# block 1

<file path="config.mk">
export PLATFORM = sky130hd
export DESIGN_NAME = led_pattern_sequencer
export DESIGN_NICKNAME = d
export VERILOG_FILES = /design/src/rtl/led_pattern_sequencer.sv
export SDC_FILE = /design/constraint.sdc
export NUM_CORES = 1
export LEC_CHECK = 0
export CAP_MARGIN = 20
export CORE_MARGIN = 4
export CORE_UTILIZATION = 56
export DETAILED_ROUTE_END_ITERATION = 12
export PLACE_DENSITY = 0.76
export SETUP_SLACK_MARGIN = 0.5
export SLEW_MARGIN = 30
export SYNTH_ARGS = -nofsm -noshare
export SYNTH_HDL_FRONTEND = slang
export SYNTH_SLANG_ARGS = --single-unit
</file>
<file path="constraint.sdc">
create_clock -name clk -period 1.8 [get_ports clk]
set_input_delay 0.54 -clock clk [delete_from_list [all_inputs] [get_ports clk]]
set_output_delay 0.54 -clock clk [all_outputs]
set_load 0.05 [all_outputs]
</file>
<file path="src/rtl/led_pattern_sequencer.sv">
// Animated pattern source for the iCEstick D1..D5 LEDs.
// Prescaled pattern stepping, synchronised mode select and global PWM dimming.
module led_pattern_sequencer #(
  parameter int STEP_DIV = 3000000,
  parameter int PWM_BITS = 4
) (
  input  logic                clk,
  input  logic                rst,
  input  logic [1:0]          mode,
  input  logic [PWM_BITS-1:0] bright,
  output logic                d1,
  output logic                d2,
  output logic                d3,
  output logic                d4,
  output logic                d5,
  output logic                step
);

  localparam int DW = (STEP_DIV > 1) ? $clog2(STEP_DIV) : 1;
  localparam logic [DW-1:0] DLAST = DW'(STEP_DIV - 1);
  localparam logic [PWM_BITS-1:0] PMAX = '1;

  typedef enum logic {UP, DOWN} dir_t;

  logic [DW-1:0]       div_cnt;
  logic                tick;
  logic [1:0]          mode_m;
  logic [1:0]          mode_s;
  logic [1:0]          mode_act;
  logic [1:0]          act_nx;
  logic [4:0]          pat;
  logic [4:0]          pat_nx;
  dir_t                dir;
  dir_t                dir_nx;
  logic [PWM_BITS-1:0] pwm_cnt;
  logic [PWM_BITS-1:0] bright_q;
  logic                en;

  assign tick = (div_cnt == DLAST);
  assign en   = (bright_q == PMAX) || (pwm_cnt < bright_q);

  // Mode switches are only honoured on a step tick; otherwise the pattern advances.
  always_comb begin
    pat_nx = pat;
    dir_nx = dir;
    act_nx = mode_act;
    if (tick) begin
      if (mode_s != mode_act) begin
        act_nx = mode_s;
        dir_nx = UP;
        unique case (mode_s)
          2'd0: pat_nx = 5'b11111;
          2'd1: pat_nx = 5'b00001;
          2'd2: pat_nx = 5'b00000;
          2'd3: pat_nx = 5'b10001;
        endcase
      end else begin
        unique case (mode_act)
          2'd0: pat_nx = 5'b11111;
          2'd1: begin
            if (dir == UP) begin
              pat_nx = pat << 1;
              if (pat_nx == 5'b10000) dir_nx = DOWN;
            end else begin
              pat_nx = pat >> 1;
              if (pat_nx == 5'b00001) dir_nx = UP;
            end
          end
          2'd2: pat_nx = pat + 5'd1;
          2'd3: pat_nx = {~pat[4], pat[2:0], pat[3]};
        endcase
      end
    end
  end

  always_ff @(posedge clk) begin
    if (rst) begin
      div_cnt  <= '0;
      step     <= 1'b0;
      mode_m   <= 2'd0;
      mode_s   <= 2'd0;
      mode_act <= 2'd0;
      pat      <= 5'b11111;
      dir      <= UP;
      pwm_cnt  <= '0;
      bright_q <= '0;
      {d5, d4, d3, d2, d1} <= 5'b00000;
    end else begin
      div_cnt  <= tick ? '0 : div_cnt + 1'b1;
      step     <= tick;
      mode_m   <= mode;
      mode_s   <= mode_m;
      mode_act <= act_nx;
      pat      <= pat_nx;
      dir      <= dir_nx;
      pwm_cnt  <= pwm_cnt + 1'b1;
      // Latch brightness only at the end of a PWM period.
      if (pwm_cnt == PMAX) bright_q <= bright;
      {d5, d4, d3, d2, d1} <= pat & {5{en}};
    end
  end

endmodule

</file>
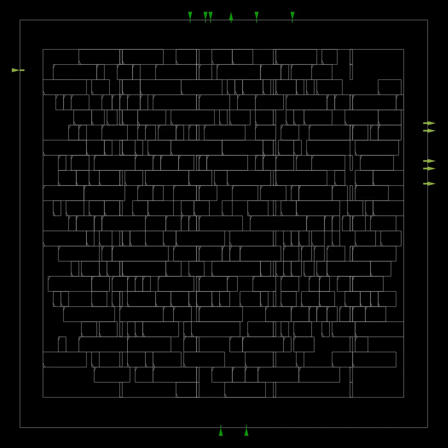
Figure 1: block 1, placed standard cells.
Finished Layout Cells: 347
Taps Inserted: 50
Flops: 48
Seq/total area: 33.1%

==> notes.md <==
run results: status=finished, final reports clean, Post-CTS Setup Repair Bufs=16, Pwr Total=0.00199 W, Post-synth area hogs=dfxtp_1 (40%), nor2_1 (6.9%), xor2_1 (5.5%), ha_1 (4.7%), xnor2_1 (4.4%), Layout Skew=7.90 ps, Clock transition at path regs=80 ps, final instance area=0.00305 mm^2, CP Launch Point=div_cnt[20], period utilization=85.2%, I/O Buffers=13, slowest CP cell=dfxtp_2, number of enable flip-flop cells=0, Syn Area/Cell=9.15 um^2, layout cell share with drive strength beyond 1=34.3%, Routed wire per std cell=14.3 um, Unique masters post-synth=41, critical path type=register to register, Top Layout Cells=nor2_1 (42), dfxtp_2 (24), buf_4 (20), # DRC=0, Pwr per Cell Area=652 mW/mm^2, cell count after synthesis=261, Synth Area in Adders=4.72%, Static Leak=1.21 nW, CTS resizes=56, post-layout util=75.2%, cells on worst reg2reg path=7, Via Count=1,915, Fin Setup TNS=0 ps, cell family with most CP delay=simple AND/OR/NAND/NOR gates, Comb area=0.00143 mm^2, M1 WL=2170 um, Hold WS=434 ps, worst reg-to-reg setup slack=270 ps, syn nets=278, M1 GR Usage=25.0%, CLK BUF=8, Slew HR=56.7%, RR Startpoint=div_cnt[20], total core area=0.00406 mm^2, crit path time final=1530 ps, Largest logic family=simple AND/OR/NAND/NOR gates, area fraction in xor and xnor cells=9.91%, highest metal used=met4, ANT nets after route=0, Simple Share, Synth=26.6%, Pint=0.00152 W, CTS root buf=clkbuf_8, largest net degree at the start of global routing=36, Hold-fix buffers, CTS=0, Clock Power Share=32.4%, hpwl dp=3090 um
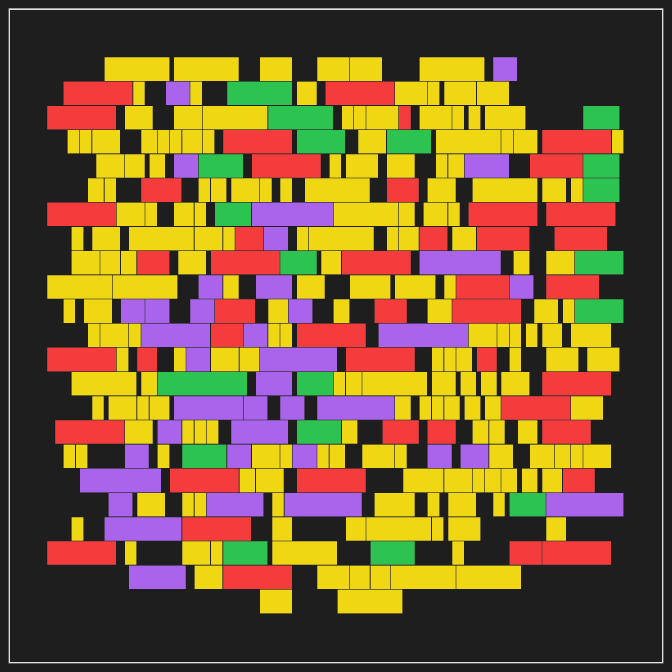
Figure 2: block 1, cells by drive strength.
Key: drive 6 and up = green [cells 19, share 6.4%, most used buf_6]; drive 1 or less = yellow [cells 195, share 66%, most used nor2_1]; drive 3 to 4 = purple [cells 38, share 13%, most used buf_4]; drive 2 = red [cells 45, share 15%, most used dfxtp_2]

## power groups by stage
stage / combinational [W] / sequential, W / clock [W]
global route: 0.000255 / 0.00111 / 0.000702
global placement: 0.000166 / 0.00113 / 0
finish: 0.000236 / 0.00111 / 0.000644
CTS: 0.000233 / 0.00111 / 0.000670
floorplan: 0.0000786 / 0.00117 / 0
detailed placement: 0.000169 / 0.00113 / 0
## state kept, by name (all words and copies together) (netlist names), 2 cells and up
| signal | flops |
|---|---|
| div_cnt | 22 |
| pat | 5 |
| bright_q | 4 |
| pwm_cnt | 4 |
| mode_act | 2 |
| mode_m | 2 |
| mode_s | 2 |

# block 2

Figure 3. Clock wires, drivers and flops (block 2).
The bar under the picture is 20 um long.
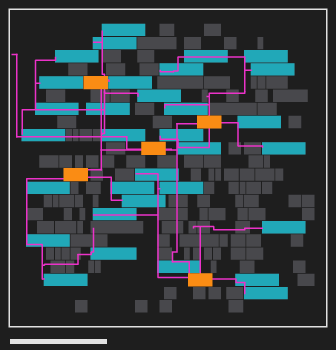
Figure 4. Routed metal per tile (block 2).
13 x 13 tiles, from dark blue (low) to red (high), scaled to the fullest tile. Values are wire area over tile area, all layers added.
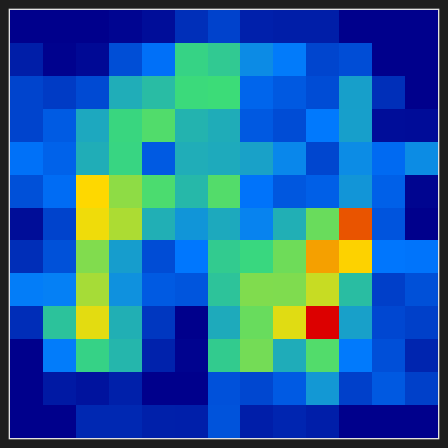
Figure 5. Sequential cells colored by netlist name (block 2).
The bar under the picture is 20 um long.
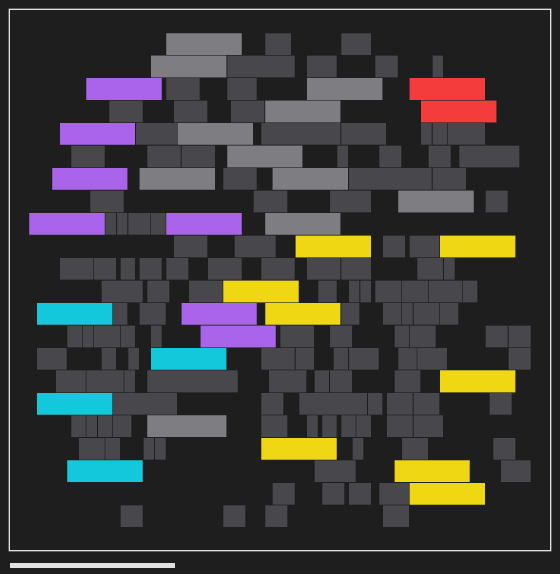
[src/rtl/lut_settle_eval.sv]
// lut_settle_eval: serially reloadable N-input truth-table gate with settling filter and toggle counter
module lut_settle_eval #(
  parameter int N_IN = 3,
  parameter int SETTLE = 4,
  parameter logic [2**N_IN-1:0] INIT_TT = '0,
  parameter int TOG_W = 8
) (
  input  logic             clk,
  input  logic             rst_n,
  input  logic [N_IN-1:0]  in,
  input  logic             tt_start,
  input  logic             tt_bit,
  input  logic             tt_valid,
  output logic             tt_ready,
  output logic             tt_busy,
  output logic             tt_done,
  output logic             out,
  output logic             out_stable,
  output logic [TOG_W-1:0] tog_cnt
);
  localparam int TT_W = 2**N_IN;
  localparam int CW = SETTLE > 1 ? $clog2(SETTLE) : 1;
  typedef enum logic {RUN, LOAD} state_t;
  state_t state, state_nx;
  logic [TT_W-1:0] active_tt, shadow, merged;
  logic [N_IN:0] idx;
  logic [CW-1:0] cnt;
  logic cand, accept, last;
  assign cand = active_tt[in];
  assign out_stable = cand == out;
  assign tt_ready = state == LOAD;
  assign tt_busy = state == LOAD;
  // a start in the same cycle as a valid bit wins; the bit is dropped
  always_comb begin
    accept = state == LOAD && tt_valid && !tt_start;
    last = accept && idx == (N_IN+1)'(TT_W-1);
    state_nx = tt_start ? LOAD : last ? RUN : state;
    merged = shadow;
    merged[TT_W-1] = tt_bit;
  end
  always_ff @(posedge clk or negedge rst_n) begin
    if (!rst_n) begin
      state <= RUN;
      active_tt <= INIT_TT;
      shadow <= '0;
      idx <= '0;
      tt_done <= 1'b0;
    end else begin
      state <= state_nx;
      tt_done <= last;
      if (tt_start) idx <= '0;
      else if (accept) begin
        shadow[idx[N_IN-1:0]] <= tt_bit;
        idx <= idx + 1'b1;
      end
      if (last) active_tt <= merged;
    end
  end
  always_ff @(posedge clk or negedge rst_n) begin
    if (!rst_n) begin
      out <= 1'b0;
      cnt <= '0;
      tog_cnt <= '0;
    end else if (out_stable) cnt <= '0;
    else if (cnt == CW'(SETTLE-1)) begin
      out <= ~out;
      cnt <= '0;
      if (tog_cnt != '1) tog_cnt <= tog_cnt + 1'b1;
    end else cnt <= cnt + 1'b1;
  end
endmodule

[config.mk]
export PLATFORM = sky130hd
export DESIGN_NAME = lut_settle_eval
export DESIGN_NICKNAME = d
export VERILOG_FILES = /design/src/rtl/lut_settle_eval.sv
export SDC_FILE = /design/constraint.sdc
export NUM_CORES = 1
export LEC_CHECK = 0
export CELL_PAD_IN_SITES_DETAIL_PLACEMENT = 0
export CELL_PAD_IN_SITES_GLOBAL_PLACEMENT = 1
export CORE_MARGIN = 2
export CORE_UTILIZATION = 44
export DETAILED_ROUTE_END_ITERATION = 16
export PLACE_DENSITY = 0.8
export SETUP_SLACK_MARGIN = 0.05
export SYNTH_ARGS = -nofsm -noshare
export SYNTH_HDL_FRONTEND = slang
export SYNTH_SLANG_ARGS = --single-unit
export TNS_END_PERCENT = 50
[constraint.sdc]
create_clock -name clk -period 2.4 [get_ports clk]
set_clock_uncertainty 0.15 [all_clocks]
set_input_delay 0.24 -clock clk [delete_from_list [all_inputs] [get_ports clk]]
set_output_delay 0.24 -clock clk [all_outputs]
set_load 0.1 [all_outputs]
==> notes.md <==
run results: area grow syn2layout=22.2%, Latency at later pin=280 ps, CTS Sinks=32, RSZ-0062 raised after global routing=false, CTS resizes=3, Unique masters post-synth=35, Die Ht=65.3 um, # placed instances=202, Clock transition at path regs=70 ps, CTS tree=built, M1 GR Usage=18.8%, Comb area=823 um^2, Static Leak=0.864 nW, CP Data Arrival Time=1830 ps, Top Layout Cells=dfrtp_1 (31), mux2_2 (18), buf_4 (18), Post-synth area hogs=dfrtp_1 (48%), mux2_2 (13%), mux2i_1 (3.6%), mux4_1 (3.2%), xor2_1 (3.2%), I/O Buffers=20, Bufs and invs on worst path=1, bufs w/o clock=26, synth cell count leaders=dfrtp_1 (32), mux2_2 (19), nand2_1 (10), Synth area leader=dfrtp_1, post-synthesis compound-gate area fraction=5.75%, chip width=65.3 um, syn nets=149, total wire length=2960 um, met2 Use GR=27.3%, initial antenna violation count=0, period utilization=92.6%, tool warning count=27, layout cell share with drive strength beyond 1=30.7%, Taps Inserted=48, CTS root buf=clkbuf_8, Simple Share, Synth=14.6%, fillers=329, status=finished, final reports clean, crit path max fanout=2, vias in the first global route=1,164, post-route setup slack=177 ps, Die Area=0.00427 mm^2, crit path time final=2220 ps, max_cap viols=0, hpwl dp=2070 um, drt first pass iters=4, post-synthesis chip area from yosys=0.00165 mm^2, Post-CTS Setup Repair Bufs=1, Pwr per Cell Area=571 mW/mm^2, Flops=32, Main synth FF type=dfrtp_1, number of enable flip-flop cells=0, #MultiIn Comb=96, Num CTS Buffers=5, MUX area fraction=21.8%, Synth async-reset ratio=100%, CLK BUF=6, Synth Area in Adders=2.27%, Worst Tran Pin Value=423 ps, gr busiest metal=met2, global route overflow=0, final instance area=0.00202 mm^2, Init Core Util=45.5%, Storage cell area=802 um^2
About Figure 3:
Key: clock wires = magenta [length 450 um]; cells driving clock nets = orange [count 5]; flip-flops = cyan [count 32]
There are 6 routed clock nets.

About Figure 4:
14% of the tiles are over half the peak. The mean over all tiles is 0.11. The emptiest ninth of the die: upper right. 15% of the tiles are nearly empty. The fullest tile reaches 0.42.

About Figure 5:
Key: `cnt` = red [placed flops 2]; `shadow` = purple [placed flops 7]; `idx` = cyan [placed flops 4]; `tog_cnt` = yellow [placed flops 8]
Another 11 sequential cells are not colored.

path summary, 6_finish.rpt:
kind | endpoint | slack, ps | cells after the start
min | tog_cnt[0] | 210 | 2
min in group clk | cnt[0] | 280 | 1
min reg2reg | cnt[0] | 280 | 1
max | out_stable | 180 | 4
max in group asynchronous | tt_busy | 1570 | 2
max reg2reg | tog_cnt[7] | 270 | 5
where the power goes:
part / internal, W / leakage (nW) / switching, W
Combinational: 0.0000357 / 0.396 / 0.0000307
Sequential: 0.000564 / 0.413 / 0.0000175
Clock: 0.000308 / 0.0552 / 0.000198

# block 3

$ cat config.mk
export PLATFORM = sky130hd
export DESIGN_NAME = median_row_sequencer_flat
export DESIGN_NICKNAME = d
export VERILOG_FILES = /design/src/rtl/median_row_sequencer_if.sv /design/src/rtl/median_row_sequencer.sv /design/src/flat_wrapper.sv
export SDC_FILE = /design/constraint.sdc
export NUM_CORES = 1
export LEC_CHECK = 0
export CAP_MARGIN = 15
export CORE_AREA = 2 2 57 113
export CTS_CLUSTER_SIZE = 28
export DETAILED_ROUTE_END_ITERATION = 8
export DIE_AREA = 0 0 59 115
export PLACE_DENSITY_LB_ADDON = 0.12
export SETUP_SLACK_MARGIN = 0.5
export SYNTH_ARGS = -nofsm -noshare
export SYNTH_HDL_FRONTEND = slang
export SYNTH_SLANG_ARGS = --single-unit
$ cat constraint.sdc
create_clock -name clk_i -period 4.1 [get_ports clk_i]
set_clock_uncertainty 0.2 [all_clocks]
set_input_delay 0.615 -clock clk_i [delete_from_list [all_inputs] [get_ports clk_i]]
set_output_delay 0.615 -clock clk_i [all_outputs]
set_load 0.02 [all_outputs]
$ cat src/rtl/median_row_sequencer_if.sv
// median_row_sequencer_if: bundles the control, window-request, write-back and status signals of the row sequencer
// master: sequencer side (drives requests and status); slave: environment side (drives start/abort and handshakes)
interface median_row_sequencer_if #(
  parameter int AW = 8
) ();
  logic          start;
  logic          abort;
  logic          win_valid;
  logic          win_ready;
  logic [AW-1:0] win_top;
  logic [AW-1:0] win_mid;
  logic [AW-1:0] win_bot;
  logic          filt_done;
  logic          out_valid;
  logic          out_ready;
  logic [AW-1:0] out_addr;
  logic          busy;
  logic          done;
  logic          err;
  logic [AW:0]   rows_done;
  modport master (
    input  start, abort, win_ready, filt_done, out_ready,
    output win_valid, win_top, win_mid, win_bot, out_valid, out_addr, busy, done, err, rows_done
  );
  modport slave (
    output start, abort, win_ready, filt_done, out_ready,
    input  win_valid, win_top, win_mid, win_bot, out_valid, out_addr, busy, done, err, rows_done
  );
endinterface

$ cat src/rtl/median_row_sequencer.sv
// median_row_sequencer: walks a frame row by row, issuing 3-line windows with edge replication, waiting on the filter under a watchdog, and handing each row to write-back
// clk_i/rst_i: clock and synchronous active-high reset; bus: master side of median_row_sequencer_if
module median_row_sequencer #(
  parameter int ROWS    = 256,
  parameter int AW      = 8,
  parameter int TIMEOUT = 1023,
  parameter int TW      = 10
) (
  input logic                    clk_i,
  input logic                    rst_i,
  median_row_sequencer_if.master bus
);
  typedef enum logic [2:0] {IDLE, ISSUE, WAIT, WRITE, DONE} state_t;
  localparam logic [AW-1:0] LAST   = AW'(ROWS - 1);
  localparam logic [TW-1:0] WD_MAX = TW'(TIMEOUT - 1);
  state_t        state_q;
  logic [AW-1:0] r_q, top_q, mid_q, bot_q, oaddr_q, r_inc;
  logic [TW-1:0] wd_q;
  logic [AW:0]   rows_q;
  logic          wv_q, ov_q, done_q, err_q;
  function automatic logic [AW-1:0] up_row(input logic [AW-1:0] i);
    return i == '0 ? '0 : i - 1'b1;
  endfunction
  function automatic logic [AW-1:0] dn_row(input logic [AW-1:0] i);
    return i == LAST ? LAST : i + 1'b1;
  endfunction
  assign r_inc = r_q + 1'b1;
  // Window addresses are latched when ISSUE is entered, so they stay stable across a stalled request.
  always_ff @(posedge clk_i) begin
    if (rst_i) begin
      state_q <= IDLE;
      r_q     <= '0;
      wd_q    <= '0;
      rows_q  <= '0;
      top_q   <= '0;
      mid_q   <= '0;
      bot_q   <= '0;
      oaddr_q <= '0;
      wv_q    <= 1'b0;
      ov_q    <= 1'b0;
      done_q  <= 1'b0;
      err_q   <= 1'b0;
    end else begin
      wv_q   <= 1'b0;
      ov_q   <= 1'b0;
      done_q <= 1'b0;
      err_q  <= 1'b0;
      if (state_q != IDLE && bus.abort) begin
        state_q <= IDLE;
      end else begin
        case (state_q)
          IDLE: if (bus.start) begin
            state_q <= ISSUE;
            r_q     <= '0;
            rows_q  <= '0;
            wv_q    <= 1'b1;
            top_q   <= '0;
            mid_q   <= '0;
            bot_q   <= dn_row('0);
          end
          ISSUE: if (bus.win_ready) begin
            state_q <= WAIT;
            wd_q    <= '0;
          end else begin
            wv_q <= 1'b1;
          end
          WAIT: if (bus.filt_done) begin
            state_q <= WRITE;
            ov_q    <= 1'b1;
            oaddr_q <= r_q;
          end else if (wd_q == WD_MAX) begin
            state_q <= IDLE;
            err_q   <= 1'b1;
          end else begin
            wd_q <= wd_q + 1'b1;
          end
          WRITE: if (bus.out_ready) begin
            rows_q <= rows_q + 1'b1;
            if (r_q == LAST) begin
              state_q <= DONE;
              done_q  <= 1'b1;
            end else begin
              state_q <= ISSUE;
              r_q     <= r_inc;
              wv_q    <= 1'b1;
              top_q   <= up_row(r_inc);
              mid_q   <= r_inc;
              bot_q   <= dn_row(r_inc);
            end
          end else begin
            ov_q <= 1'b1;
          end
          default: state_q <= IDLE;
        endcase
      end
    end
  end
  assign bus.win_valid = wv_q;
  assign bus.win_top   = top_q;
  assign bus.win_mid   = mid_q;
  assign bus.win_bot   = bot_q;
  assign bus.out_valid = ov_q;
  assign bus.out_addr  = oaddr_q;
  assign bus.busy      = state_q != IDLE;
  assign bus.done      = done_q;
  assign bus.err       = err_q;
  assign bus.rows_done = rows_q;
endmodule

$ cat src/flat_wrapper.sv
// flat-port wrapper written by rule: the top's interface ports become plain ports
module median_row_sequencer_flat 
#(
  parameter int ROWS    = 256,
  parameter int AW      = 8,
  parameter int TIMEOUT = 1023,
  parameter int TW      = 10
)
  (clk_i, rst_i, bus_start, bus_abort, bus_win_ready, bus_filt_done, bus_out_ready, bus_win_valid, bus_win_top, bus_win_mid, bus_win_bot, bus_out_valid, bus_out_addr, bus_busy, bus_done, bus_err, bus_rows_done);
  median_row_sequencer_if #(.AW(AW)) bus_i ();
  input logic clk_i;
  input logic rst_i;
  input wire logic [$bits(bus_i.start)-1:0] bus_start;
  input wire logic [$bits(bus_i.abort)-1:0] bus_abort;
  input wire logic [$bits(bus_i.win_ready)-1:0] bus_win_ready;
  input wire logic [$bits(bus_i.filt_done)-1:0] bus_filt_done;
  input wire logic [$bits(bus_i.out_ready)-1:0] bus_out_ready;
  output wire logic [$bits(bus_i.win_valid)-1:0] bus_win_valid;
  output wire logic [$bits(bus_i.win_top)-1:0] bus_win_top;
  output wire logic [$bits(bus_i.win_mid)-1:0] bus_win_mid;
  output wire logic [$bits(bus_i.win_bot)-1:0] bus_win_bot;
  output wire logic [$bits(bus_i.out_valid)-1:0] bus_out_valid;
  output wire logic [$bits(bus_i.out_addr)-1:0] bus_out_addr;
  output wire logic [$bits(bus_i.busy)-1:0] bus_busy;
  output wire logic [$bits(bus_i.done)-1:0] bus_done;
  output wire logic [$bits(bus_i.err)-1:0] bus_err;
  output wire logic [$bits(bus_i.rows_done)-1:0] bus_rows_done;
  assign bus_i.start = bus_start;
  assign bus_i.abort = bus_abort;
  assign bus_i.win_ready = bus_win_ready;
  assign bus_i.filt_done = bus_filt_done;
  assign bus_i.out_ready = bus_out_ready;
  assign bus_win_valid = bus_i.win_valid;
  assign bus_win_top = bus_i.win_top;
  assign bus_win_mid = bus_i.win_mid;
  assign bus_win_bot = bus_i.win_bot;
  assign bus_out_valid = bus_i.out_valid;
  assign bus_out_addr = bus_i.out_addr;
  assign bus_busy = bus_i.busy;
  assign bus_done = bus_i.done;
  assign bus_err = bus_i.err;
  assign bus_rows_done = bus_i.rows_done;
  median_row_sequencer #(.ROWS(ROWS), .AW(AW), .TIMEOUT(TIMEOUT), .TW(TW)) u_core (.clk_i(clk_i), .rst_i(rst_i), .bus(bus_i));
endmodule
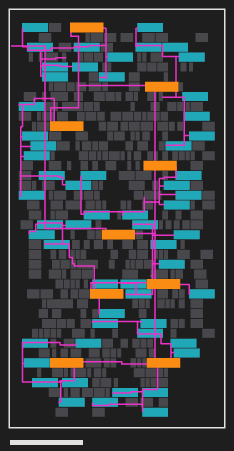
Figure 6: block 3, clock wires, drivers and flops.
The bar under the picture is 20 um long.
Key: flip-flops = cyan [count 58]; cells driving clock nets = orange [count 9]; clock wires = magenta [length 789 um]
Position of the flops: spread over the die.

==> notes.md <==
run results: Fin. Hold Viols=0, hold path depth=2, hpwl dp=4640 um, Worst path depth=7, Worst Setup Start Kind=primary input, switching pwr=0.000341 W, Logic pwr share=10.0%, flops out of synthesis=58, # DRC=0, most used logic cell in the final layout=dfxtp_1, critical path type=primary input to register, Taps Inserted=63, buffer share of cell area=14.6%, Comb group=0.000143 W, Clock Power Share=48.6%, post-placement worst setup slack=931 ps, Final Max-Slew Violation Tally=0, Starting DRT DRC Count=114, CTS Sinks=58, total core area=0.00591 mm^2, placed inst area=0.00340 mm^2, Hold-fix buffers, CTS=0, Main synth FF type=dfxtp_1, area grow syn2layout=28.9%, CTS tree=built, Storage cell area=0.00116 mm^2, Clock net power=0.000696 W, Unique masters post-synth=54, Comb area=0.00159 mm^2, logic share of the area=43.2%, Post-synth area hogs=dfxtp_1 (41%), nor2_1 (5.7%), a21oi_1 (4.0%), xnor2_1 (3.7%), xor2_1 (3.7%), #MultiIn Comb=251, Ports=53, Die Area=0.00679 mm^2, status=finished, final reports clean, Bufs and invs on worst path=1, ANT nets after route=0, Synth Area in Adders=3.07%, bufs w/o clock=54, nets=396, total wire length=6660 um, CTS root buf=clkbuf_16, min-delay worst type=register to register, final instance area=0.00368 mm^2, synthesized cell area=0.00286 mm^2, CTS resizes=0, worst reg-to-reg setup slack=1250 ps, slowest CP cell=and3_1, worst hold path startpoint=u_core.bus.win_bot[6], Worst Tran Pin Value=567 ps, MUX area fraction=3.51%, post-route setup slack=1210 ps, H-tree depth=3, worst hold endpoint=u_core.bus.win_bot[6], Pwr top=the clock network, cell count after synthesis=332, Reg power frac=41.4%, top area contributor share=40.7%, Pint=0.00109 W
==> sequential cells by signal, indices dropped and copies added, names as in the netlist, 3 cells and up <==
name and count:
u_core.bus.win_mid 8, u_core.state_q 3, u_core.bus.rows_done 9, u_core.wd_q 10, u_core.bus.win_top 8, u_core.bus.out_addr 8
u_core.bus.win_bot 8
==> routing by layer <==
metal / part of all wire, % / wire, um / vias up / global-route usage, %
met4: 2.7 / 180 / 0 / 11.8
li1: - / - / 1281 / -
met1: 44 / 2930 / 1207 / 26.2
met5: 0 / 0 / - / 0
met2: 48 / 3220 / 75 / 33.9
met3: 4.9 / 328 / 14 / 5.62

# block 4

## config.mk

```make
export PLATFORM = sky130hd
export DESIGN_NAME = decoder_nbit_seq
export DESIGN_NICKNAME = d
export VERILOG_FILES = /design/src/rtl/decoder_nbit_seq.sv
export SDC_FILE = /design/constraint.sdc
export NUM_CORES = 1
export LEC_CHECK = 0
export ABC_AREA = 1
export CELL_PAD_IN_SITES_DETAIL_PLACEMENT = 1
export CELL_PAD_IN_SITES_GLOBAL_PLACEMENT = 1
export CORE_UTILIZATION = 25
export CTS_CLUSTER_DIAMETER = 120
export DETAILED_ROUTE_END_ITERATION = 7
export PLACE_DENSITY_LB_ADDON = 0.05
export SETUP_SLACK_MARGIN = 0.2
export SLEW_MARGIN = 10
export SYNTH_ARGS = -nofsm -noshare
export SYNTH_HDL_FRONTEND = slang
export SYNTH_SLANG_ARGS = --single-unit
```

## constraint.sdc

```tcl
create_clock -name clk -period 1.09 [get_ports clk]
set_input_delay 0.2725 -clock clk [delete_from_list [all_inputs] [get_ports clk]]
set_output_delay 0.2725 -clock clk [all_outputs]
set_load 0.01 [all_outputs]
```

## src/rtl/decoder_nbit_seq.sv

```systemverilog
// decoder_nbit_seq: registered binary-to-one-hot decoder with a valid/ready
// select input and an optional auto-scan mode enabled by DECODER_SCAN_EN.
//
// Ports:
//   clk, rst_n        clock, asynchronous active-low reset
//   en                block enable; low forces outputs idle
//   mode              0 = DIRECT decode, 1 = SCAN (scan build only)
//   in_valid/in_ready select word handshake
//   in                binary select
//   dwell             SCAN: extra cycles each position is held
//   out               registered one-hot (or all-zero) output
//   out_valid         out carries a fresh/valid pattern
//   scan_wrap         1-cycle pulse when the scan returns to bit 0
//
// Build option: define DECODER_SCAN_EN to include the SCAN state, the
// idx/dwell counters and scan_wrap. Without it, mode and dwell are ignored.
module decoder_nbit_seq #(
    parameter int IN_W    = 3,
    parameter int DWELL_W = 8,
    localparam int OUT_W  = 1 << IN_W
) (
    input  logic               clk,
    input  logic               rst_n,
    input  logic               en,
    input  logic               mode,
    input  logic               in_valid,
    output logic               in_ready,
    input  logic [IN_W-1:0]    in,
    input  logic [DWELL_W-1:0] dwell,
    output logic [OUT_W-1:0]   out,
    output logic               out_valid,
    output logic               scan_wrap
);

`ifdef DECODER_SCAN_EN
    typedef enum logic [1:0] {
        IDLE   = 2'd0,
        DIRECT = 2'd1,
        SCAN   = 2'd2
    } state_t;
`else
    typedef enum logic {
        IDLE   = 1'b0,
        DIRECT = 1'b1
    } state_t;
`endif

    state_t           state, state_n;
    logic [OUT_W-1:0] out_q, out_n;
    logic             ov_q, ov_n;
    // Low only until the first clock after reset, so in_ready stays
    // deasserted while the block is held in reset.
    logic             armed;
    logic             scan_req;
    logic             in_scan;
    logic             accept;

`ifdef DECODER_SCAN_EN
    logic [IN_W-1:0]    idx, idx_n;
    logic [IN_W-1:0]    idx_inc;
    logic [DWELL_W-1:0] cnt, cnt_n;
    logic               wrap_q, wrap_n;

    assign scan_req = mode;
    assign in_scan  = (state == SCAN);
    assign idx_inc  = idx + 1'b1;
`else
    logic unused_inputs;

    assign scan_req      = 1'b0;
    assign in_scan       = 1'b0;
    assign unused_inputs = ^{mode, dwell};
`endif

    assign in_ready = armed & en & ~scan_req & ~in_scan;
    assign accept   = in_valid & in_ready;

    always_comb begin
        state_n = state;
        out_n   = out_q;
        ov_n    = 1'b0;
`ifdef DECODER_SCAN_EN
        idx_n   = idx;
        cnt_n   = cnt;
        wrap_n  = 1'b0;
`endif
        if (!en) begin
            state_n = IDLE;
            out_n   = '0;
`ifdef DECODER_SCAN_EN
            idx_n   = '0;
            cnt_n   = '0;
`endif
        end else begin
            unique case (state)
                IDLE: begin
                    if (scan_req) begin
`ifdef DECODER_SCAN_EN
                        state_n = SCAN;
                        out_n   = OUT_W'(1);
                        ov_n    = 1'b1;
                        idx_n   = '0;
                        cnt_n   = dwell;
`endif
                    end else begin
                        state_n = DIRECT;
                        if (accept) begin
                            out_n = OUT_W'(1) << in;
                            ov_n  = 1'b1;
                        end
                    end
                end
                DIRECT: begin
                    // A mode change leaves via IDLE for one blank cycle.
                    if (scan_req) begin
                        state_n = IDLE;
                        out_n   = '0;
                    end else if (accept) begin
                        out_n = OUT_W'(1) << in;
                        ov_n  = 1'b1;
                    end
                end
`ifdef DECODER_SCAN_EN
                SCAN: begin
                    if (!scan_req) begin
                        state_n = IDLE;
                        out_n   = '0;
                        idx_n   = '0;
                        cnt_n   = '0;
                    end else begin
                        ov_n = 1'b1;
                        if (cnt == '0) begin
                            // dwell is re-sampled as each position starts.
                            idx_n  = idx_inc;
                            cnt_n  = dwell;
                            out_n  = OUT_W'(1) << idx_inc;
                            wrap_n = &idx;
                        end else begin
                            cnt_n = cnt - 1'b1;
                        end
                    end
                end
`endif
                default: begin
                    state_n = IDLE;
                    out_n   = '0;
                end
            endcase
        end
    end

    always_ff @(posedge clk or negedge rst_n) begin
        if (!rst_n) begin
            state <= IDLE;
            out_q <= '0;
            ov_q  <= 1'b0;
            armed <= 1'b0;
        end else begin
            state <= state_n;
            out_q <= out_n;
            ov_q  <= ov_n;
            armed <= 1'b1;
        end
    end

`ifdef DECODER_SCAN_EN
    always_ff @(posedge clk or negedge rst_n) begin
        if (!rst_n) begin
            idx    <= '0;
            cnt    <= '0;
            wrap_q <= 1'b0;
        end else begin
            idx    <= idx_n;
            cnt    <= cnt_n;
            wrap_q <= wrap_n;
        end
    end

    assign scan_wrap = wrap_q;
`else
    assign scan_wrap = 1'b0;
`endif

    assign out       = out_q;
    assign out_valid = ov_q;

endmodule

```

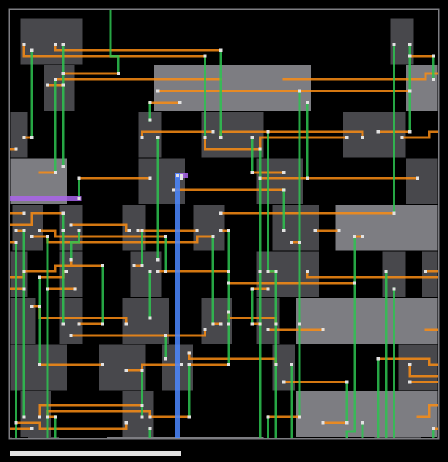
Figure 7: block 4, close-up of the layout.
The bar under the picture is 10 um long. Window x 10 to 35, y 19 to 44 um. Cells in gray, sequential cells in the stronger gray; small squares are vias.
Key: met1 = orange; met4 = blue; met2 = green; met3 = purple
Netlist names of flops here include `out` (3), `out_valid` (1). Sequential cells in the window: 4. Most frequent: nand3_1 (7), nand2_1 (6). 34 logic cells have their middle in the window.

==> notes.md <==
run results: status=complete, but fails checks, violated checks=setup timing, Main synth FF type=dfrtp_1, Rows=15, CTS root buf=clkbuf_4, total wire length=1230 um, cells on worst reg2reg path=6, Post-synth area hogs=dfrtp_1 (54%), nand3_1 (17%), nand2_1 (7.3%), nor2_8 (4.3%), inv_1 (4.0%), register area share after synthesis=53.8%, area grow syn2layout=75.5%, M1 GR Usage=17.9%, layout cell share with drive strength beyond 1=51.2%, post-synthesis chip area from yosys=465 um^2, Logic pwr share=16.0%, logic share of the area=27.1%, Clock Tree Buf Depth=2, CP cell instances=nand2_4 > inv_2 > buf_6, Worst path depth=3, clock tree cell share of total cell area=4.44%, Top class by area=non-clock buffers, # DRC=0, Reg power frac=44.6%, met2 wire len=592 um, Fin Setup TNS=-265 ps, Syn Area/Cell=9.13 um^2, I/O Buffers=16, bufs w/o clock=33, Taps Inserted=25, Storage cell area=250 um^2, M3 GR Usage=5.20%, total core area=0.00173 mm^2, post-route setup slack=-84.0 ps, Synth area leader=dfrtp_1, yosys warns=0, cell family with most CP delay=flip-flops, Seq/total area=30.6%, Via Count=462, CTS Sinks=10, Finished Layout Cells=111, CLK BUF=4, flops out of synthesis=10, R2R Path End=out[5], post-placement worst setup slack=-604 ps, Top Layout Cells=buf_4 (15), dfrtp_1 (10), nand2_1 (9), Pwr top=registers, period utilization=108%, most used logic cell in the final layout=buf_4, worst reg-to-reg setup slack=-40 ps, Num CTS Buffers=3, Final Setup Violations=9, sequential cell power=0.000385 W, slowest CP cell=dfrtp_1, Pwr per Cell Area=1060 mW/mm^2, GRT Util Overall=14.4%, nets=103, Critical Path Sink=in_ready, Peak Freq=852 MHz, CP Data Arrival Time=900 ps, highest metal used=met4, min-delay worst type=primary input to async pin
[worst register-to-register path, cell delays in order, from the launching register on]
cell and delay, ps:
dfrtp_1 410, buf_4 150, buf_6 100, buf_6 100, nand3_4 140, nand3_2 80
nand2_1 70
[cells by family (layout without fill, tap and decap cells)]
logic type             Yosys count  in the layout  share of synthesized area [%]
buffers and inverters            8             43                           8.87
flip-flops                      10             10                           53.8
other                            2              2                           1.61
AND/OR/NAND/NOR                 31             31                           35.8
[registers in the layout, indices dropped and copies added, names as in the netlist]
signal / flops
out: 8
armed: 1
out_valid: 1

# block 5

Figure 8. Routed metal per tile (block 5).
31 x 31 tiles, from dark blue (low) to red (high), scaled to the fullest tile. Values are wire area over tile area, all layers added.
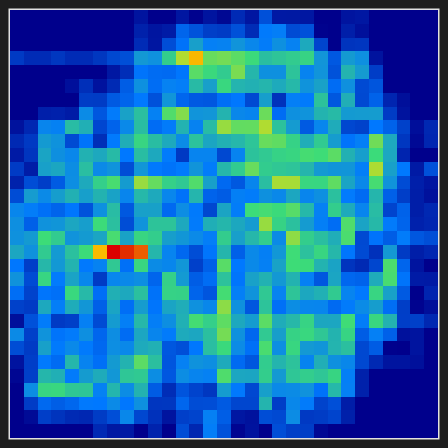
Figure 9. Sequential cells colored by netlist name (block 5).
The bar under the picture is 50 um long.
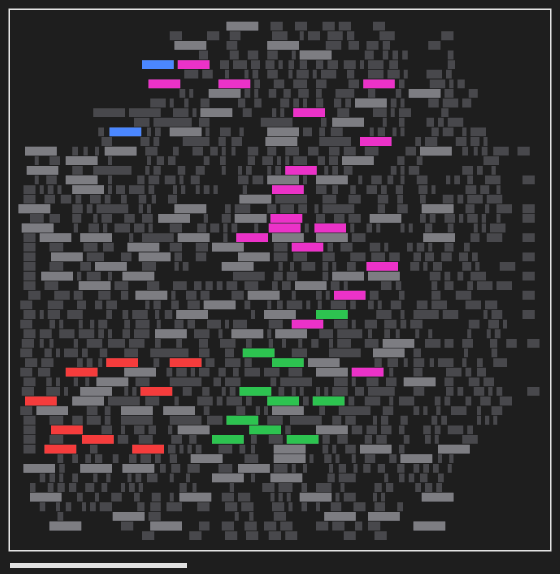
[config.mk]
export PLATFORM = sky130hd
export DESIGN_NAME = fb_scan_addr_flat
export DESIGN_NICKNAME = d
export VERILOG_FILES = /design/src/rtl/fb_pkg.sv /design/src/rtl/fb_scan_addr_if.sv /design/src/rtl/fb_base_calc.sv /design/src/rtl/fb_scan_addr.sv /design/src/flat_wrapper.sv
export SDC_FILE = /design/constraint.sdc
export NUM_CORES = 1
export LEC_CHECK = 0
export CAP_MARGIN = 20
export CELL_PAD_IN_SITES_DETAIL_PLACEMENT = 1
export CELL_PAD_IN_SITES_GLOBAL_PLACEMENT = 2
export CORE_MARGIN = 2
export CORE_UTILIZATION = 39
export CTS_CLUSTER_DIAMETER = 30
export DETAILED_ROUTE_END_ITERATION = 16
export PLACE_DENSITY = 0.89
export SYNTH_ARGS = -nofsm -noshare
export SYNTH_HDL_FRONTEND = slang
export SYNTH_SLANG_ARGS = --single-unit
[constraint.sdc]
create_clock -name clk -period 13.44 [get_ports clk]
set_input_delay 2.688 -clock clk [delete_from_list [all_inputs] [get_ports clk]]
set_output_delay 2.688 -clock clk [all_outputs]
set_load 0.02 [all_outputs]
[src/rtl/fb_pkg.sv]
// Shared definitions for the framebuffer scan address generator.
//   DefHRes/DefVRes : default frame size in pixels
//   DefXw/DefYw/DefAw : default coordinate and linear address widths
//   scan_state_e    : scanner state encoding
package fb_pkg;

  localparam int unsigned DefHRes = 320;
  localparam int unsigned DefVRes = 240;
  localparam int unsigned DefXw   = 10;
  localparam int unsigned DefYw   = 9;
  localparam int unsigned DefAw   = 17;

  typedef enum logic [1:0] {
    StIdle,
    StInit,
    StRun
  } scan_state_e;

endpackage

[src/rtl/fb_scan_addr_if.sv]
// Control and beat-stream bundle of the scan address generator.
//   start/cont/stop         : scan control (master -> slave)
//   win_x0/x1, win_y0/y1    : inclusive window bounds (master -> slave)
//   addr_ready              : consumer accepts current beat (master -> slave)
//   addr_valid/x/y/addr     : current beat (slave -> master)
//   line_end/frame_end      : beat position flags (slave -> master)
//   busy/done/cfg_err       : scanner status (slave -> master)
interface fb_scan_addr_if
  import fb_pkg::*;
#(
  parameter int unsigned XW = DefXw,
  parameter int unsigned YW = DefYw,
  parameter int unsigned AW = DefAw
);

  logic          start;
  logic          cont;
  logic          stop;
  logic [XW-1:0] win_x0;
  logic [XW-1:0] win_x1;
  logic [YW-1:0] win_y0;
  logic [YW-1:0] win_y1;
  logic          addr_ready;

  logic          addr_valid;
  logic [XW-1:0] x;
  logic [YW-1:0] y;
  logic [AW-1:0] addr;
  logic          line_end;
  logic          frame_end;
  logic          busy;
  logic          done;
  logic          cfg_err;

  modport master (
    output start, cont, stop, win_x0, win_x1, win_y0, win_y1, addr_ready,
    input  addr_valid, x, y, addr, line_end, frame_end, busy, done, cfg_err
  );

  modport slave (
    input  start, cont, stop, win_x0, win_x1, win_y0, win_y1, addr_ready,
    output addr_valid, x, y, addr, line_end, frame_end, busy, done, cfg_err
  );

endinterface

[src/rtl/fb_base_calc.sv]
// Iterative window base address calculator: result = y0 * H_RES + x0.
// Adds H_RES once per cycle instead of using a multiplier, so a request
// takes y0 + 1 cycles from start_i to done_o.
//   clk, reset : clock, asynchronous active-high reset
//   start_i    : load x0_i/y0_i and begin (ignored while busy)
//   abort_i    : drop an in-progress calculation
//   x0_i, y0_i : window origin
//   busy_o     : calculation in progress
//   done_o     : result_o is final this cycle; the unit goes idle on the next edge
//   result_o   : accumulator value
module fb_base_calc
  import fb_pkg::*;
#(
  parameter int unsigned H_RES = DefHRes,
  parameter int unsigned XW    = DefXw,
  parameter int unsigned YW    = DefYw,
  parameter int unsigned AW    = DefAw
) (
  input  logic          clk,
  input  logic          reset,
  input  logic          start_i,
  input  logic          abort_i,
  input  logic [XW-1:0] x0_i,
  input  logic [YW-1:0] y0_i,
  output logic          busy_o,
  output logic          done_o,
  output logic [AW-1:0] result_o
);

  logic          busy_q, busy_d;
  logic [AW-1:0] acc_q, acc_d;
  logic [YW-1:0] cnt_q, cnt_d;
  logic [YW-1:0] y0_q, y0_d;
  logic          last_row;

  // Accumulator already holds y0 rows' worth of H_RES plus x0.
  assign last_row = (cnt_q == y0_q);

  always_comb begin
    busy_d = busy_q;
    acc_d  = acc_q;
    cnt_d  = cnt_q;
    y0_d   = y0_q;
    if (!busy_q) begin
      if (start_i) begin
        busy_d = 1'b1;
        acc_d  = AW'(x0_i);
        cnt_d  = '0;
        y0_d   = y0_i;
      end
    end else if (abort_i || last_row) begin
      busy_d = 1'b0;
    end else begin
      acc_d = acc_q + AW'(H_RES);
      cnt_d = cnt_q + YW'(1);
    end
  end

  always_ff @(posedge clk or posedge reset) begin
    if (reset) begin
      busy_q <= 1'b0;
      acc_q  <= '0;
      cnt_q  <= '0;
      y0_q   <= '0;
    end else begin
      busy_q <= busy_d;
      acc_q  <= acc_d;
      cnt_q  <= cnt_d;
      y0_q   <= y0_d;
    end
  end

  assign busy_o   = busy_q;
  assign done_o   = busy_q && last_row;
  assign result_o = acc_q;

endmodule

[src/rtl/fb_scan_addr.sv]
// Windowed framebuffer address generator. Scans a rectangular window of an
// H_RES x V_RES frame row by row and emits (x, y, addr) beats on a
// valid/ready stream, with line/frame end flags. Single-shot or continuous,
// with synchronous abort.
//   clk, reset : clock, asynchronous active-high reset
//   bus        : control, window, beat stream and status (slave side)
module fb_scan_addr
  import fb_pkg::*;
#(
  parameter int unsigned H_RES = DefHRes,
  parameter int unsigned V_RES = DefVRes,
  parameter int unsigned XW    = DefXw,
  parameter int unsigned YW    = DefYw,
  parameter int unsigned AW    = DefAw
) (
  input  logic           clk,
  input  logic           reset,
  fb_scan_addr_if.slave  bus
);

  scan_state_e   state_q, state_d;
  logic [XW-1:0] x_q, x_d;
  logic [YW-1:0] y_q, y_d;
  logic [AW-1:0] addr_q, addr_d;
  logic [AW-1:0] base_q, base_d;
  logic [XW-1:0] x0_q, x0_d, x1_q, x1_d;
  logic [YW-1:0] y0_q, y0_d, y1_q, y1_d;
  logic          cont_q, cont_d;
  logic          done_q, done_d;
  logic          cfg_err_q, cfg_err_d;

  logic          win_ok;
  logic [AW-1:0] row_step;
  logic          calc_start;
  logic          calc_abort;
  logic          calc_busy;
  logic          calc_done;
  logic [AW-1:0] calc_result;
  logic          beat_valid;
  logic          at_x1;
  logic          at_y1;

  assign win_ok = (bus.win_x0 <= bus.win_x1) && (bus.win_y0 <= bus.win_y1) &&
                  (32'(bus.win_x1) < H_RES) && (32'(bus.win_y1) < V_RES);

  // Jump from the last column of one row to the first column of the next.
  assign row_step = AW'(H_RES) - (AW'(x1_q) - AW'(x0_q));

  assign at_x1 = (x_q == x1_q);
  assign at_y1 = (y_q == y1_q);

  fb_base_calc #(
    .H_RES (H_RES),
    .XW    (XW),
    .YW    (YW),
    .AW    (AW)
  ) u_base_calc (
    .clk      (clk),
    .reset    (reset),
    .start_i  (calc_start),
    .abort_i  (calc_abort),
    .x0_i     (bus.win_x0),
    .y0_i     (bus.win_y0),
    .busy_o   (calc_busy),
    .done_o   (calc_done),
    .result_o (calc_result)
  );

  always_comb begin
    state_d    = state_q;
    x_d        = x_q;
    y_d        = y_q;
    addr_d     = addr_q;
    base_d     = base_q;
    x0_d       = x0_q;
    x1_d       = x1_q;
    y0_d       = y0_q;
    y1_d       = y1_q;
    cont_d     = cont_q;
    done_d     = 1'b0;
    cfg_err_d  = 1'b0;
    calc_start = 1'b0;
    calc_abort = 1'b0;

    unique case (state_q)
      StIdle: begin
        // stop is meaningless here, so start always wins.
        if (bus.start) begin
          if (win_ok) begin
            x0_d       = bus.win_x0;
            x1_d       = bus.win_x1;
            y0_d       = bus.win_y0;
            y1_d       = bus.win_y1;
            cont_d     = bus.cont;
            calc_start = 1'b1;
            state_d    = StInit;
          end else begin
            cfg_err_d = 1'b1;
          end
        end
      end

      StInit: begin
        if (bus.stop) begin
          calc_abort = 1'b1;
          state_d    = StIdle;
        end else if (calc_done) begin
          base_d  = calc_result;
          addr_d  = calc_result;
          x_d     = x0_q;
          y_d     = y0_q;
          state_d = StRun;
        end
      end

      StRun: begin
        // Abort outranks acceptance: the beat on the bus is dropped.
        if (bus.stop) begin
          state_d = StIdle;
        end else if (bus.addr_ready) begin
          if (!at_x1) begin
            x_d    = x_q + XW'(1);
            addr_d = addr_q + AW'(1);
          end else if (!at_y1) begin
            x_d    = x0_q;
            y_d    = y_q + YW'(1);
            addr_d = addr_q + row_step;
          end else if (cont_q) begin
            x_d    = x0_q;
            y_d    = y0_q;
            addr_d = base_q;
          end else begin
            state_d = StIdle;
            done_d  = 1'b1;
          end
        end
      end

      default: begin
        state_d = StIdle;
      end
    endcase
  end

  always_ff @(posedge clk or posedge reset) begin
    if (reset) begin
      state_q   <= StIdle;
      x_q       <= '0;
      y_q       <= '0;
      addr_q    <= '0;
      base_q    <= '0;
      x0_q      <= '0;
      x1_q      <= '0;
      y0_q      <= '0;
      y1_q      <= '0;
      cont_q    <= 1'b0;
      done_q    <= 1'b0;
      cfg_err_q <= 1'b0;
    end else begin
      state_q   <= state_d;
      x_q       <= x_d;
      y_q       <= y_d;
      addr_q    <= addr_d;
      base_q    <= base_d;
      x0_q      <= x0_d;
      x1_q      <= x1_d;
      y0_q      <= y0_d;
      y1_q      <= y1_d;
      cont_q    <= cont_d;
      done_q    <= done_d;
      cfg_err_q <= cfg_err_d;
    end
  end

  assign beat_valid     = (state_q == StRun);
  assign bus.addr_valid = beat_valid;
  assign bus.x          = x_q;
  assign bus.y          = y_q;
  assign bus.addr       = addr_q;
  assign bus.line_end   = beat_valid && at_x1;
  assign bus.frame_end  = beat_valid && at_x1 && at_y1;
  assign bus.busy       = (state_q != StIdle);
  assign bus.done       = done_q;
  assign bus.cfg_err    = cfg_err_q;

  // Calculator busy mirrors INIT; kept for visibility only.
  logic unused_calc_busy;
  assign unused_calc_busy = calc_busy;

endmodule

[src/flat_wrapper.sv]
// flat-port wrapper written by rule: the top's interface ports become plain ports
module fb_scan_addr_flat import fb_pkg::*;
#(
  parameter int unsigned H_RES = DefHRes,
  parameter int unsigned V_RES = DefVRes,
  parameter int unsigned XW    = DefXw,
  parameter int unsigned YW    = DefYw,
  parameter int unsigned AW    = DefAw
)
  (clk, reset, bus_start, bus_cont, bus_stop, bus_win_x0, bus_win_x1, bus_win_y0, bus_win_y1, bus_addr_ready, bus_addr_valid, bus_x, bus_y, bus_addr, bus_line_end, bus_frame_end, bus_busy, bus_done, bus_cfg_err);
  fb_scan_addr_if #(.XW(XW), .YW(YW), .AW(AW)) bus_i ();
  input  logic clk;
  input  logic reset;
  input wire logic [$bits(bus_i.start)-1:0] bus_start;
  input wire logic [$bits(bus_i.cont)-1:0] bus_cont;
  input wire logic [$bits(bus_i.stop)-1:0] bus_stop;
  input wire logic [$bits(bus_i.win_x0)-1:0] bus_win_x0;
  input wire logic [$bits(bus_i.win_x1)-1:0] bus_win_x1;
  input wire logic [$bits(bus_i.win_y0)-1:0] bus_win_y0;
  input wire logic [$bits(bus_i.win_y1)-1:0] bus_win_y1;
  input wire logic [$bits(bus_i.addr_ready)-1:0] bus_addr_ready;
  output wire logic [$bits(bus_i.addr_valid)-1:0] bus_addr_valid;
  output wire logic [$bits(bus_i.x)-1:0] bus_x;
  output wire logic [$bits(bus_i.y)-1:0] bus_y;
  output wire logic [$bits(bus_i.addr)-1:0] bus_addr;
  output wire logic [$bits(bus_i.line_end)-1:0] bus_line_end;
  output wire logic [$bits(bus_i.frame_end)-1:0] bus_frame_end;
  output wire logic [$bits(bus_i.busy)-1:0] bus_busy;
  output wire logic [$bits(bus_i.done)-1:0] bus_done;
  output wire logic [$bits(bus_i.cfg_err)-1:0] bus_cfg_err;
  assign bus_i.start = bus_start;
  assign bus_i.cont = bus_cont;
  assign bus_i.stop = bus_stop;
  assign bus_i.win_x0 = bus_win_x0;
  assign bus_i.win_x1 = bus_win_x1;
  assign bus_i.win_y0 = bus_win_y0;
  assign bus_i.win_y1 = bus_win_y1;
  assign bus_i.addr_ready = bus_addr_ready;
  assign bus_addr_valid = bus_i.addr_valid;
  assign bus_x = bus_i.x;
  assign bus_y = bus_i.y;
  assign bus_addr = bus_i.addr;
  assign bus_line_end = bus_i.line_end;
  assign bus_frame_end = bus_i.frame_end;
  assign bus_busy = bus_i.busy;
  assign bus_done = bus_i.done;
  assign bus_cfg_err = bus_i.cfg_err;
  fb_scan_addr #(.H_RES(H_RES), .V_RES(V_RES), .XW(XW), .YW(YW), .AW(AW)) u_core (.clk(clk), .reset(reset), .bus(bus_i));
endmodule
==> notes.md <==
run results: bufs w/o clock=97, cell count after synthesis=924, RR Startpoint=u_core.x1_q[1], Latency at later pin=420 ps, Final Setup Violations=0, Main synth FF type=dfrtp_1, tool warning count=28, layout cell share with drive strength beyond 1=10.4%, Starting DRT DRC Count=387, Simple Share, Synth=14.6%, largest net degree at the start of global routing=76, Fin Setup TNS=0 ps, Bufs and invs on worst path=3, CP cell instances=clkdlybuf4s50_1 > inv_1 > ha_1 > a211oi_1 > o211ai_1 > o221ai_1 > nand4_1 > buf_4 > mux2_2, CP Launch Point=bus_win_y1[8], first-pass GRT wire length=42,500 um, post-synthesis chip area from yosys=0.00864 mm^2, Ports=86, slowest CP cell=nand4_1, worst reg-to-reg setup slack=8090 ps, status=finished, final reports clean, #MultiIn Comb=687, # DRC=0, period utilization=42.1%, Storage cell area=0.00330 mm^2, Synth Area in Adders=10.3%, Comb area=0.00492 mm^2, CTS root buf=clkbuf_16, Clock Tree Buf Depth=2
Notes on Figure 8 above:
15% of the tiles are nearly empty. 5.9% of the tiles are over half the peak. The emptiest ninth of the die: upper left.
GRT Util Overall: 22.6%
Routed wire per std cell: 19.7 um
Via Count: 7,223
total wire length: 25,500 um

Notes on Figure 9 above:
Key: `u_core.y0_q` = red [placed flops 9, where lower left]; `u_core.base_q` = magenta [placed flops 17]; `u_core.state_q` = blue [placed flops 2]; `u_core.x1_q` = green [placed flops 10, where bottom center]
Another 94 sequential cells are not colored.

-- metal layers --
metal / wire length, um / track usage (%)
met1: 11900 / 30.7
met3: 906 / 4.12
met5: 13 / 0
met2: 12500 / 38.1
met4: 195 / 4.14
-- per-stage QoR --
| stage | hold slack [ps] | std cells | cell area, um^2 | utilization [%] |
|---|---|---|---|---|
| finish | 506 | 1295 | 10400 | 47.6 |
| global placement | 490 | 1263 | 9770 | 44.9 |
| detailed placement | 492 | 1263 | 9770 | 44.9 |
| floorplan | 449 | 924 | 8640 | - |
| CTS | 506 | 1294 | 10400 | 47.6 |
| global route | 526 | 1294 | 10400 | 47.6 |

# block 6

Figure 10. Routed metal per tile (block 6).
27 x 27 tiles, from dark blue (low) to red (high), scaled to the fullest tile. Values are wire area over tile area, all layers added.
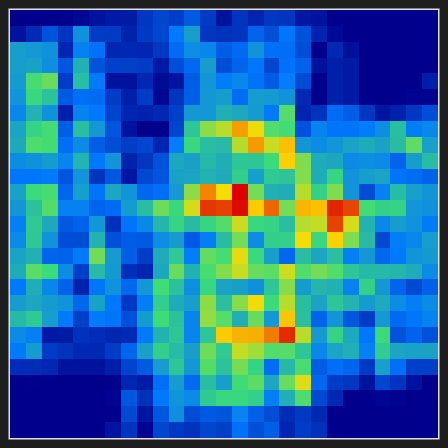
Figure 11. Cells by drive strength (block 6).
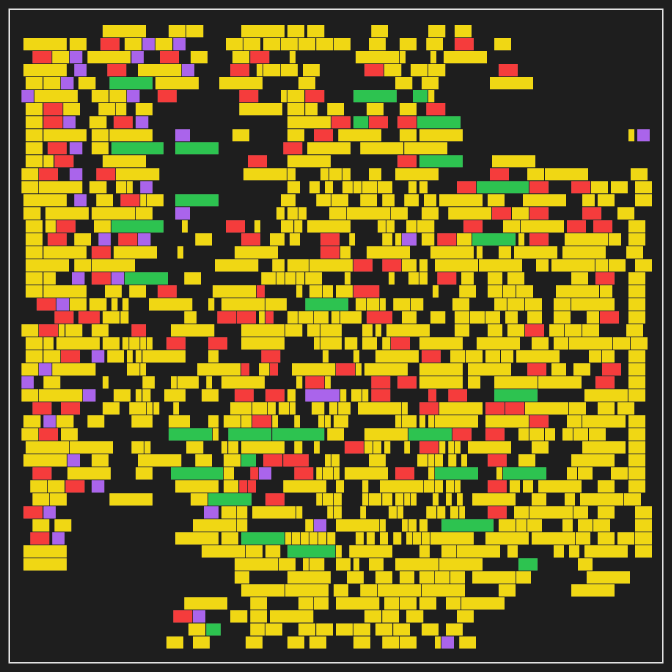
`src/rtl/lsu_rmw_if.sv`:
```
// Core request/response handshake and data-memory bus of the load/store unit.
interface lsu_rmw_if;
  logic        req_valid;
  logic        req_ready;
  logic        req_we;
  logic [1:0]  req_size;
  logic        req_unsigned;
  logic [31:0] req_addr;
  logic [31:0] req_wdata;
  logic        rsp_valid;
  logic        rsp_err;
  logic [31:0] rsp_rdata;
  logic        mem_we;
  logic [31:0] mem_a;
  logic [31:0] mem_wd;
  logic [31:0] mem_rd;

  // View of the load/store unit itself.
  modport slave (
    input  req_valid, req_we, req_size, req_unsigned, req_addr, req_wdata, mem_rd,
    output req_ready, rsp_valid, rsp_err, rsp_rdata, mem_we, mem_a, mem_wd
  );

  // View of the surroundings: the core issuing requests and the memory answering reads.
  modport master (
    output req_valid, req_we, req_size, req_unsigned, req_addr, req_wdata, mem_rd,
    input  req_ready, rsp_valid, rsp_err, rsp_rdata, mem_we, mem_a, mem_wd
  );
endinterface

```
`src/rtl/lsu_rmw.sv`:
```
// Load/store unit driving a word-addressed single-port memory. All accesses are
// aligned 32-bit words; sub-word stores are done as read-modify-write.
module lsu_rmw #(
  parameter int MEM_WORDS   = 64,
  parameter bit CHECK_ALIGN = 1'b1
) (
  input  logic     clk,
  input  logic     reset,
  lsu_rmw_if.slave bus
);

  typedef enum logic [1:0] {IDLE = 2'd0, RD = 2'd1, WR = 2'd2, RESP = 2'd3} state_t;

  state_t      state;
  state_t      state_nx;
  logic [31:0] addr;
  logic [31:0] wdata;
  logic [31:0] rd_buf;
  logic [1:0]  size;
  logic        we;
  logic        uns;
  logic        rsp_err_q;
  logic [31:0] rsp_rdata_q;
  logic        accept;
  logic        req_err;

  // Select the addressed byte/halfword lane and extend it to 32 bits.
  function automatic logic [31:0] load_ext(input logic [31:0] word, input logic [1:0] sz,
                                           input logic [1:0] lane, input logic zext);
    logic signed [7:0]  b;
    logic signed [15:0] h;
    logic signed [31:0] r;
    b = word[{lane, 3'b000} +: 8];
    h = word[{lane[1], 4'b0000} +: 16];
    case (sz)
      2'b00:   r = zext ? {24'd0, b} : 32'(b);
      2'b01:   r = zext ? {16'd0, h} : 32'(h);
      default: r = word;
    endcase
    return r;
  endfunction

  // Replace the addressed lane of the old word with the right-justified store data.
  function automatic logic [31:0] merge_store(input logic [31:0] old, input logic [31:0] wd,
                                              input logic [1:0] sz, input logic [1:0] lane);
    logic [31:0] r;
    r = old;
    case (sz)
      2'b00:   r[{lane, 3'b000} +: 8]    = wd[7:0];
      2'b01:   r[{lane[1], 4'b0000} +: 16] = wd[15:0];
      default: r = wd;
    endcase
    return r;
  endfunction

  // Acceptance and error classification of the request currently offered.
  always_comb begin
    accept  = bus.req_valid && (state == IDLE);
    req_err = ({2'b00, bus.req_addr[31:2]} >= 32'(MEM_WORDS));
    if (CHECK_ALIGN) begin
      if ((bus.req_size == 2'b01) && bus.req_addr[0]) req_err = 1'b1;
      if (bus.req_size[1] && (bus.req_addr[1:0] != 2'b00)) req_err = 1'b1;
    end
  end

  // State register; reset aborts any transaction in flight.
  always_ff @(posedge clk or posedge reset) begin
    if (reset) state <= IDLE;
    else       state <= state_nx;
  end

  // Next state: errors answer at once, word stores skip the read.
  always_comb begin
    state_nx = state;
    case (state)
      IDLE: begin
        if (accept) begin
          if (req_err)                         state_nx = RESP;
          else if (bus.req_we && bus.req_size[1]) state_nx = WR;
          else                                 state_nx = RD;
        end
      end
      RD:      state_nx = we ? WR : RESP;
      WR:      state_nx = RESP;
      default: state_nx = IDLE;
    endcase
  end

  // Outputs decoded from state; mem_we clears asynchronously with the state.
  always_comb begin
    bus.req_ready = (state == IDLE);
    bus.rsp_valid = (state == RESP);
    bus.mem_we    = (state == WR);
    bus.mem_a     = {addr[31:2], 2'b00};
    bus.mem_wd    = merge_store(rd_buf, wdata, size, addr[1:0]);
    bus.rsp_err   = rsp_err_q;
    bus.rsp_rdata = rsp_rdata_q;
  end

  // Request latches, read buffer and response registers (held between transactions).
  always_ff @(posedge clk or posedge reset) begin
    if (reset) begin
      addr        <= '0;
      wdata       <= '0;
      rd_buf      <= '0;
      size        <= '0;
      we          <= 1'b0;
      uns         <= 1'b0;
      rsp_err_q   <= 1'b0;
      rsp_rdata_q <= '0;
    end else begin
      if (accept) begin
        addr  <= bus.req_addr;
        wdata <= bus.req_wdata;
        size  <= bus.req_size;
        we    <= bus.req_we;
        uns   <= bus.req_unsigned;
      end
      if (state == RD) rd_buf <= bus.mem_rd;
      if (accept && req_err) begin
        rsp_err_q   <= 1'b1;
        rsp_rdata_q <= '0;
      end else if (state == RD && !we) begin
        rsp_err_q   <= 1'b0;
        rsp_rdata_q <= load_ext(bus.mem_rd, size, addr[1:0], uns);
      end else if (state == WR) begin
        rsp_err_q   <= 1'b0;
        rsp_rdata_q <= '0;
      end
    end
  end

endmodule

```
`src/flat_wrapper.sv`:
```
// flat-port wrapper written by rule: the top's interface ports become plain ports
module lsu_rmw_flat 
#(
  parameter int MEM_WORDS   = 64,
  parameter bit CHECK_ALIGN = 1'b1
)
  (clk, reset, bus_req_valid, bus_req_we, bus_req_size, bus_req_unsigned, bus_req_addr, bus_req_wdata, bus_mem_rd, bus_req_ready, bus_rsp_valid, bus_rsp_err, bus_rsp_rdata, bus_mem_we, bus_mem_a, bus_mem_wd);
  lsu_rmw_if bus_i ();
  input  logic clk;
  input  logic reset;
  input wire logic [$bits(bus_i.req_valid)-1:0] bus_req_valid;
  input wire logic [$bits(bus_i.req_we)-1:0] bus_req_we;
  input wire logic [$bits(bus_i.req_size)-1:0] bus_req_size;
  input wire logic [$bits(bus_i.req_unsigned)-1:0] bus_req_unsigned;
  input wire logic [$bits(bus_i.req_addr)-1:0] bus_req_addr;
  input wire logic [$bits(bus_i.req_wdata)-1:0] bus_req_wdata;
  input wire logic [$bits(bus_i.mem_rd)-1:0] bus_mem_rd;
  output wire logic [$bits(bus_i.req_ready)-1:0] bus_req_ready;
  output wire logic [$bits(bus_i.rsp_valid)-1:0] bus_rsp_valid;
  output wire logic [$bits(bus_i.rsp_err)-1:0] bus_rsp_err;
  output wire logic [$bits(bus_i.rsp_rdata)-1:0] bus_rsp_rdata;
  output wire logic [$bits(bus_i.mem_we)-1:0] bus_mem_we;
  output wire logic [$bits(bus_i.mem_a)-1:0] bus_mem_a;
  output wire logic [$bits(bus_i.mem_wd)-1:0] bus_mem_wd;
  assign bus_i.req_valid = bus_req_valid;
  assign bus_i.req_we = bus_req_we;
  assign bus_i.req_size = bus_req_size;
  assign bus_i.req_unsigned = bus_req_unsigned;
  assign bus_i.req_addr = bus_req_addr;
  assign bus_i.req_wdata = bus_req_wdata;
  assign bus_i.mem_rd = bus_mem_rd;
  assign bus_req_ready = bus_i.req_ready;
  assign bus_rsp_valid = bus_i.rsp_valid;
  assign bus_rsp_err = bus_i.rsp_err;
  assign bus_rsp_rdata = bus_i.rsp_rdata;
  assign bus_mem_we = bus_i.mem_we;
  assign bus_mem_a = bus_i.mem_a;
  assign bus_mem_wd = bus_i.mem_wd;
  lsu_rmw #(.MEM_WORDS(MEM_WORDS), .CHECK_ALIGN(CHECK_ALIGN)) u_core (.clk(clk), .reset(reset), .bus(bus_i));
endmodule
```
`config.mk`:
```
export PLATFORM = sky130hd
export DESIGN_NAME = lsu_rmw_flat
export DESIGN_NICKNAME = d
export VERILOG_FILES = /design/src/rtl/lsu_rmw_if.sv /design/src/rtl/lsu_rmw.sv /design/src/flat_wrapper.sv
export SDC_FILE = /design/constraint.sdc
export NUM_CORES = 1
export LEC_CHECK = 0
export CAP_MARGIN = 10
export CELL_PAD_IN_SITES_DETAIL_PLACEMENT = 0
export CELL_PAD_IN_SITES_GLOBAL_PLACEMENT = 1
export CORE_MARGIN = 2
export CORE_UTILIZATION = 40
export DETAILED_ROUTE_END_ITERATION = 10
export GPL_TIMING_DRIVEN = 0
export PLACE_DENSITY = 0.95
export SYNTH_ARGS = -nofsm -noshare
export SYNTH_HDL_FRONTEND = slang
export SYNTH_SLANG_ARGS = --single-unit
```
`constraint.sdc`:
```
create_clock -name clk -period 11.51 [get_ports clk]
set_input_delay 2.8775 -clock clk [delete_from_list [all_inputs] [get_ports clk]]
set_output_delay 2.8775 -clock clk [all_outputs]
set_load 0.02 [all_outputs]
```
==> notes.md <==
run results: CTS root buf=clkbuf_16, Critical Path Sink=bus_mem_wd[23], ANT nets after route=0, area grow syn2layout=42.8%, Synth async-reset ratio=100%, global route overflow=0, register area share after synthesis=48.2%, Die Ht=136 um, worst hold path startpoint=u_core.wdata[29], MUX area fraction=18.7%, Synth area leader=dfrtp_1, critical path capture point type=output port, Taps Inserted=225, #MultiIn Comb=388, I/O Buffers=200, Flops=135, post-synthesis chip area from yosys=0.00701 mm^2, Fin. Hold Viols=0, gr busiest metal=met2, Pint=0.00204 W, buffer share of cell area=24.5%, hpwl dp=16,000 um, status=finished, final reports clean, initial antenna violation count=0, synthesized cell area=0.00701 mm^2, CLK BUF=18, Rows=48, Storage cell area=0.00338 mm^2, Slew HR=40.6%, Hold-fix buffers, CTS=0, synth cell count leaders=dfrtp_1 (135), mux2_2 (102), a22o_1 (47), cell count after synthesis=611, Reg power frac=26.0%, yosys warns=0, Hold WS=503 ps, chip width=136 um, WP data required=8630 ps, CTS tree=built, RSZ-0062 raised after global routing=false, min-delay worst type=register to register, placed inst area=0.00933 mm^2, Top class by area=flip-flops and latches, yosys stat cell total=611, Seq/total area=33.8%, top area contributor share=48.2%, # DRC=0, switching pwr=0.00135 W, Clock transition at path regs=60 ps, flops out of synthesis=135, fillers=1,468, Worst Setup Start Kind=register, CP Data Arrival Time=4120 ps, Clock Tree Buf Depth=2, most used logic cell in the final layout=clkdlybuf4s50_1, Final Max-Slew Violation Tally=0, worst reg-to-reg setup slack=8880 ps, R2R Path End=u_core.addr[6], CTS resizes=0, detail-routed via count per cell=5.55, sequential cell power=0.000884 W, RR Startpoint=u_core.state[0], tool warning count=33, Non-Clock Inverter Count=15, Pwr top=combinational logic, M1 GR Usage=29.8%, Met3 Wirelength=2110 um
About Figure 10:
The emptiest ninth of the die: upper right. 13% of the tiles are nearly empty. 13% of the tiles are over half the peak. The mean over all tiles is 0.19. The fullest tile reaches 0.69.
Via Count: 5,942
total wire length: 21,600 um
GRT Util Overall: 24.0%
Routed wire per std cell: 20.2 um

About Figure 11:
Key: drive 6 and up = green [cells 29, share 3.4%, most used clkbuf_16]; drive 1 or less = yellow [cells 662, share 78%, most used clkdlybuf4s50_1]; drive 3 to 4 = purple [cells 39, share 4.6%, most used buf_4]; drive 2 = red [cells 115, share 14%, most used mux2_2]

## worst max-delay path: stages (launching register included)
cell,delay [ps]
dfrtp_1,390
buf_2,240
clkinv_1,200
clkbuf_1,350
ha_1,480
nor4b_2,670
a221oi_1,180
a211oi_1,450
a21o_1,130
clkdlybuf4s50_1,590
## metrics by stage
stage	std cells	setup WS, ps	total power (W)
5_1_grt	1070	4320	0.00358
6_report	1070	4510	0.00339
4_1_cts	1070	4620	0.00340
2_1_floorplan	612	5020	0.00201
3_3_place_gp	1037	3050	0.00272
3_5_place_dp	1038	5110	0.00276

# block 7

Figure 12. Clock wires, drivers and flops (block 7).
The bar under the picture is 20 um long.
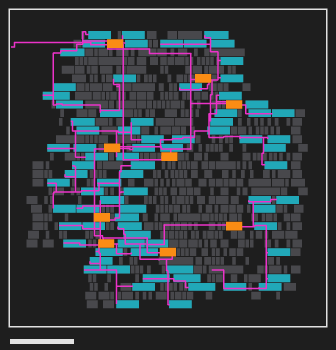
Figure 13. Routed metal per tile (block 7).
20 x 20 tiles, from dark blue (low) to red (high), scaled to the fullest tile. Values are wire area over tile area, all layers added.
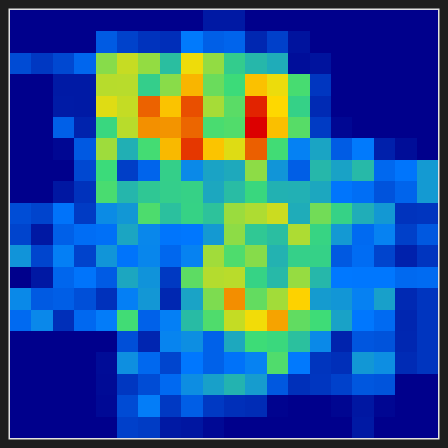
<file path="src/rtl/guess_input_ctrl.sv">
`default_nettype none
// +----------------------------------------------------------------------------+
// | guess_input_ctrl: synchronizes and debounces confirm, validates the BCD    |
// | guess on SW and offers it to the game FSM over a valid/ready handshake.    |
// | Revision: 1.0                                                              |
// +----------------------------------------------------------------------------+
module guess_input_ctrl #(
  parameter int DEBOUNCE_CYCLES = 1000000,
  parameter int CHECK_DISTINCT  = 1
) (
  input  logic        clock,
  input  logic        reset,
  input  logic [15:0] SW,
  input  logic        confirm,
  input  logic        guess_ready,
  output logic [15:0] guess,
  output logic        guess_valid,
  output logic        guess_error,
  output logic        press_dropped
);

  localparam logic [0:0]  c_idle    = 1'b0;
  localparam logic [0:0]  c_offer   = 1'b1;
  localparam logic [23:0] c_cnt_max = 24'(DEBOUNCE_CYCLES - 1);

  logic [15:0] r_sw_meta, r_sw_sync;
  logic        r_conf_meta, r_conf_sync;
  logic        r_stable, r_stable_d, r_press;
  logic [23:0] r_cnt;
  logic [0:0]  r_state;
  logic [15:0] r_guess;
  logic        r_error, r_dropped;

  logic [3:0]  w_digit [4];
  logic        w_in_range, w_distinct, w_sw_ok;

  always_ff @(posedge clock) begin
    if (reset) begin
      r_sw_meta   <= 16'h0000;
      r_sw_sync   <= 16'h0000;
      r_conf_meta <= 1'b0;
      r_conf_sync <= 1'b0;
    end else begin
      r_sw_meta   <= SW;
      r_sw_sync   <= r_sw_meta;
      r_conf_meta <= confirm;
      r_conf_sync <= r_conf_meta;
    end
  end

  // The press pulse is registered once more so the FSM sees it a full cycle
  // after the stable level rises.
  always_ff @(posedge clock) begin
    if (reset) begin
      r_stable   <= 1'b0;
      r_stable_d <= 1'b0;
      r_press    <= 1'b0;
      r_cnt      <= 24'd0;
    end else begin
      r_stable_d <= r_stable;
      r_press    <= r_stable & ~r_stable_d;
      if (r_conf_sync == r_stable) begin
        r_cnt <= 24'd0;
      end else if (r_cnt == c_cnt_max) begin
        r_stable <= ~r_stable;
        r_cnt    <= 24'd0;
      end else begin
        r_cnt <= r_cnt + 24'd1;
      end
    end
  end

  for (genvar gi = 0; gi < 4; gi++) begin : g_digit
    assign w_digit[gi] = r_sw_sync[15-4*gi -: 4];
  end

  always_comb begin
    w_in_range = 1'b1;
    w_distinct = 1'b1;
    for (int i = 0; i < 4; i++) begin
      if (w_digit[i] > 4'd9) w_in_range = 1'b0;
      for (int j = i + 1; j < 4; j++) begin
        if (w_digit[i] == w_digit[j]) w_distinct = 1'b0;
      end
    end
    w_sw_ok = w_in_range & (w_distinct | (CHECK_DISTINCT == 0));
  end

  always_ff @(posedge clock) begin
    if (reset) begin
      r_state   <= c_idle;
      r_guess   <= 16'h0000;
      r_error   <= 1'b0;
      r_dropped <= 1'b0;
    end else begin
      r_error   <= 1'b0;
      r_dropped <= 1'b0;
      case (r_state)
        c_idle: begin
          if (r_press) begin
            if (w_sw_ok) begin
              r_state <= c_offer;
              r_guess <= r_sw_sync;
            end else begin
              r_error <= 1'b1;
            end
          end
        end
        c_offer: begin
          if (r_press)     r_dropped <= 1'b1;
          if (guess_ready) r_state   <= c_idle;
        end
        default: r_state <= c_idle;
      endcase
    end
  end

  assign guess         = r_guess;
  assign guess_valid   = (r_state == c_offer);
  assign guess_error   = r_error;
  assign press_dropped = r_dropped;

endmodule
`default_nettype wire
</file>
<file path="config.mk">
export PLATFORM = sky130hd
export DESIGN_NAME = guess_input_ctrl
export DESIGN_NICKNAME = d
export VERILOG_FILES = /design/src/rtl/guess_input_ctrl.sv
export SDC_FILE = /design/constraint.sdc
export NUM_CORES = 1
export LEC_CHECK = 0
export ABC_AREA = 1
export ABC_CLOCK_PERIOD_IN_PS = 1500
export CAP_MARGIN = 5
export CORE_MARGIN = 5
export CORE_UTILIZATION = 45
export DETAILED_ROUTE_END_ITERATION = 6
export GPL_TIMING_DRIVEN = 0
export PLACE_DENSITY = 0.72
export SLEW_MARGIN = 5
export SYNTH_ARGS = -nofsm -noshare
export SYNTH_HDL_FRONTEND = slang
export SYNTH_SLANG_ARGS = --single-unit
export TNS_END_PERCENT = 10
</file>
<file path="constraint.sdc">
create_clock -name clock -period 1.5 [get_ports clock]
set_input_delay 0.3 -clock clock [delete_from_list [all_inputs] [get_ports clock]]
set_output_delay 0.3 -clock clock [all_outputs]
set_load 0.02 [all_outputs]
</file>
==> notes.md <==
run results: status=complete, but fails checks, violated checks=setup timing, Ports=39, post-route setup slack=-113 ps, Final Setup Violations=27, Logic pwr share=8.6%, Clock Tree Buf Depth=2, most frequent CP cell=nand3_4, flops out of synthesis=80, yosys stat cell total=513, Worst path depth=10, Worst VDD drop=0.435 mV, Hold-fix buffers, CTS=0, diode count=0, worst hold endpoint=r_sw_sync[3], Pwr top=registers, Die Area=0.00979 mm^2, number of enable flip-flop cells=0, Seq/total area=33.7%, R2R Path End=r_cnt[16], Pwr per Cell Area=911 mW/mm^2, crit path time final=1610 ps, Slew HR=71.4%, critical path capture point type=register, synthesized cell area=0.00356 mm^2, drt first pass iters=4, Via Count=3,179, slowest stage delay, CP=370 ps, bufs w/o clock=76, Synth area leader=dfxtp_1, Post-synth area hogs=dfxtp_1 (45%), nand2_1 (13%), inv_1 (9.7%), nor2_1 (9.0%), nand4_1 (3.9%)
## Picture notes: Figure 12
Key: flip-flops = cyan [count 80]; cells driving clock nets = orange [count 9]; clock wires = magenta [length 909 um]
Position of the flops: spread over the die.
Clock Power Share: 42.3%
Clock net power: 0.00189 W
Layout Skew: 6.99 ps

## Picture notes: Figure 13
The mean over all tiles is 0.13. 27% of the tiles are nearly empty. The emptiest ninth of the die: upper right. 17% of the tiles are over half the peak.

==> sequential cells by signal, summed over array words and instances (netlist names) <==
signal and cells:
r_cnt 24, guess 16, r_sw_meta 16, r_sw_sync 16, guess_error 1, guess_valid 1, press_dropped 1, r_conf_meta 1
r_conf_sync 1, r_press 1, r_stable 1, r_stable_d 1
==> per-layer routing <==
| metal | global-route usage [%] | routed length, um | vias up |
|---|---|---|---|
| li1 | - | - | 1679 |
| met1 | 20.3 | 3540 | 1412 |
| met2 | 24.6 | 3790 | 76 |
| met3 | 3.82 | 444 | 12 |
| met4 | 6.41 | 120 | 0 |
| met5 | 0 | 0 | - |

# block 8

File: config.mk
export PLATFORM = sky130hd
export DESIGN_NAME = ctrl_step_sequencer
export DESIGN_NICKNAME = d
export VERILOG_FILES = /design/src/rtl/ctrl_step_sequencer.sv
export SDC_FILE = /design/constraint.sdc
export NUM_CORES = 1
export LEC_CHECK = 0
export ABC_AREA = 1
export CORE_MARGIN = 4
export CORE_UTILIZATION = 30
export CTS_CLUSTER_DIAMETER = 40
export DETAILED_ROUTE_END_ITERATION = 6
export HOLD_SLACK_MARGIN = 0.02
export MAX_ROUTING_LAYER = met4
export PLACE_DENSITY = 0.73
export SETUP_SLACK_MARGIN = 0.15
export SYNTH_ARGS = -nofsm -noshare
export SYNTH_HDL_FRONTEND = slang
export SYNTH_SLANG_ARGS = --single-unit
File: constraint.sdc
create_clock -name clk -period 1.25 [get_ports clk]
set_input_delay 0.3125 -clock clk [delete_from_list [all_inputs] [get_ports clk]]
set_output_delay 0.3125 -clock clk [all_outputs]
set_load 0.02 [all_outputs]
File: src/rtl/ctrl_step_sequencer.sv
// ctrl_step_sequencer: one-hot T-step generator for the CPU control unit.
// Produces fetch/execute steps with memory-wait stalls, early instruction
// termination and a reset-only halt state.
//
// Optional feature macro: SEQ_PERF_CNT_EN
//   When defined, adds the cycle_count / instr_count ports and the counter
//   logic. Sequencing is identical with or without it.
//
// Ports:
//   clk          rising-edge system clock
//   reset        synchronous, active-low reset
//   run          level enable for instruction stepping
//   mem_wait     memory not ready; holds the current step
//   end_instr    marks the current execute step as the final one
//   halt_req     halt instruction flag, sampled at the final step
//   step         one-hot current T-step (zero when not running)
//   step_idx     binary index of the current step
//   fetch        high during the leading fetch steps while running
//   con_reset    high during T0 while running
//   running      high in RUN
//   halted       high in HALT
//   cycle_count  RUN cycles including stalls   (SEQ_PERF_CNT_EN only)
//   instr_count  completed instructions        (SEQ_PERF_CNT_EN only)

module ctrl_step_sequencer #(
    parameter int NUM_STEPS   = 8,
    parameter int FETCH_STEPS = 3,
    parameter int CNT_W       = 32
) (
    input  logic                         clk,
    input  logic                         reset,
    input  logic                         run,
    input  logic                         mem_wait,
    input  logic                         end_instr,
    input  logic                         halt_req,
    output logic [NUM_STEPS-1:0]         step,
    output logic [$clog2(NUM_STEPS)-1:0] step_idx,
    output logic                         fetch,
    output logic                         con_reset,
    output logic                         running,
    output logic                         halted
`ifdef SEQ_PERF_CNT_EN
    ,
    output logic [CNT_W-1:0]             cycle_count,
    output logic [CNT_W-1:0]             instr_count
`endif
);

    localparam int IDX_W = $clog2(NUM_STEPS);

    localparam logic [IDX_W-1:0] LAST_IDX   = IDX_W'(NUM_STEPS - 1);
    localparam logic [IDX_W-1:0] FIRST_EXEC = IDX_W'(FETCH_STEPS);

    localparam logic [NUM_STEPS-1:0] STEP_T0 = {{(NUM_STEPS-1){1'b0}}, 1'b1};

    if (NUM_STEPS < 4 || NUM_STEPS > 16) begin : g_bad_num_steps
        $error("ctrl_step_sequencer: NUM_STEPS must be 4..16");
    end

    if (FETCH_STEPS < 1 || FETCH_STEPS > NUM_STEPS - 1) begin : g_bad_fetch
        $error("ctrl_step_sequencer: FETCH_STEPS must be 1..NUM_STEPS-1");
    end

    typedef enum logic [1:0] {
        S_IDLE,
        S_RUN,
        S_HALT
    } state_t;

    state_t             state;
    state_t             state_nxt;
    logic [IDX_W-1:0]   idx;
    logic [IDX_W-1:0]   idx_nxt;
    logic               final_step;

    // end_instr only counts once the fetch steps are over; the last
    // step is always final regardless of the decoder.
    always_comb begin
        final_step = (idx == LAST_IDX) ||
                     (end_instr && (idx >= FIRST_EXEC));
    end

    always_ff @(posedge clk) begin
        if (!reset) begin
            state <= S_IDLE;
            idx   <= '0;
        end else begin
            state <= state_nxt;
            idx   <= idx_nxt;
        end
    end

    always_comb begin
        state_nxt = state;
        idx_nxt   = idx;
        unique case (state)
            S_IDLE: begin
                if (run) begin
                    state_nxt = S_RUN;
                    idx_nxt   = '0;
                end
            end
            S_RUN: begin
                // A stall outranks completion, even in the final step.
                if (mem_wait) begin
                    idx_nxt = idx;
                end else if (final_step) begin
                    idx_nxt = '0;
                    if (halt_req) begin
                        state_nxt = S_HALT;
                    end else if (!run) begin
                        state_nxt = S_IDLE;
                    end else begin
                        state_nxt = S_RUN;
                    end
                end else begin
                    idx_nxt = idx + 1'b1;
                end
            end
            S_HALT: begin
                state_nxt = S_HALT;
            end
            default: begin
                state_nxt = S_IDLE;
                idx_nxt   = '0;
            end
        endcase
    end

    // Outputs decode only the registered state and index.
    always_comb begin
        running   = (state == S_RUN);
        halted    = (state == S_HALT);
        step_idx  = idx;
        step      = '0;
        fetch     = 1'b0;
        con_reset = 1'b0;
        if (running) begin
            step      = STEP_T0 << idx;
            fetch     = (idx < FIRST_EXEC);
            con_reset = (idx == '0);
        end
    end

`ifdef SEQ_PERF_CNT_EN
    logic complete;

    always_comb begin
        complete = (state == S_RUN) && !mem_wait && final_step;
    end

    always_ff @(posedge clk) begin
        if (!reset) begin
            cycle_count <= '0;
            instr_count <= '0;
        end else begin
            if (state == S_RUN) begin
                cycle_count <= cycle_count + 1'b1;
            end
            if (complete) begin
                instr_count <= instr_count + 1'b1;
            end
        end
    end
`endif

endmodule

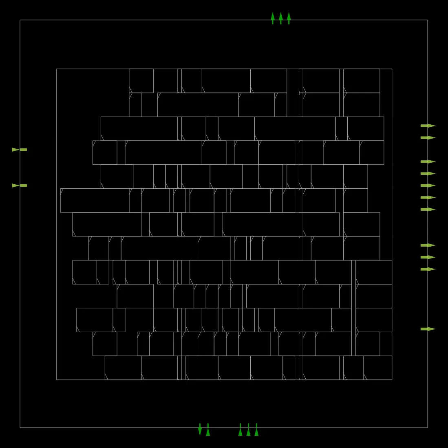
Figure 14: block 8, placed standard cells.
Flops: 5
Rows: 13
Seq/total area: 11.0%

==> notes.md <==
run results: Hold WS=526 ps, initial antenna violation count=0, syn nets=85, Worst path depth=5, number of enable flip-flop cells=0, Comb group=0.000321 W, area grow syn2layout=135%, total wire length=1650 um, nets=127, Simple Share, Synth=34.0%, register area share after synthesis=22.7%, Init Core Util=32.7%, Synth async-reset ratio=0%, sequential cell power=0.000179 W, switching pwr=0.000242 W, violated checks=setup timing, post-route setup slack=-276 ps, I/O Buffers=20, final instance area=0.00104 mm^2, Synth Area in Adders=17.0%, Main synth FF type=dfxtp_1, top area contributor share=22.7%, status=complete, but fails checks, Final Setup Violations=18, # DRC=0, worst hold path startpoint=step_idx[2]
-- worst min-delay path, cell delays in order, from the launching register on --
cell,delay (ps)
dfxtp_4,350
nand2_1,80
a21oi_2,50
-- routing by layer --
metal,part of all wire [%],track usage (%),vias up
met1,35,16.2,271
li1,-,-,309
met5,0,-,-
met2,59,28.3,15
met4,0.61,8.52,0
met3,4.5,3.13,2
-- state kept, by name, summed over array words and instances (netlist names) --
signal,count
step_idx,3
state,2

# block 9

==> config.mk <==
export PLATFORM = sky130hd
export DESIGN_NAME = uart_ahb_loader
export DESIGN_NICKNAME = d
export VERILOG_FILES = /design/src/rtl/uart_ahb_loader.sv
export SDC_FILE = /design/constraint.sdc
export NUM_CORES = 1
export LEC_CHECK = 0
export CAP_MARGIN = 10
export CORE_MARGIN = 2
export CORE_UTILIZATION = 53
export DETAILED_ROUTE_END_ITERATION = 12
export GPL_TIMING_DRIVEN = 0
export HOLD_SLACK_MARGIN = 0.1
export PLACE_DENSITY = 0.79
export SLEW_MARGIN = 20
export SYNTH_ARGS = -nofsm -noshare
export SYNTH_HDL_FRONTEND = slang
export SYNTH_SLANG_ARGS = --single-unit
==> constraint.sdc <==
create_clock -name HCLK -period 2.14 [get_ports HCLK]
set_input_delay 0.214 -clock HCLK [delete_from_list [all_inputs] [get_ports HCLK]]
set_output_delay 0.214 -clock HCLK [all_outputs]
set_load 0.02 [all_outputs]
==> src/rtl/uart_ahb_loader.sv <==
// ---------------------------------------------------------------------------
// uart_ahb_loader
//
// Receives framed byte streams from a UART receiver and writes the payload
// words into SRAM through a single-beat AHB-Lite master port.
//
// Frame: 0xA5 | ADDR[4] LE | LEN[2] LE (word count) | LEN*4 data bytes LE |
//        CSUM (8-bit modulo sum of the data bytes)
//
// Ports
//   HCLK, HRESETN        clock, asynchronous active-low reset
//   RX_DATA, RX_VALID    received byte and its one-cycle strobe
//   HADDR .. HWDATA      AHB-Lite master outputs (word writes only)
//   HREADY, HRESP        AHB-Lite slave response
//   BUSY                 a frame is being received or drained
//   DONE / ERR           result of the last frame, held until next header
// ---------------------------------------------------------------------------
module uart_ahb_loader #(
   parameter int unsigned TIMEOUT_CYCLES = 1000000
) (
   input  logic        HCLK,
   input  logic        HRESETN,
   input  logic [7:0]  RX_DATA,
   input  logic        RX_VALID,
   output logic [31:0] HADDR,
   output logic [1:0]  HTRANS,
   output logic [2:0]  HSIZE,
   output logic [2:0]  HBURST,
   output logic [3:0]  HPROT,
   output logic        HWRITE,
   output logic        HMASTLOCK,
   output logic [31:0] HWDATA,
   input  logic        HREADY,
   input  logic        HRESP,
   output logic        BUSY,
   output logic        DONE,
   output logic        ERR
);

   localparam int GAP_W = (TIMEOUT_CYCLES > 2) ? $clog2(TIMEOUT_CYCLES) : 1;
   localparam logic [GAP_W-1:0] GAP_LAST = GAP_W'(TIMEOUT_CYCLES - 1);

   localparam logic [1:0] TRANS_IDLE    = 2'b00;
   localparam logic [1:0] TRANS_NONSEQ  = 2'b10;

   typedef enum logic [2:0] {IDLE, ADDR, LEN, DATA, CSUM} state_t;
   typedef enum logic [1:0] {AIDLE, APHASE, DPHASE} ahb_state_t;

   state_t           state;
   ahb_state_t       ahb_state;
   logic [1:0]       byte_cnt;
   logic [23:0]      addr_shift;
   logic [7:0]       len_lo;
   logic [23:0]      word_shift;
   logic [15:0]      words_left;
   logic [7:0]       sum;
   logic [GAP_W-1:0] gap_cnt;
   logic             csum_got;
   logic             csum_ok;
   logic             draining;
   logic             wr_req;
   logic [31:0]      wr_word;
   logic             addr_load;
   logic [31:0]      load_addr;
   logic [31:0]      cur_addr;
   logic             ahb_err;
   logic             write_pending;
   logic             timer_run;

   // Single-beat word writes with fixed attributes.
   assign HSIZE     = 3'b010;
   assign HBURST    = 3'b000;
   assign HPROT     = 4'b0011;
   assign HMASTLOCK = 1'b0;

   // A write is outstanding from the request pulse until its data phase ends.
   assign write_pending = wr_req || (ahb_state != AIDLE);

   // The inter-byte timer only runs while waiting for frame bytes; it stops
   // once the checksum is in or while an aborted frame drains its last write.
   assign timer_run = (state != IDLE) && !draining && !csum_got;

   // Frame receiver. Error paths in priority order: bus error response,
   // draining an aborted frame, inter-byte timeout, then normal parsing.
   always_ff @(posedge HCLK or negedge HRESETN) begin
      if (!HRESETN) begin
         state      <= IDLE;
         byte_cnt   <= '0;
         addr_shift <= '0;
         len_lo     <= '0;
         word_shift <= '0;
         words_left <= '0;
         sum        <= '0;
         gap_cnt    <= '0;
         csum_got   <= 1'b0;
         csum_ok    <= 1'b0;
         draining   <= 1'b0;
         wr_req     <= 1'b0;
         wr_word    <= '0;
         addr_load  <= 1'b0;
         load_addr  <= '0;
         BUSY       <= 1'b0;
         DONE       <= 1'b0;
         ERR        <= 1'b0;
      end else begin
         wr_req    <= 1'b0;
         addr_load <= 1'b0;

         if (RX_VALID || !timer_run)
            gap_cnt <= '0;
         else
            gap_cnt <= gap_cnt + 1'b1;

         if (state != IDLE && ahb_err) begin
            state    <= IDLE;
            BUSY     <= 1'b0;
            DONE     <= 1'b0;
            ERR      <= 1'b1;
            draining <= 1'b0;
            csum_got <= 1'b0;
         end else if (draining) begin
            // Aborted frame: bytes are ignored until the in-flight write ends.
            if (!write_pending) begin
               state    <= IDLE;
               BUSY     <= 1'b0;
               draining <= 1'b0;
               csum_got <= 1'b0;
            end
         end else if (timer_run && !RX_VALID && gap_cnt == GAP_LAST) begin
            ERR      <= 1'b1;
            draining <= 1'b1;
         end else begin
            case (state)
               IDLE: begin
                  if (RX_VALID && RX_DATA == 8'hA5 && !write_pending) begin
                     state    <= ADDR;
                     byte_cnt <= '0;
                     sum      <= '0;
                     csum_got <= 1'b0;
                     csum_ok  <= 1'b0;
                     BUSY     <= 1'b1;
                     DONE     <= 1'b0;
                     ERR      <= 1'b0;
                  end
               end
               ADDR: begin
                  if (RX_VALID) begin
                     byte_cnt <= byte_cnt + 2'd1;
                     if (byte_cnt == 2'd3) begin
                        // Word-align the start address.
                        load_addr <= {RX_DATA, addr_shift} & 32'hFFFF_FFFC;
                        addr_load <= 1'b1;
                        state     <= LEN;
                     end else begin
                        addr_shift <= {RX_DATA, addr_shift[23:8]};
                     end
                  end
               end
               LEN: begin
                  if (RX_VALID) begin
                     if (byte_cnt == 2'd0) begin
                        len_lo   <= RX_DATA;
                        byte_cnt <= 2'd1;
                     end else begin
                        words_left <= {RX_DATA, len_lo};
                        byte_cnt   <= '0;
                        state      <= ({RX_DATA, len_lo} == 16'd0) ? CSUM : DATA;
                     end
                  end
               end
               DATA: begin
                  if (RX_VALID) begin
                     sum      <= sum + RX_DATA;
                     byte_cnt <= byte_cnt + 2'd1;
                     if (byte_cnt == 2'd3) begin
                        if (write_pending) begin
                           // Overrun: previous word still on the bus.
                           ERR      <= 1'b1;
                           draining <= 1'b1;
                        end else begin
                           wr_req     <= 1'b1;
                           wr_word    <= {RX_DATA, word_shift};
                           words_left <= words_left - 16'd1;
                           if (words_left == 16'd1)
                              state <= CSUM;
                        end
                     end else begin
                        word_shift <= {RX_DATA, word_shift[23:8]};
                     end
                  end
               end
               CSUM: begin
                  if (!csum_got) begin
                     if (RX_VALID) begin
                        csum_got <= 1'b1;
                        csum_ok  <= (RX_DATA == sum);
                     end
                  end else if (!write_pending) begin
                     // Result is reported only after the last write retires.
                     state    <= IDLE;
                     BUSY     <= 1'b0;
                     DONE     <= csum_ok;
                     ERR      <= !csum_ok;
                     csum_got <= 1'b0;
                  end
               end
               default: state <= IDLE;
            endcase
         end
      end
   end

   // AHB-Lite master: one NONSEQ word write per request, no pipelining.
   // HWDATA is loaded with the address phase and held through the data phase.
   // The write address advances only on an OKAY completion.
   always_ff @(posedge HCLK or negedge HRESETN) begin
      if (!HRESETN) begin
         ahb_state <= AIDLE;
         HADDR     <= '0;
         HTRANS    <= TRANS_IDLE;
         HWRITE    <= 1'b0;
         HWDATA    <= '0;
         cur_addr  <= '0;
         ahb_err   <= 1'b0;
      end else begin
         ahb_err <= 1'b0;
         if (addr_load)
            cur_addr <= load_addr;
         case (ahb_state)
            AIDLE: begin
               if (wr_req) begin
                  HADDR     <= cur_addr;
                  HTRANS    <= TRANS_NONSEQ;
                  HWRITE    <= 1'b1;
                  HWDATA    <= wr_word;
                  ahb_state <= APHASE;
               end
            end
            APHASE: begin
               if (HREADY) begin
                  HTRANS    <= TRANS_IDLE;
                  HWRITE    <= 1'b0;
                  ahb_state <= DPHASE;
               end
            end
            DPHASE: begin
               if (HREADY) begin
                  ahb_state <= AIDLE;
                  if (HRESP)
                     ahb_err <= 1'b1;
                  else
                     cur_addr <= cur_addr + 32'd4;
               end
            end
            default: ahb_state <= AIDLE;
         endcase
      end
   end

endmodule

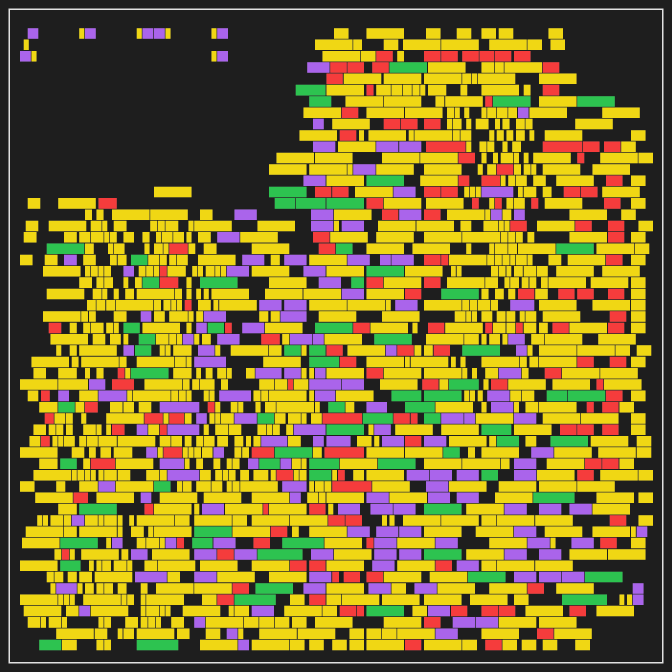
Figure 15: block 9, cells by drive strength.
Key: drive 1 or less = yellow [cells 840, share 69%, most used dfrtp_1]; drive 2 = red [cells 151, share 12%, most used mux2_2]; drive 3 to 4 = purple [cells 155, share 13%, most used mux2_4]; drive 6 and up = green [cells 72, share 5.9%, most used clkbuf_16]
area grow syn2layout: 27.8%
final instance area: 0.0158 mm^2
bufs w/o clock: 189

==> notes.md <==
run results: status=complete, but fails checks, violated checks=setup timing, Num CTS Buffers=27, Pwr per Cell Area=925 mW/mm^2, cell family with most CP delay=simple AND/OR/NAND/NOR gates, Final Setup Violations=119, Net Sw Frac=29.8%, Main synth FF type=dfrtp_1, placed inst area=0.0139 mm^2, most used logic cell in the final layout=dfrtp_1, GRT Util Overall=24.9%, CTS root buf=clkbuf_16, critical path capture point type=register, drt first pass iters=6, Synth Area in Adders=1.48%, first-pass GRT wire length=48,700 um, Synth async-reset ratio=100%, number of enable flip-flop cells=0, largest net degree at the start of global routing=104, Peak Freq=403 MHz, slowest stage delay, CP=540 ps, switching pwr=0.00435 W, Final Max-Slew Violation Tally=0, post-route setup slack=-341 ps, Die Area=0.0245 mm^2, WP data required=2550 ps, Pwr top=registers
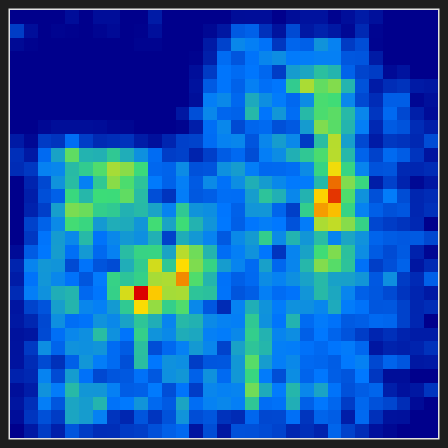
Figure 16: block 9, routed metal per tile.
31 x 31 tiles, from dark blue (low) to red (high), scaled to the fullest tile. Values are wire area over tile area, all layers added.
16% of the tiles are nearly empty. The fullest tile reaches 0.95. The mean over all tiles is 0.20.
Routed wire per std cell: 20.2 um
total wire length: 31,000 um

-- final cells by class --
cell class,instances,area [um^2]
fill,1513,7010
sequential,273,6840
multi-input combinational,692,5740
timing repair buffer,129,1400
clock buffer,37,763
buffer,60,457
tap,313,392
clock inverter,10,114
inverter,17,63.8
-- metrics by stage --
stage          utilization (%)  cells
3_3_place_gp              60.6   1437
5_1_grt                   69.2   1531
3_5_place_dp              60.9   1439
2_1_floorplan                -   1044
4_1_cts                   68.0   1516
6_report                  69.2   1531

# block 10

Figure 17. Sequential cells colored by netlist name (block 10).
The bar under the picture is 20 um long.
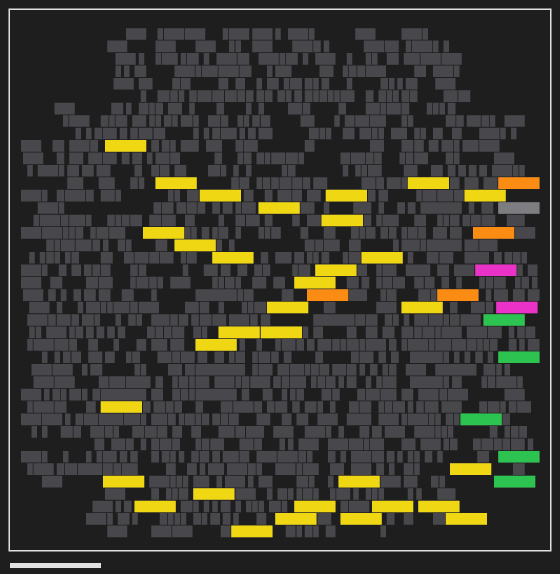
Figure 18. Placed standard cells (block 10).
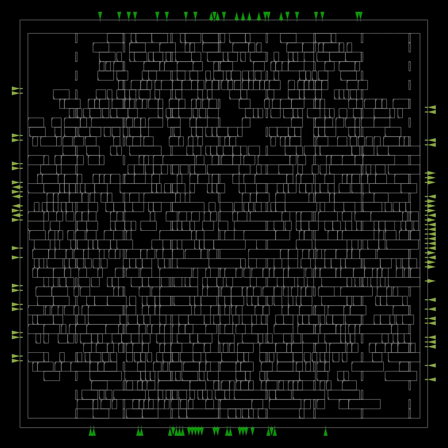
Figure 19. Cells by drive strength (block 10).
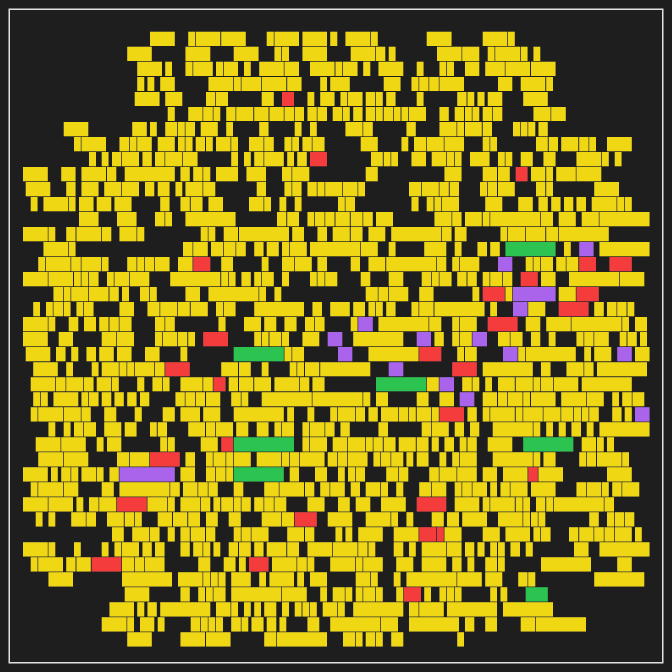
File: src/rtl/alu_pkg.sv
// ---------------------------------------------------------------------------
// alu_pkg -- shared definitions for the iterative ALU execute stage.
//   alu_op_e : ALU control codes produced by the decoder (0-8, 9-15 unused)
//   state_e  : execute FSM states
//   is_shift : true for the codes executed one bit per cycle
// ---------------------------------------------------------------------------
package alu_pkg;

    typedef enum logic [3:0] {
        ALU_ADD = 4'd0,
        ALU_SUB = 4'd1,
        ALU_AND = 4'd2,
        ALU_OR  = 4'd3,
        ALU_XOR = 4'd4,
        ALU_SLT = 4'd5,
        ALU_SLL = 4'd6,
        ALU_SRL = 4'd7,
        ALU_SRA = 4'd8
    } alu_op_e;

    typedef enum logic [1:0] {
        ST_IDLE  = 2'd0,
        ST_SHIFT = 2'd1,
        ST_DONE  = 2'd2
    } state_e;

    // Shift amounts come from operand B bits [4:0]
    localparam int SHAMT_W = 5;

    function automatic logic is_shift(input logic [3:0] op);
        return (op == ALU_SLL) || (op == ALU_SRL) || (op == ALU_SRA);
    endfunction

endpackage

File: src/rtl/alu_core.sv
// ---------------------------------------------------------------------------
// alu_core -- combinational single-cycle ALU operations.
//   op_i  : ALU control code
//   a_i   : operand A
//   b_i   : operand B
//   res_o : result; shift codes and unused codes 9-15 return zero here
//           (shifts are executed iteratively by the parent)
// ---------------------------------------------------------------------------
module alu_core
    import alu_pkg::*;
#(
    parameter int WIDTH = 32
) (
    input  logic [3:0]       op_i,
    input  logic [WIDTH-1:0] a_i,
    input  logic [WIDTH-1:0] b_i,
    output logic [WIDTH-1:0] res_o
);

    // Single-cycle operation select; arithmetic wraps modulo 2^WIDTH
    always_comb begin
        res_o = {WIDTH{1'b0}};
        case (op_i)
            ALU_ADD: res_o = a_i + b_i;
            ALU_SUB: res_o = a_i - b_i;
            ALU_AND: res_o = a_i & b_i;
            ALU_OR:  res_o = a_i | b_i;
            ALU_XOR: res_o = a_i ^ b_i;
            ALU_SLT: res_o = {{(WIDTH-1){1'b0}}, ($signed(a_i) < $signed(b_i))};
            default: res_o = {WIDTH{1'b0}};
        endcase
    end

endmodule

File: src/rtl/alu_iter_exec.sv
// ---------------------------------------------------------------------------
// alu_iter_exec -- ALU execute stage with bit-serial shifts.
//   clk_i, rst_n_i : clock, asynchronous active-low reset
//   valid_i/ready_o: operation handshake (ready only in IDLE)
//   aluControl_i   : ALU control code, srcA_i/srcB_i operands
//   flush_i        : synchronous abort, overrides everything else
//   valid_o/ready_i: result handshake, result_o/zero_o held until accepted
// Non-shift codes finish one cycle after transfer; shifts take 1 + shamt.
// ---------------------------------------------------------------------------
module alu_iter_exec
    import alu_pkg::*;
#(
    parameter int WIDTH = 32
) (
    input  logic             clk_i,
    input  logic             rst_n_i,
    input  logic             valid_i,
    output logic             ready_o,
    input  logic [3:0]       aluControl_i,
    input  logic [WIDTH-1:0] srcA_i,
    input  logic [WIDTH-1:0] srcB_i,
    input  logic             flush_i,
    output logic             valid_o,
    input  logic             ready_i,
    output logic [WIDTH-1:0] result_o,
    output logic             zero_o
);

    state_e               state_q, state_d;
    logic [WIDTH-1:0]     result_q, result_d;   // also serves as the shift register
    logic [SHAMT_W-1:0]   cnt_q, cnt_d;
    logic [3:0]           op_q, op_d;
    logic                 valid_q, valid_d;
    logic [WIDTH-1:0]     core_res_s;
    logic [WIDTH-1:0]     shifted_s;
    logic [SHAMT_W-1:0]   shamt_s;

    assign shamt_s = srcB_i[SHAMT_W-1:0];

    alu_core #(.WIDTH(WIDTH)) u_core (
        .op_i  (aluControl_i),
        .a_i   (srcA_i),
        .b_i   (srcB_i),
        .res_o (core_res_s)
    );

    // One-bit step of the shift in progress, selected by the latched code
    always_comb begin
        shifted_s = result_q;
        case (op_q)
            ALU_SLL: shifted_s = {result_q[WIDTH-2:0], 1'b0};
            ALU_SRL: shifted_s = {1'b0, result_q[WIDTH-1:1]};
            ALU_SRA: shifted_s = {result_q[WIDTH-1], result_q[WIDTH-1:1]};
            default: shifted_s = result_q;
        endcase
    end

    // FSM next-state and datapath update; flush wins over any handshake
    always_comb begin
        state_d  = state_q;
        result_d = result_q;
        cnt_d    = cnt_q;
        op_d     = op_q;
        valid_d  = valid_q;
        if (flush_i) begin
            state_d = ST_IDLE;
            valid_d = 1'b0;
            cnt_d   = {SHAMT_W{1'b0}};
        end else begin
            case (state_q)
                ST_IDLE: begin
                    if (valid_i) begin
                        op_d = aluControl_i;
                        if (is_shift(aluControl_i)) begin
                            result_d = srcA_i;
                            cnt_d    = shamt_s;
                            if (shamt_s != {SHAMT_W{1'b0}}) begin
                                state_d = ST_SHIFT;
                            end else begin
                                state_d = ST_DONE;
                                valid_d = 1'b1;
                            end
                        end else begin
                            result_d = core_res_s;
                            state_d  = ST_DONE;
                            valid_d  = 1'b1;
                        end
                    end else begin
                        state_d = ST_IDLE;
                    end
                end
                ST_SHIFT: begin
                    result_d = shifted_s;
                    cnt_d    = cnt_q - {{(SHAMT_W-1){1'b0}}, 1'b1};
                    if (cnt_q == {{(SHAMT_W-1){1'b0}}, 1'b1}) begin
                        state_d = ST_DONE;
                        valid_d = 1'b1;
                    end else begin
                        state_d = ST_SHIFT;
                    end
                end
                ST_DONE: begin
                    if (ready_i) begin
                        state_d = ST_IDLE;
                        valid_d = 1'b0;
                    end else begin
                        state_d = ST_DONE;
                    end
                end
                default: begin
                    state_d = ST_IDLE;
                    valid_d = 1'b0;
                end
            endcase
        end
    end

    // State and datapath registers
    always_ff @(posedge clk_i or negedge rst_n_i) begin
        if (!rst_n_i) begin
            state_q  <= ST_IDLE;
            result_q <= {WIDTH{1'b0}};
            cnt_q    <= {SHAMT_W{1'b0}};
            op_q     <= 4'd0;
            valid_q  <= 1'b0;
        end else begin
            state_q  <= state_d;
            result_q <= result_d;
            cnt_q    <= cnt_d;
            op_q     <= op_d;
            valid_q  <= valid_d;
        end
    end

    assign ready_o  = (state_q == ST_IDLE);
    assign valid_o  = valid_q;
    assign result_o = result_q;
    assign zero_o   = (result_q == {WIDTH{1'b0}});

endmodule

File: config.mk
export PLATFORM = sky130hd
export DESIGN_NAME = alu_iter_exec
export DESIGN_NICKNAME = d
export VERILOG_FILES = /design/src/rtl/alu_pkg.sv /design/src/rtl/alu_core.sv /design/src/rtl/alu_iter_exec.sv
export SDC_FILE = /design/constraint.sdc
export NUM_CORES = 1
export LEC_CHECK = 0
export CORE_MARGIN = 2
export CORE_UTILIZATION = 60
export CTS_CLUSTER_DIAMETER = 40
export DETAILED_ROUTE_END_ITERATION = 8
export DONT_BUFFER_PORTS = 1
export PLACE_DENSITY = 0.84
export SLEW_MARGIN = 25
export SYNTH_ARGS = -nofsm -noshare
export SYNTH_HDL_FRONTEND = slang
export SYNTH_SLANG_ARGS = --single-unit
File: constraint.sdc
create_clock -name clk_i -period 6.2 [get_ports clk_i]
set_input_delay 1.55 -clock clk_i [delete_from_list [all_inputs] [get_ports clk_i]]
set_output_delay 1.55 -clock clk_i [all_outputs]
set_load 0.02 [all_outputs]
==> notes.md <==
run results: Logic pwr share=43.9%, number of enable flip-flop cells=0, nets=1,234, Yosys top cell by instances=nand2_1, post-placement worst setup slack=1740 ps, Pwr per Cell Area=188 mW/mm^2, Net Sw Frac=47.6%, fillers=1,174, R2R Path End=result_o[27], # placed instances=1,218, Via Count=8,570, I/O Buffers=0, Taps Inserted=172, area fraction in xor and xnor cells=1.01%, Worst Tran Pin Value=945 ps, hold path depth=1, Routed wire per std cell=20.8 um, synthesized cell area=0.00781 mm^2, CTS Sinks=44, cell family with most CP delay=AND-OR/OR-AND gates, Latency at later pin=290 ps, status=finished, final reports clean, CTS tree=built, slowest stage delay, CP=530 ps, detail-routed via count per cell=6.98, Synth area leader=ha_1, Hold-fix buffers, CTS=0, period utilization=68.0%
Notes on Figure 17 above:
Key: `result_o` = yellow [placed flops 32]; `state_q` = magenta [placed flops 2]; `cnt_q` = green [placed flops 5, where lower right]; `op_q` = orange [placed flops 4, where middle right]
Another 1 sequential cells are not colored.

Notes on Figure 18 above:
Finished Layout Cells: 1,227
Rows: 41
post-layout util: 63.3%
Flops: 44

Notes on Figure 19 above:
Key: drive 2 = red [cells 28, share 2.7%]; drive 6 and up = green [cells 7, share 0.66%, most used clkbuf_16]; drive 1 or less = yellow [cells 1,004, share 95%, most used nand2_1]; drive 3 to 4 = purple [cells 16, share 1.5%, most used buf_4]
bufs w/o clock: 15
area grow syn2layout: 2.67%
post-route setup slack: 1990 ps

-- registers in the layout, indices dropped and copies added (netlist names) --
| name | count |
|---|---|
| cnt_q | 5 |
| valid_o | 1 |
| result_o | 32 |
| state_q | 2 |
| op_q | 4 |
-- layer usage --
metal  vias up  track usage (%)  share of wire (%)
li1       3947                -                  -
met1      4032             48.5                 40
met2       516             55.5                 45
met3        75             7.32                 11
met4         0             11.8                3.6
met5         -                0                  0
-- stage by stage --
stage	utilization, %	power, W
floorplan	-	0.000994
global placement	61.9	0.00116
detailed placement	61.9	0.00117
CTS	63.2	0.00148
global route	63.3	0.00160
finish	63.3	0.00151

# block 11

**src/rtl/cia_pkg.sv**
```systemverilog
// Shared types for the CIA interrupt controller: ICR source bits and the
// selectable chip variant that sets IRQ latency.
package cia;

  typedef logic [7:0] reg8_t;

  // Bit order matches the ICR layout: {flag, sp, alarm, tb, ta} = bits 4:0.
  typedef struct packed {
    logic flag;
    logic sp;
    logic alarm;
    logic tb;
    logic ta;
  } icr_t;

  typedef enum logic {
    MOS6526 = 1'b0,
    MOS8521 = 1'b1
  } model_t;

endpackage

```
**src/rtl/cia_interrupt.sv**
```systemverilog
// CIA interrupt control register: sticky source flags, mask, and the delayed
// IRQ flag whose latency depends on the chip variant.
module cia_interrupt
  import cia::*;
#(
  parameter cia::model_t MODEL = cia::MOS6526
) (
  input  logic        clk,
  input  logic        res,
  input  logic        phi2_dn,
  input  logic        icr_r,
  input  logic        icr_w,
  input  cia::reg8_t  data,
  input  logic        ta_int,
  input  logic        tb_int,
  input  logic        alarm,
  input  logic        sp_int,
  input  logic        flag_n,
  output cia::reg8_t  regs,
  output logic        irq_n
);

  icr_t       icr;
  icr_t       events;
  logic [4:0] icr_new;
  logic [4:0] mask;
  logic [4:0] mask_new;
  logic       flag_q;
  logic       ir;
  logic       stage1;
  logic       stage2;
  logic       pending;
  logic       delayed_set;
  logic       unused_data;

  assign unused_data = ^data[6:5];

  always_comb begin
    events       = '0;
    events.flag  = flag_q & ~flag_n;
    events.sp    = sp_int;
    events.alarm = alarm;
    events.tb    = tb_int;
    events.ta    = ta_int;

    // A read clears the flags, but an event in the same cycle still lands.
    icr_new = (icr_r ? 5'b00000 : icr) | events;

    mask_new = mask;
    if (icr_w) begin
      if (data[7]) mask_new = mask | data[4:0];
      else         mask_new = mask & ~data[4:0];
    end

    pending     = |(icr_new & mask_new);
    delayed_set = (MODEL == MOS8521) ? stage1 : stage2;
  end

  always_ff @(posedge clk or posedge res) begin
    if (res) begin
      icr    <= '0;
      mask   <= '0;
      flag_q <= 1'b1;
      stage1 <= 1'b0;
      stage2 <= 1'b0;
      ir     <= 1'b0;
    end else if (phi2_dn) begin
      flag_q <= flag_n;
      icr    <= icr_new;
      mask   <= mask_new;
      // stage1 is recomputed from post-read state, so a read only keeps it
      // armed when a fresh event arrived in the same cycle.
      stage1 <= pending;
      stage2 <= icr_r ? 1'b0 : stage1;
      ir     <= icr_r ? 1'b0 : (ir | delayed_set);
    end
  end

  assign regs  = {ir, 2'b00, icr};
  assign irq_n = ~ir;

endmodule
```
**config.mk**
```make
export PLATFORM = sky130hd
export DESIGN_NAME = cia_interrupt
export DESIGN_NICKNAME = d
export VERILOG_FILES = /design/src/rtl/cia_pkg.sv /design/src/rtl/cia_interrupt.sv
export SDC_FILE = /design/constraint.sdc
export NUM_CORES = 1
export LEC_CHECK = 0
export CORE_ASPECT_RATIO = 0.75
export CORE_MARGIN = 2
export CORE_UTILIZATION = 37
export CTS_BUF_LIST = sky130_fd_sc_hd__clkbuf_16
export CTS_CLUSTER_DIAMETER = 60
export DETAILED_ROUTE_END_ITERATION = 10
export PLACE_DENSITY = 0.82
export SKIP_LAST_GASP = 1
export SYNTH_ARGS = -nofsm -noshare
export SYNTH_HDL_FRONTEND = slang
export SYNTH_SLANG_ARGS = --single-unit
```
**constraint.sdc**
```tcl
create_clock -name clk -period 1 [get_ports clk]
set_input_delay 0.2 -clock clk [delete_from_list [all_inputs] [get_ports clk]]
set_output_delay 0.2 -clock clk [all_outputs]
set_load 0.05 [all_outputs]
```
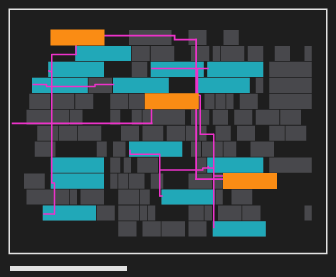
Figure 20: block 11, clock wires, drivers and flops.
The bar under the picture is 20 um long.
Key: cells driving clock nets = orange [count 3]; clock wires = magenta [length 209 um]; flip-flops = cyan [count 14]
There are 4 routed clock nets.
Clock Power Share: 34.5%
Layout Skew: 6.98 ps
Latency at later pin: 250 ps

==> notes.md <==
run results: largest net degree at the start of global routing=11, CLK BUF=3, max_cap viols=0, Reg power frac=32.7%, Net Sw Frac=28.1%, fillers=125, Clock net power=0.000756 W, cell count after synthesis=65, #MultiIn Comb=43, GRT Util Overall=18.2%, first-pass GRT wire length=2820 um, Synth area leader=dfrtp_1, buffer share of cell area=36.7%, clock tree cell share of total cell area=6.44%, Ports=27, total wire length=1670 um, ANT nets after route=0, Hold-fix buffers, CTS=0, detail-routed via count per cell=4.87, Seq/total area=29.2%, tool warning count=31, CTS root buf=clkbuf_16, Main synth FF type=dfrtp_1, Pint=0.00158 W, Die Area=0.00223 mm^2, gpl congestion=0.785, bufs w/o clock=40, Top Layout Cells=buf_4 (10), dfrtp_1 (8), dlygate4sd2_1 (8), buf_12 (8), post-synthesis compound-gate area fraction=18.1%, area fraction in xor and xnor cells=0%, hpwl dp=1220 um, yosys stat cell total=65, status=complete, but fails checks, Rows=13, area grow syn2layout=77.2%, post-synthesis chip area from yosys=691 um^2, critical path type=register to output port, synthesized cell area=691 um^2, CP Launch Point=regs[2], period utilization=112%, Worst Setup Start Kind=register, initial antenna violation count=0, nets=123, Pwr per Cell Area=1790 mW/mm^2, Post-synth area hogs=dfrtp_1 (47%), mux2i_1 (7.2%), a21oi_1 (6.5%), mux2_2 (6.5%), a22o_1 (6.3%), Num CTS Buffers=3, Clock Tree Buf Depth=2, register area share after synthesis=50.9%, Final Max-Slew Violation Tally=0, post-route setup slack=-123 ps, synth cell count leaders=dfrtp_1 (13), a21oi_1 (9), a22o_1 (5), mux2i_1 (5), nand2_1 (5), Starting DRT DRC Count=5, Routed wire per std cell=13.3 um, H-tree depth=1, post-layout util=70.3%, yosys warns=0, Top class by area=non-clock buffers, crit path max fanout=2, CTS resizes=22, M3 GR Usage=7.91%, Peak Freq=890 MHz, Taps Inserted=22, Final Setup Violations=8, CTS tree=built, Clock transition at path regs=50 ps, violated checks=setup timing
-- metrics by stage --
stage	power (W)	TNS, ps	instances	setup WS, ps	cell area (um^2)
after floorplan	0.00106	-171	66	-171	704
after global routing	0.00231	-1020	126	-152	1220
after detailed placement	0.00139	-4830	116	-738	1080
after global placement	0.00138	-4510	116	-646	1080
after CTS	0.00221	-817	125	-126	1220
final	0.00219	-785	126	-123	1220
-- worst max-delay path, cell delays in order (launching register included) --
cell and delay (ps):
dfrtp_2 410, buf_6 130, buf_12 130


## Gallery

Routed metal per tile.
Plate I
11 x 8 tiles, from dark blue (low) to red (high), scaled to the fullest tile. Values are wire area over tile area, all layers added.
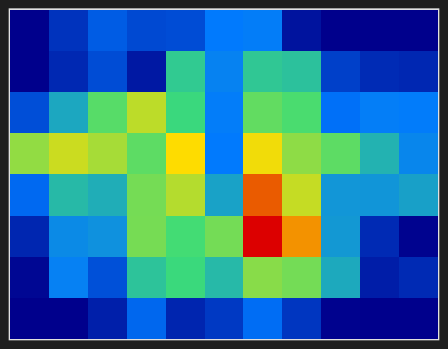
Plate II
9 x 9 tiles, from dark blue (low) to red (high), scaled to the fullest tile. Values are wire area over tile area, all layers added.
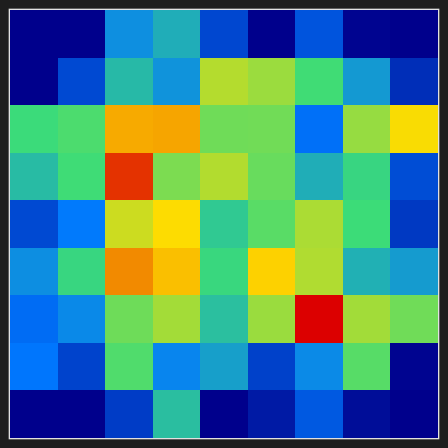
Plate III
9 x 9 tiles, from dark blue (low) to red (high), scaled to the fullest tile. Values are wire area over tile area, all layers added.
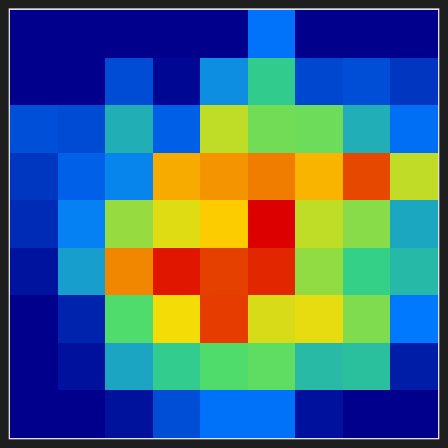
Plate IV
15 x 15 tiles, from dark blue (low) to red (high), scaled to the fullest tile. Values are wire area over tile area, all layers added.
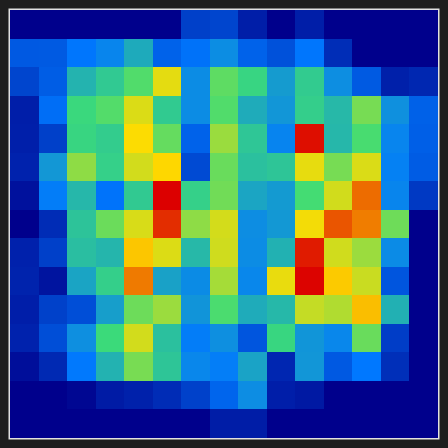
Plate V
12 x 23 tiles, from dark blue (low) to red (high), scaled to the fullest tile. Values are wire area over tile area, all layers added.
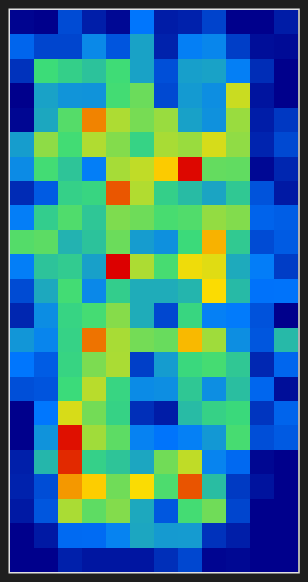
Plate VI
24 x 24 tiles, from dark blue (low) to red (high), scaled to the fullest tile. Values are wire area over tile area, all layers added.
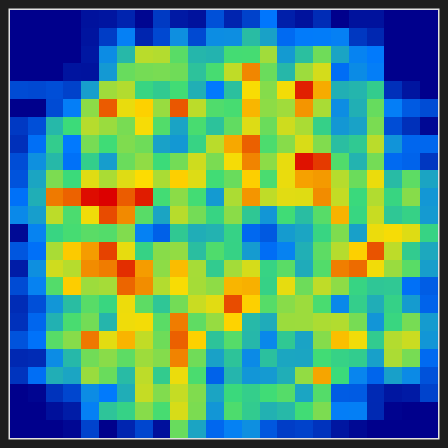
block 1 -> Plate IV
block 10 -> Plate VI
block 8 -> Plate III
block 4 -> Plate II
block 3 -> Plate V
block 11 -> Plate I


==> screenshots <==
Placed standard cells.
panel A
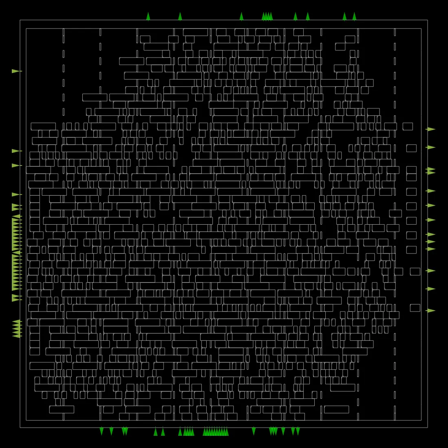
panel B
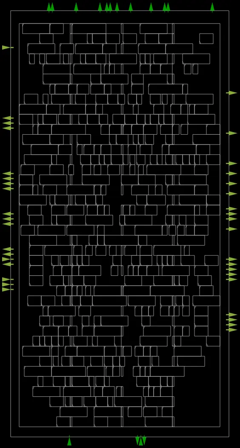
panel C
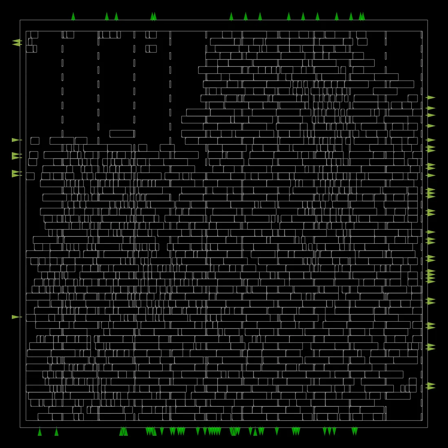
panel D
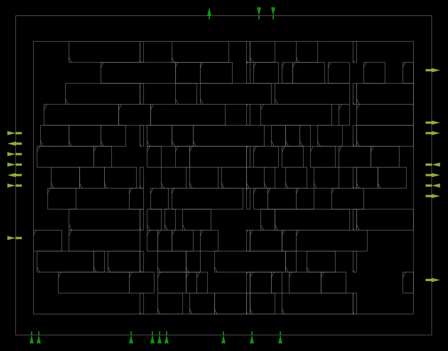
panel E
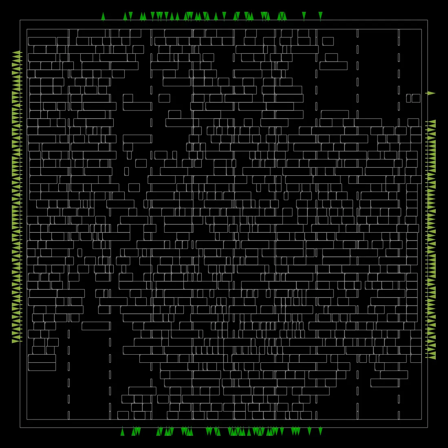
panel F
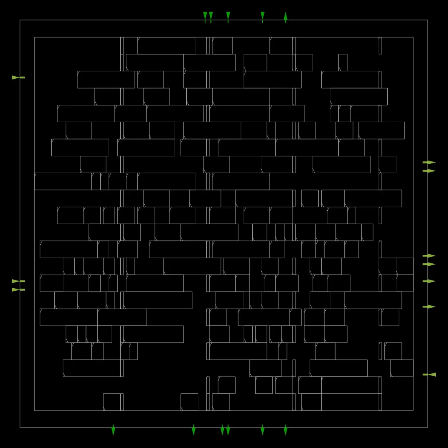
block 6 -> panel E
block 3 -> panel B
block 5 -> panel A
block 2 -> panel F
block 11 -> panel D
block 9 -> panel C
Of these, fewest sequential cells: panel D
Of these, most cells: panel C

Power is estimated from default activity; no workload was simulated.
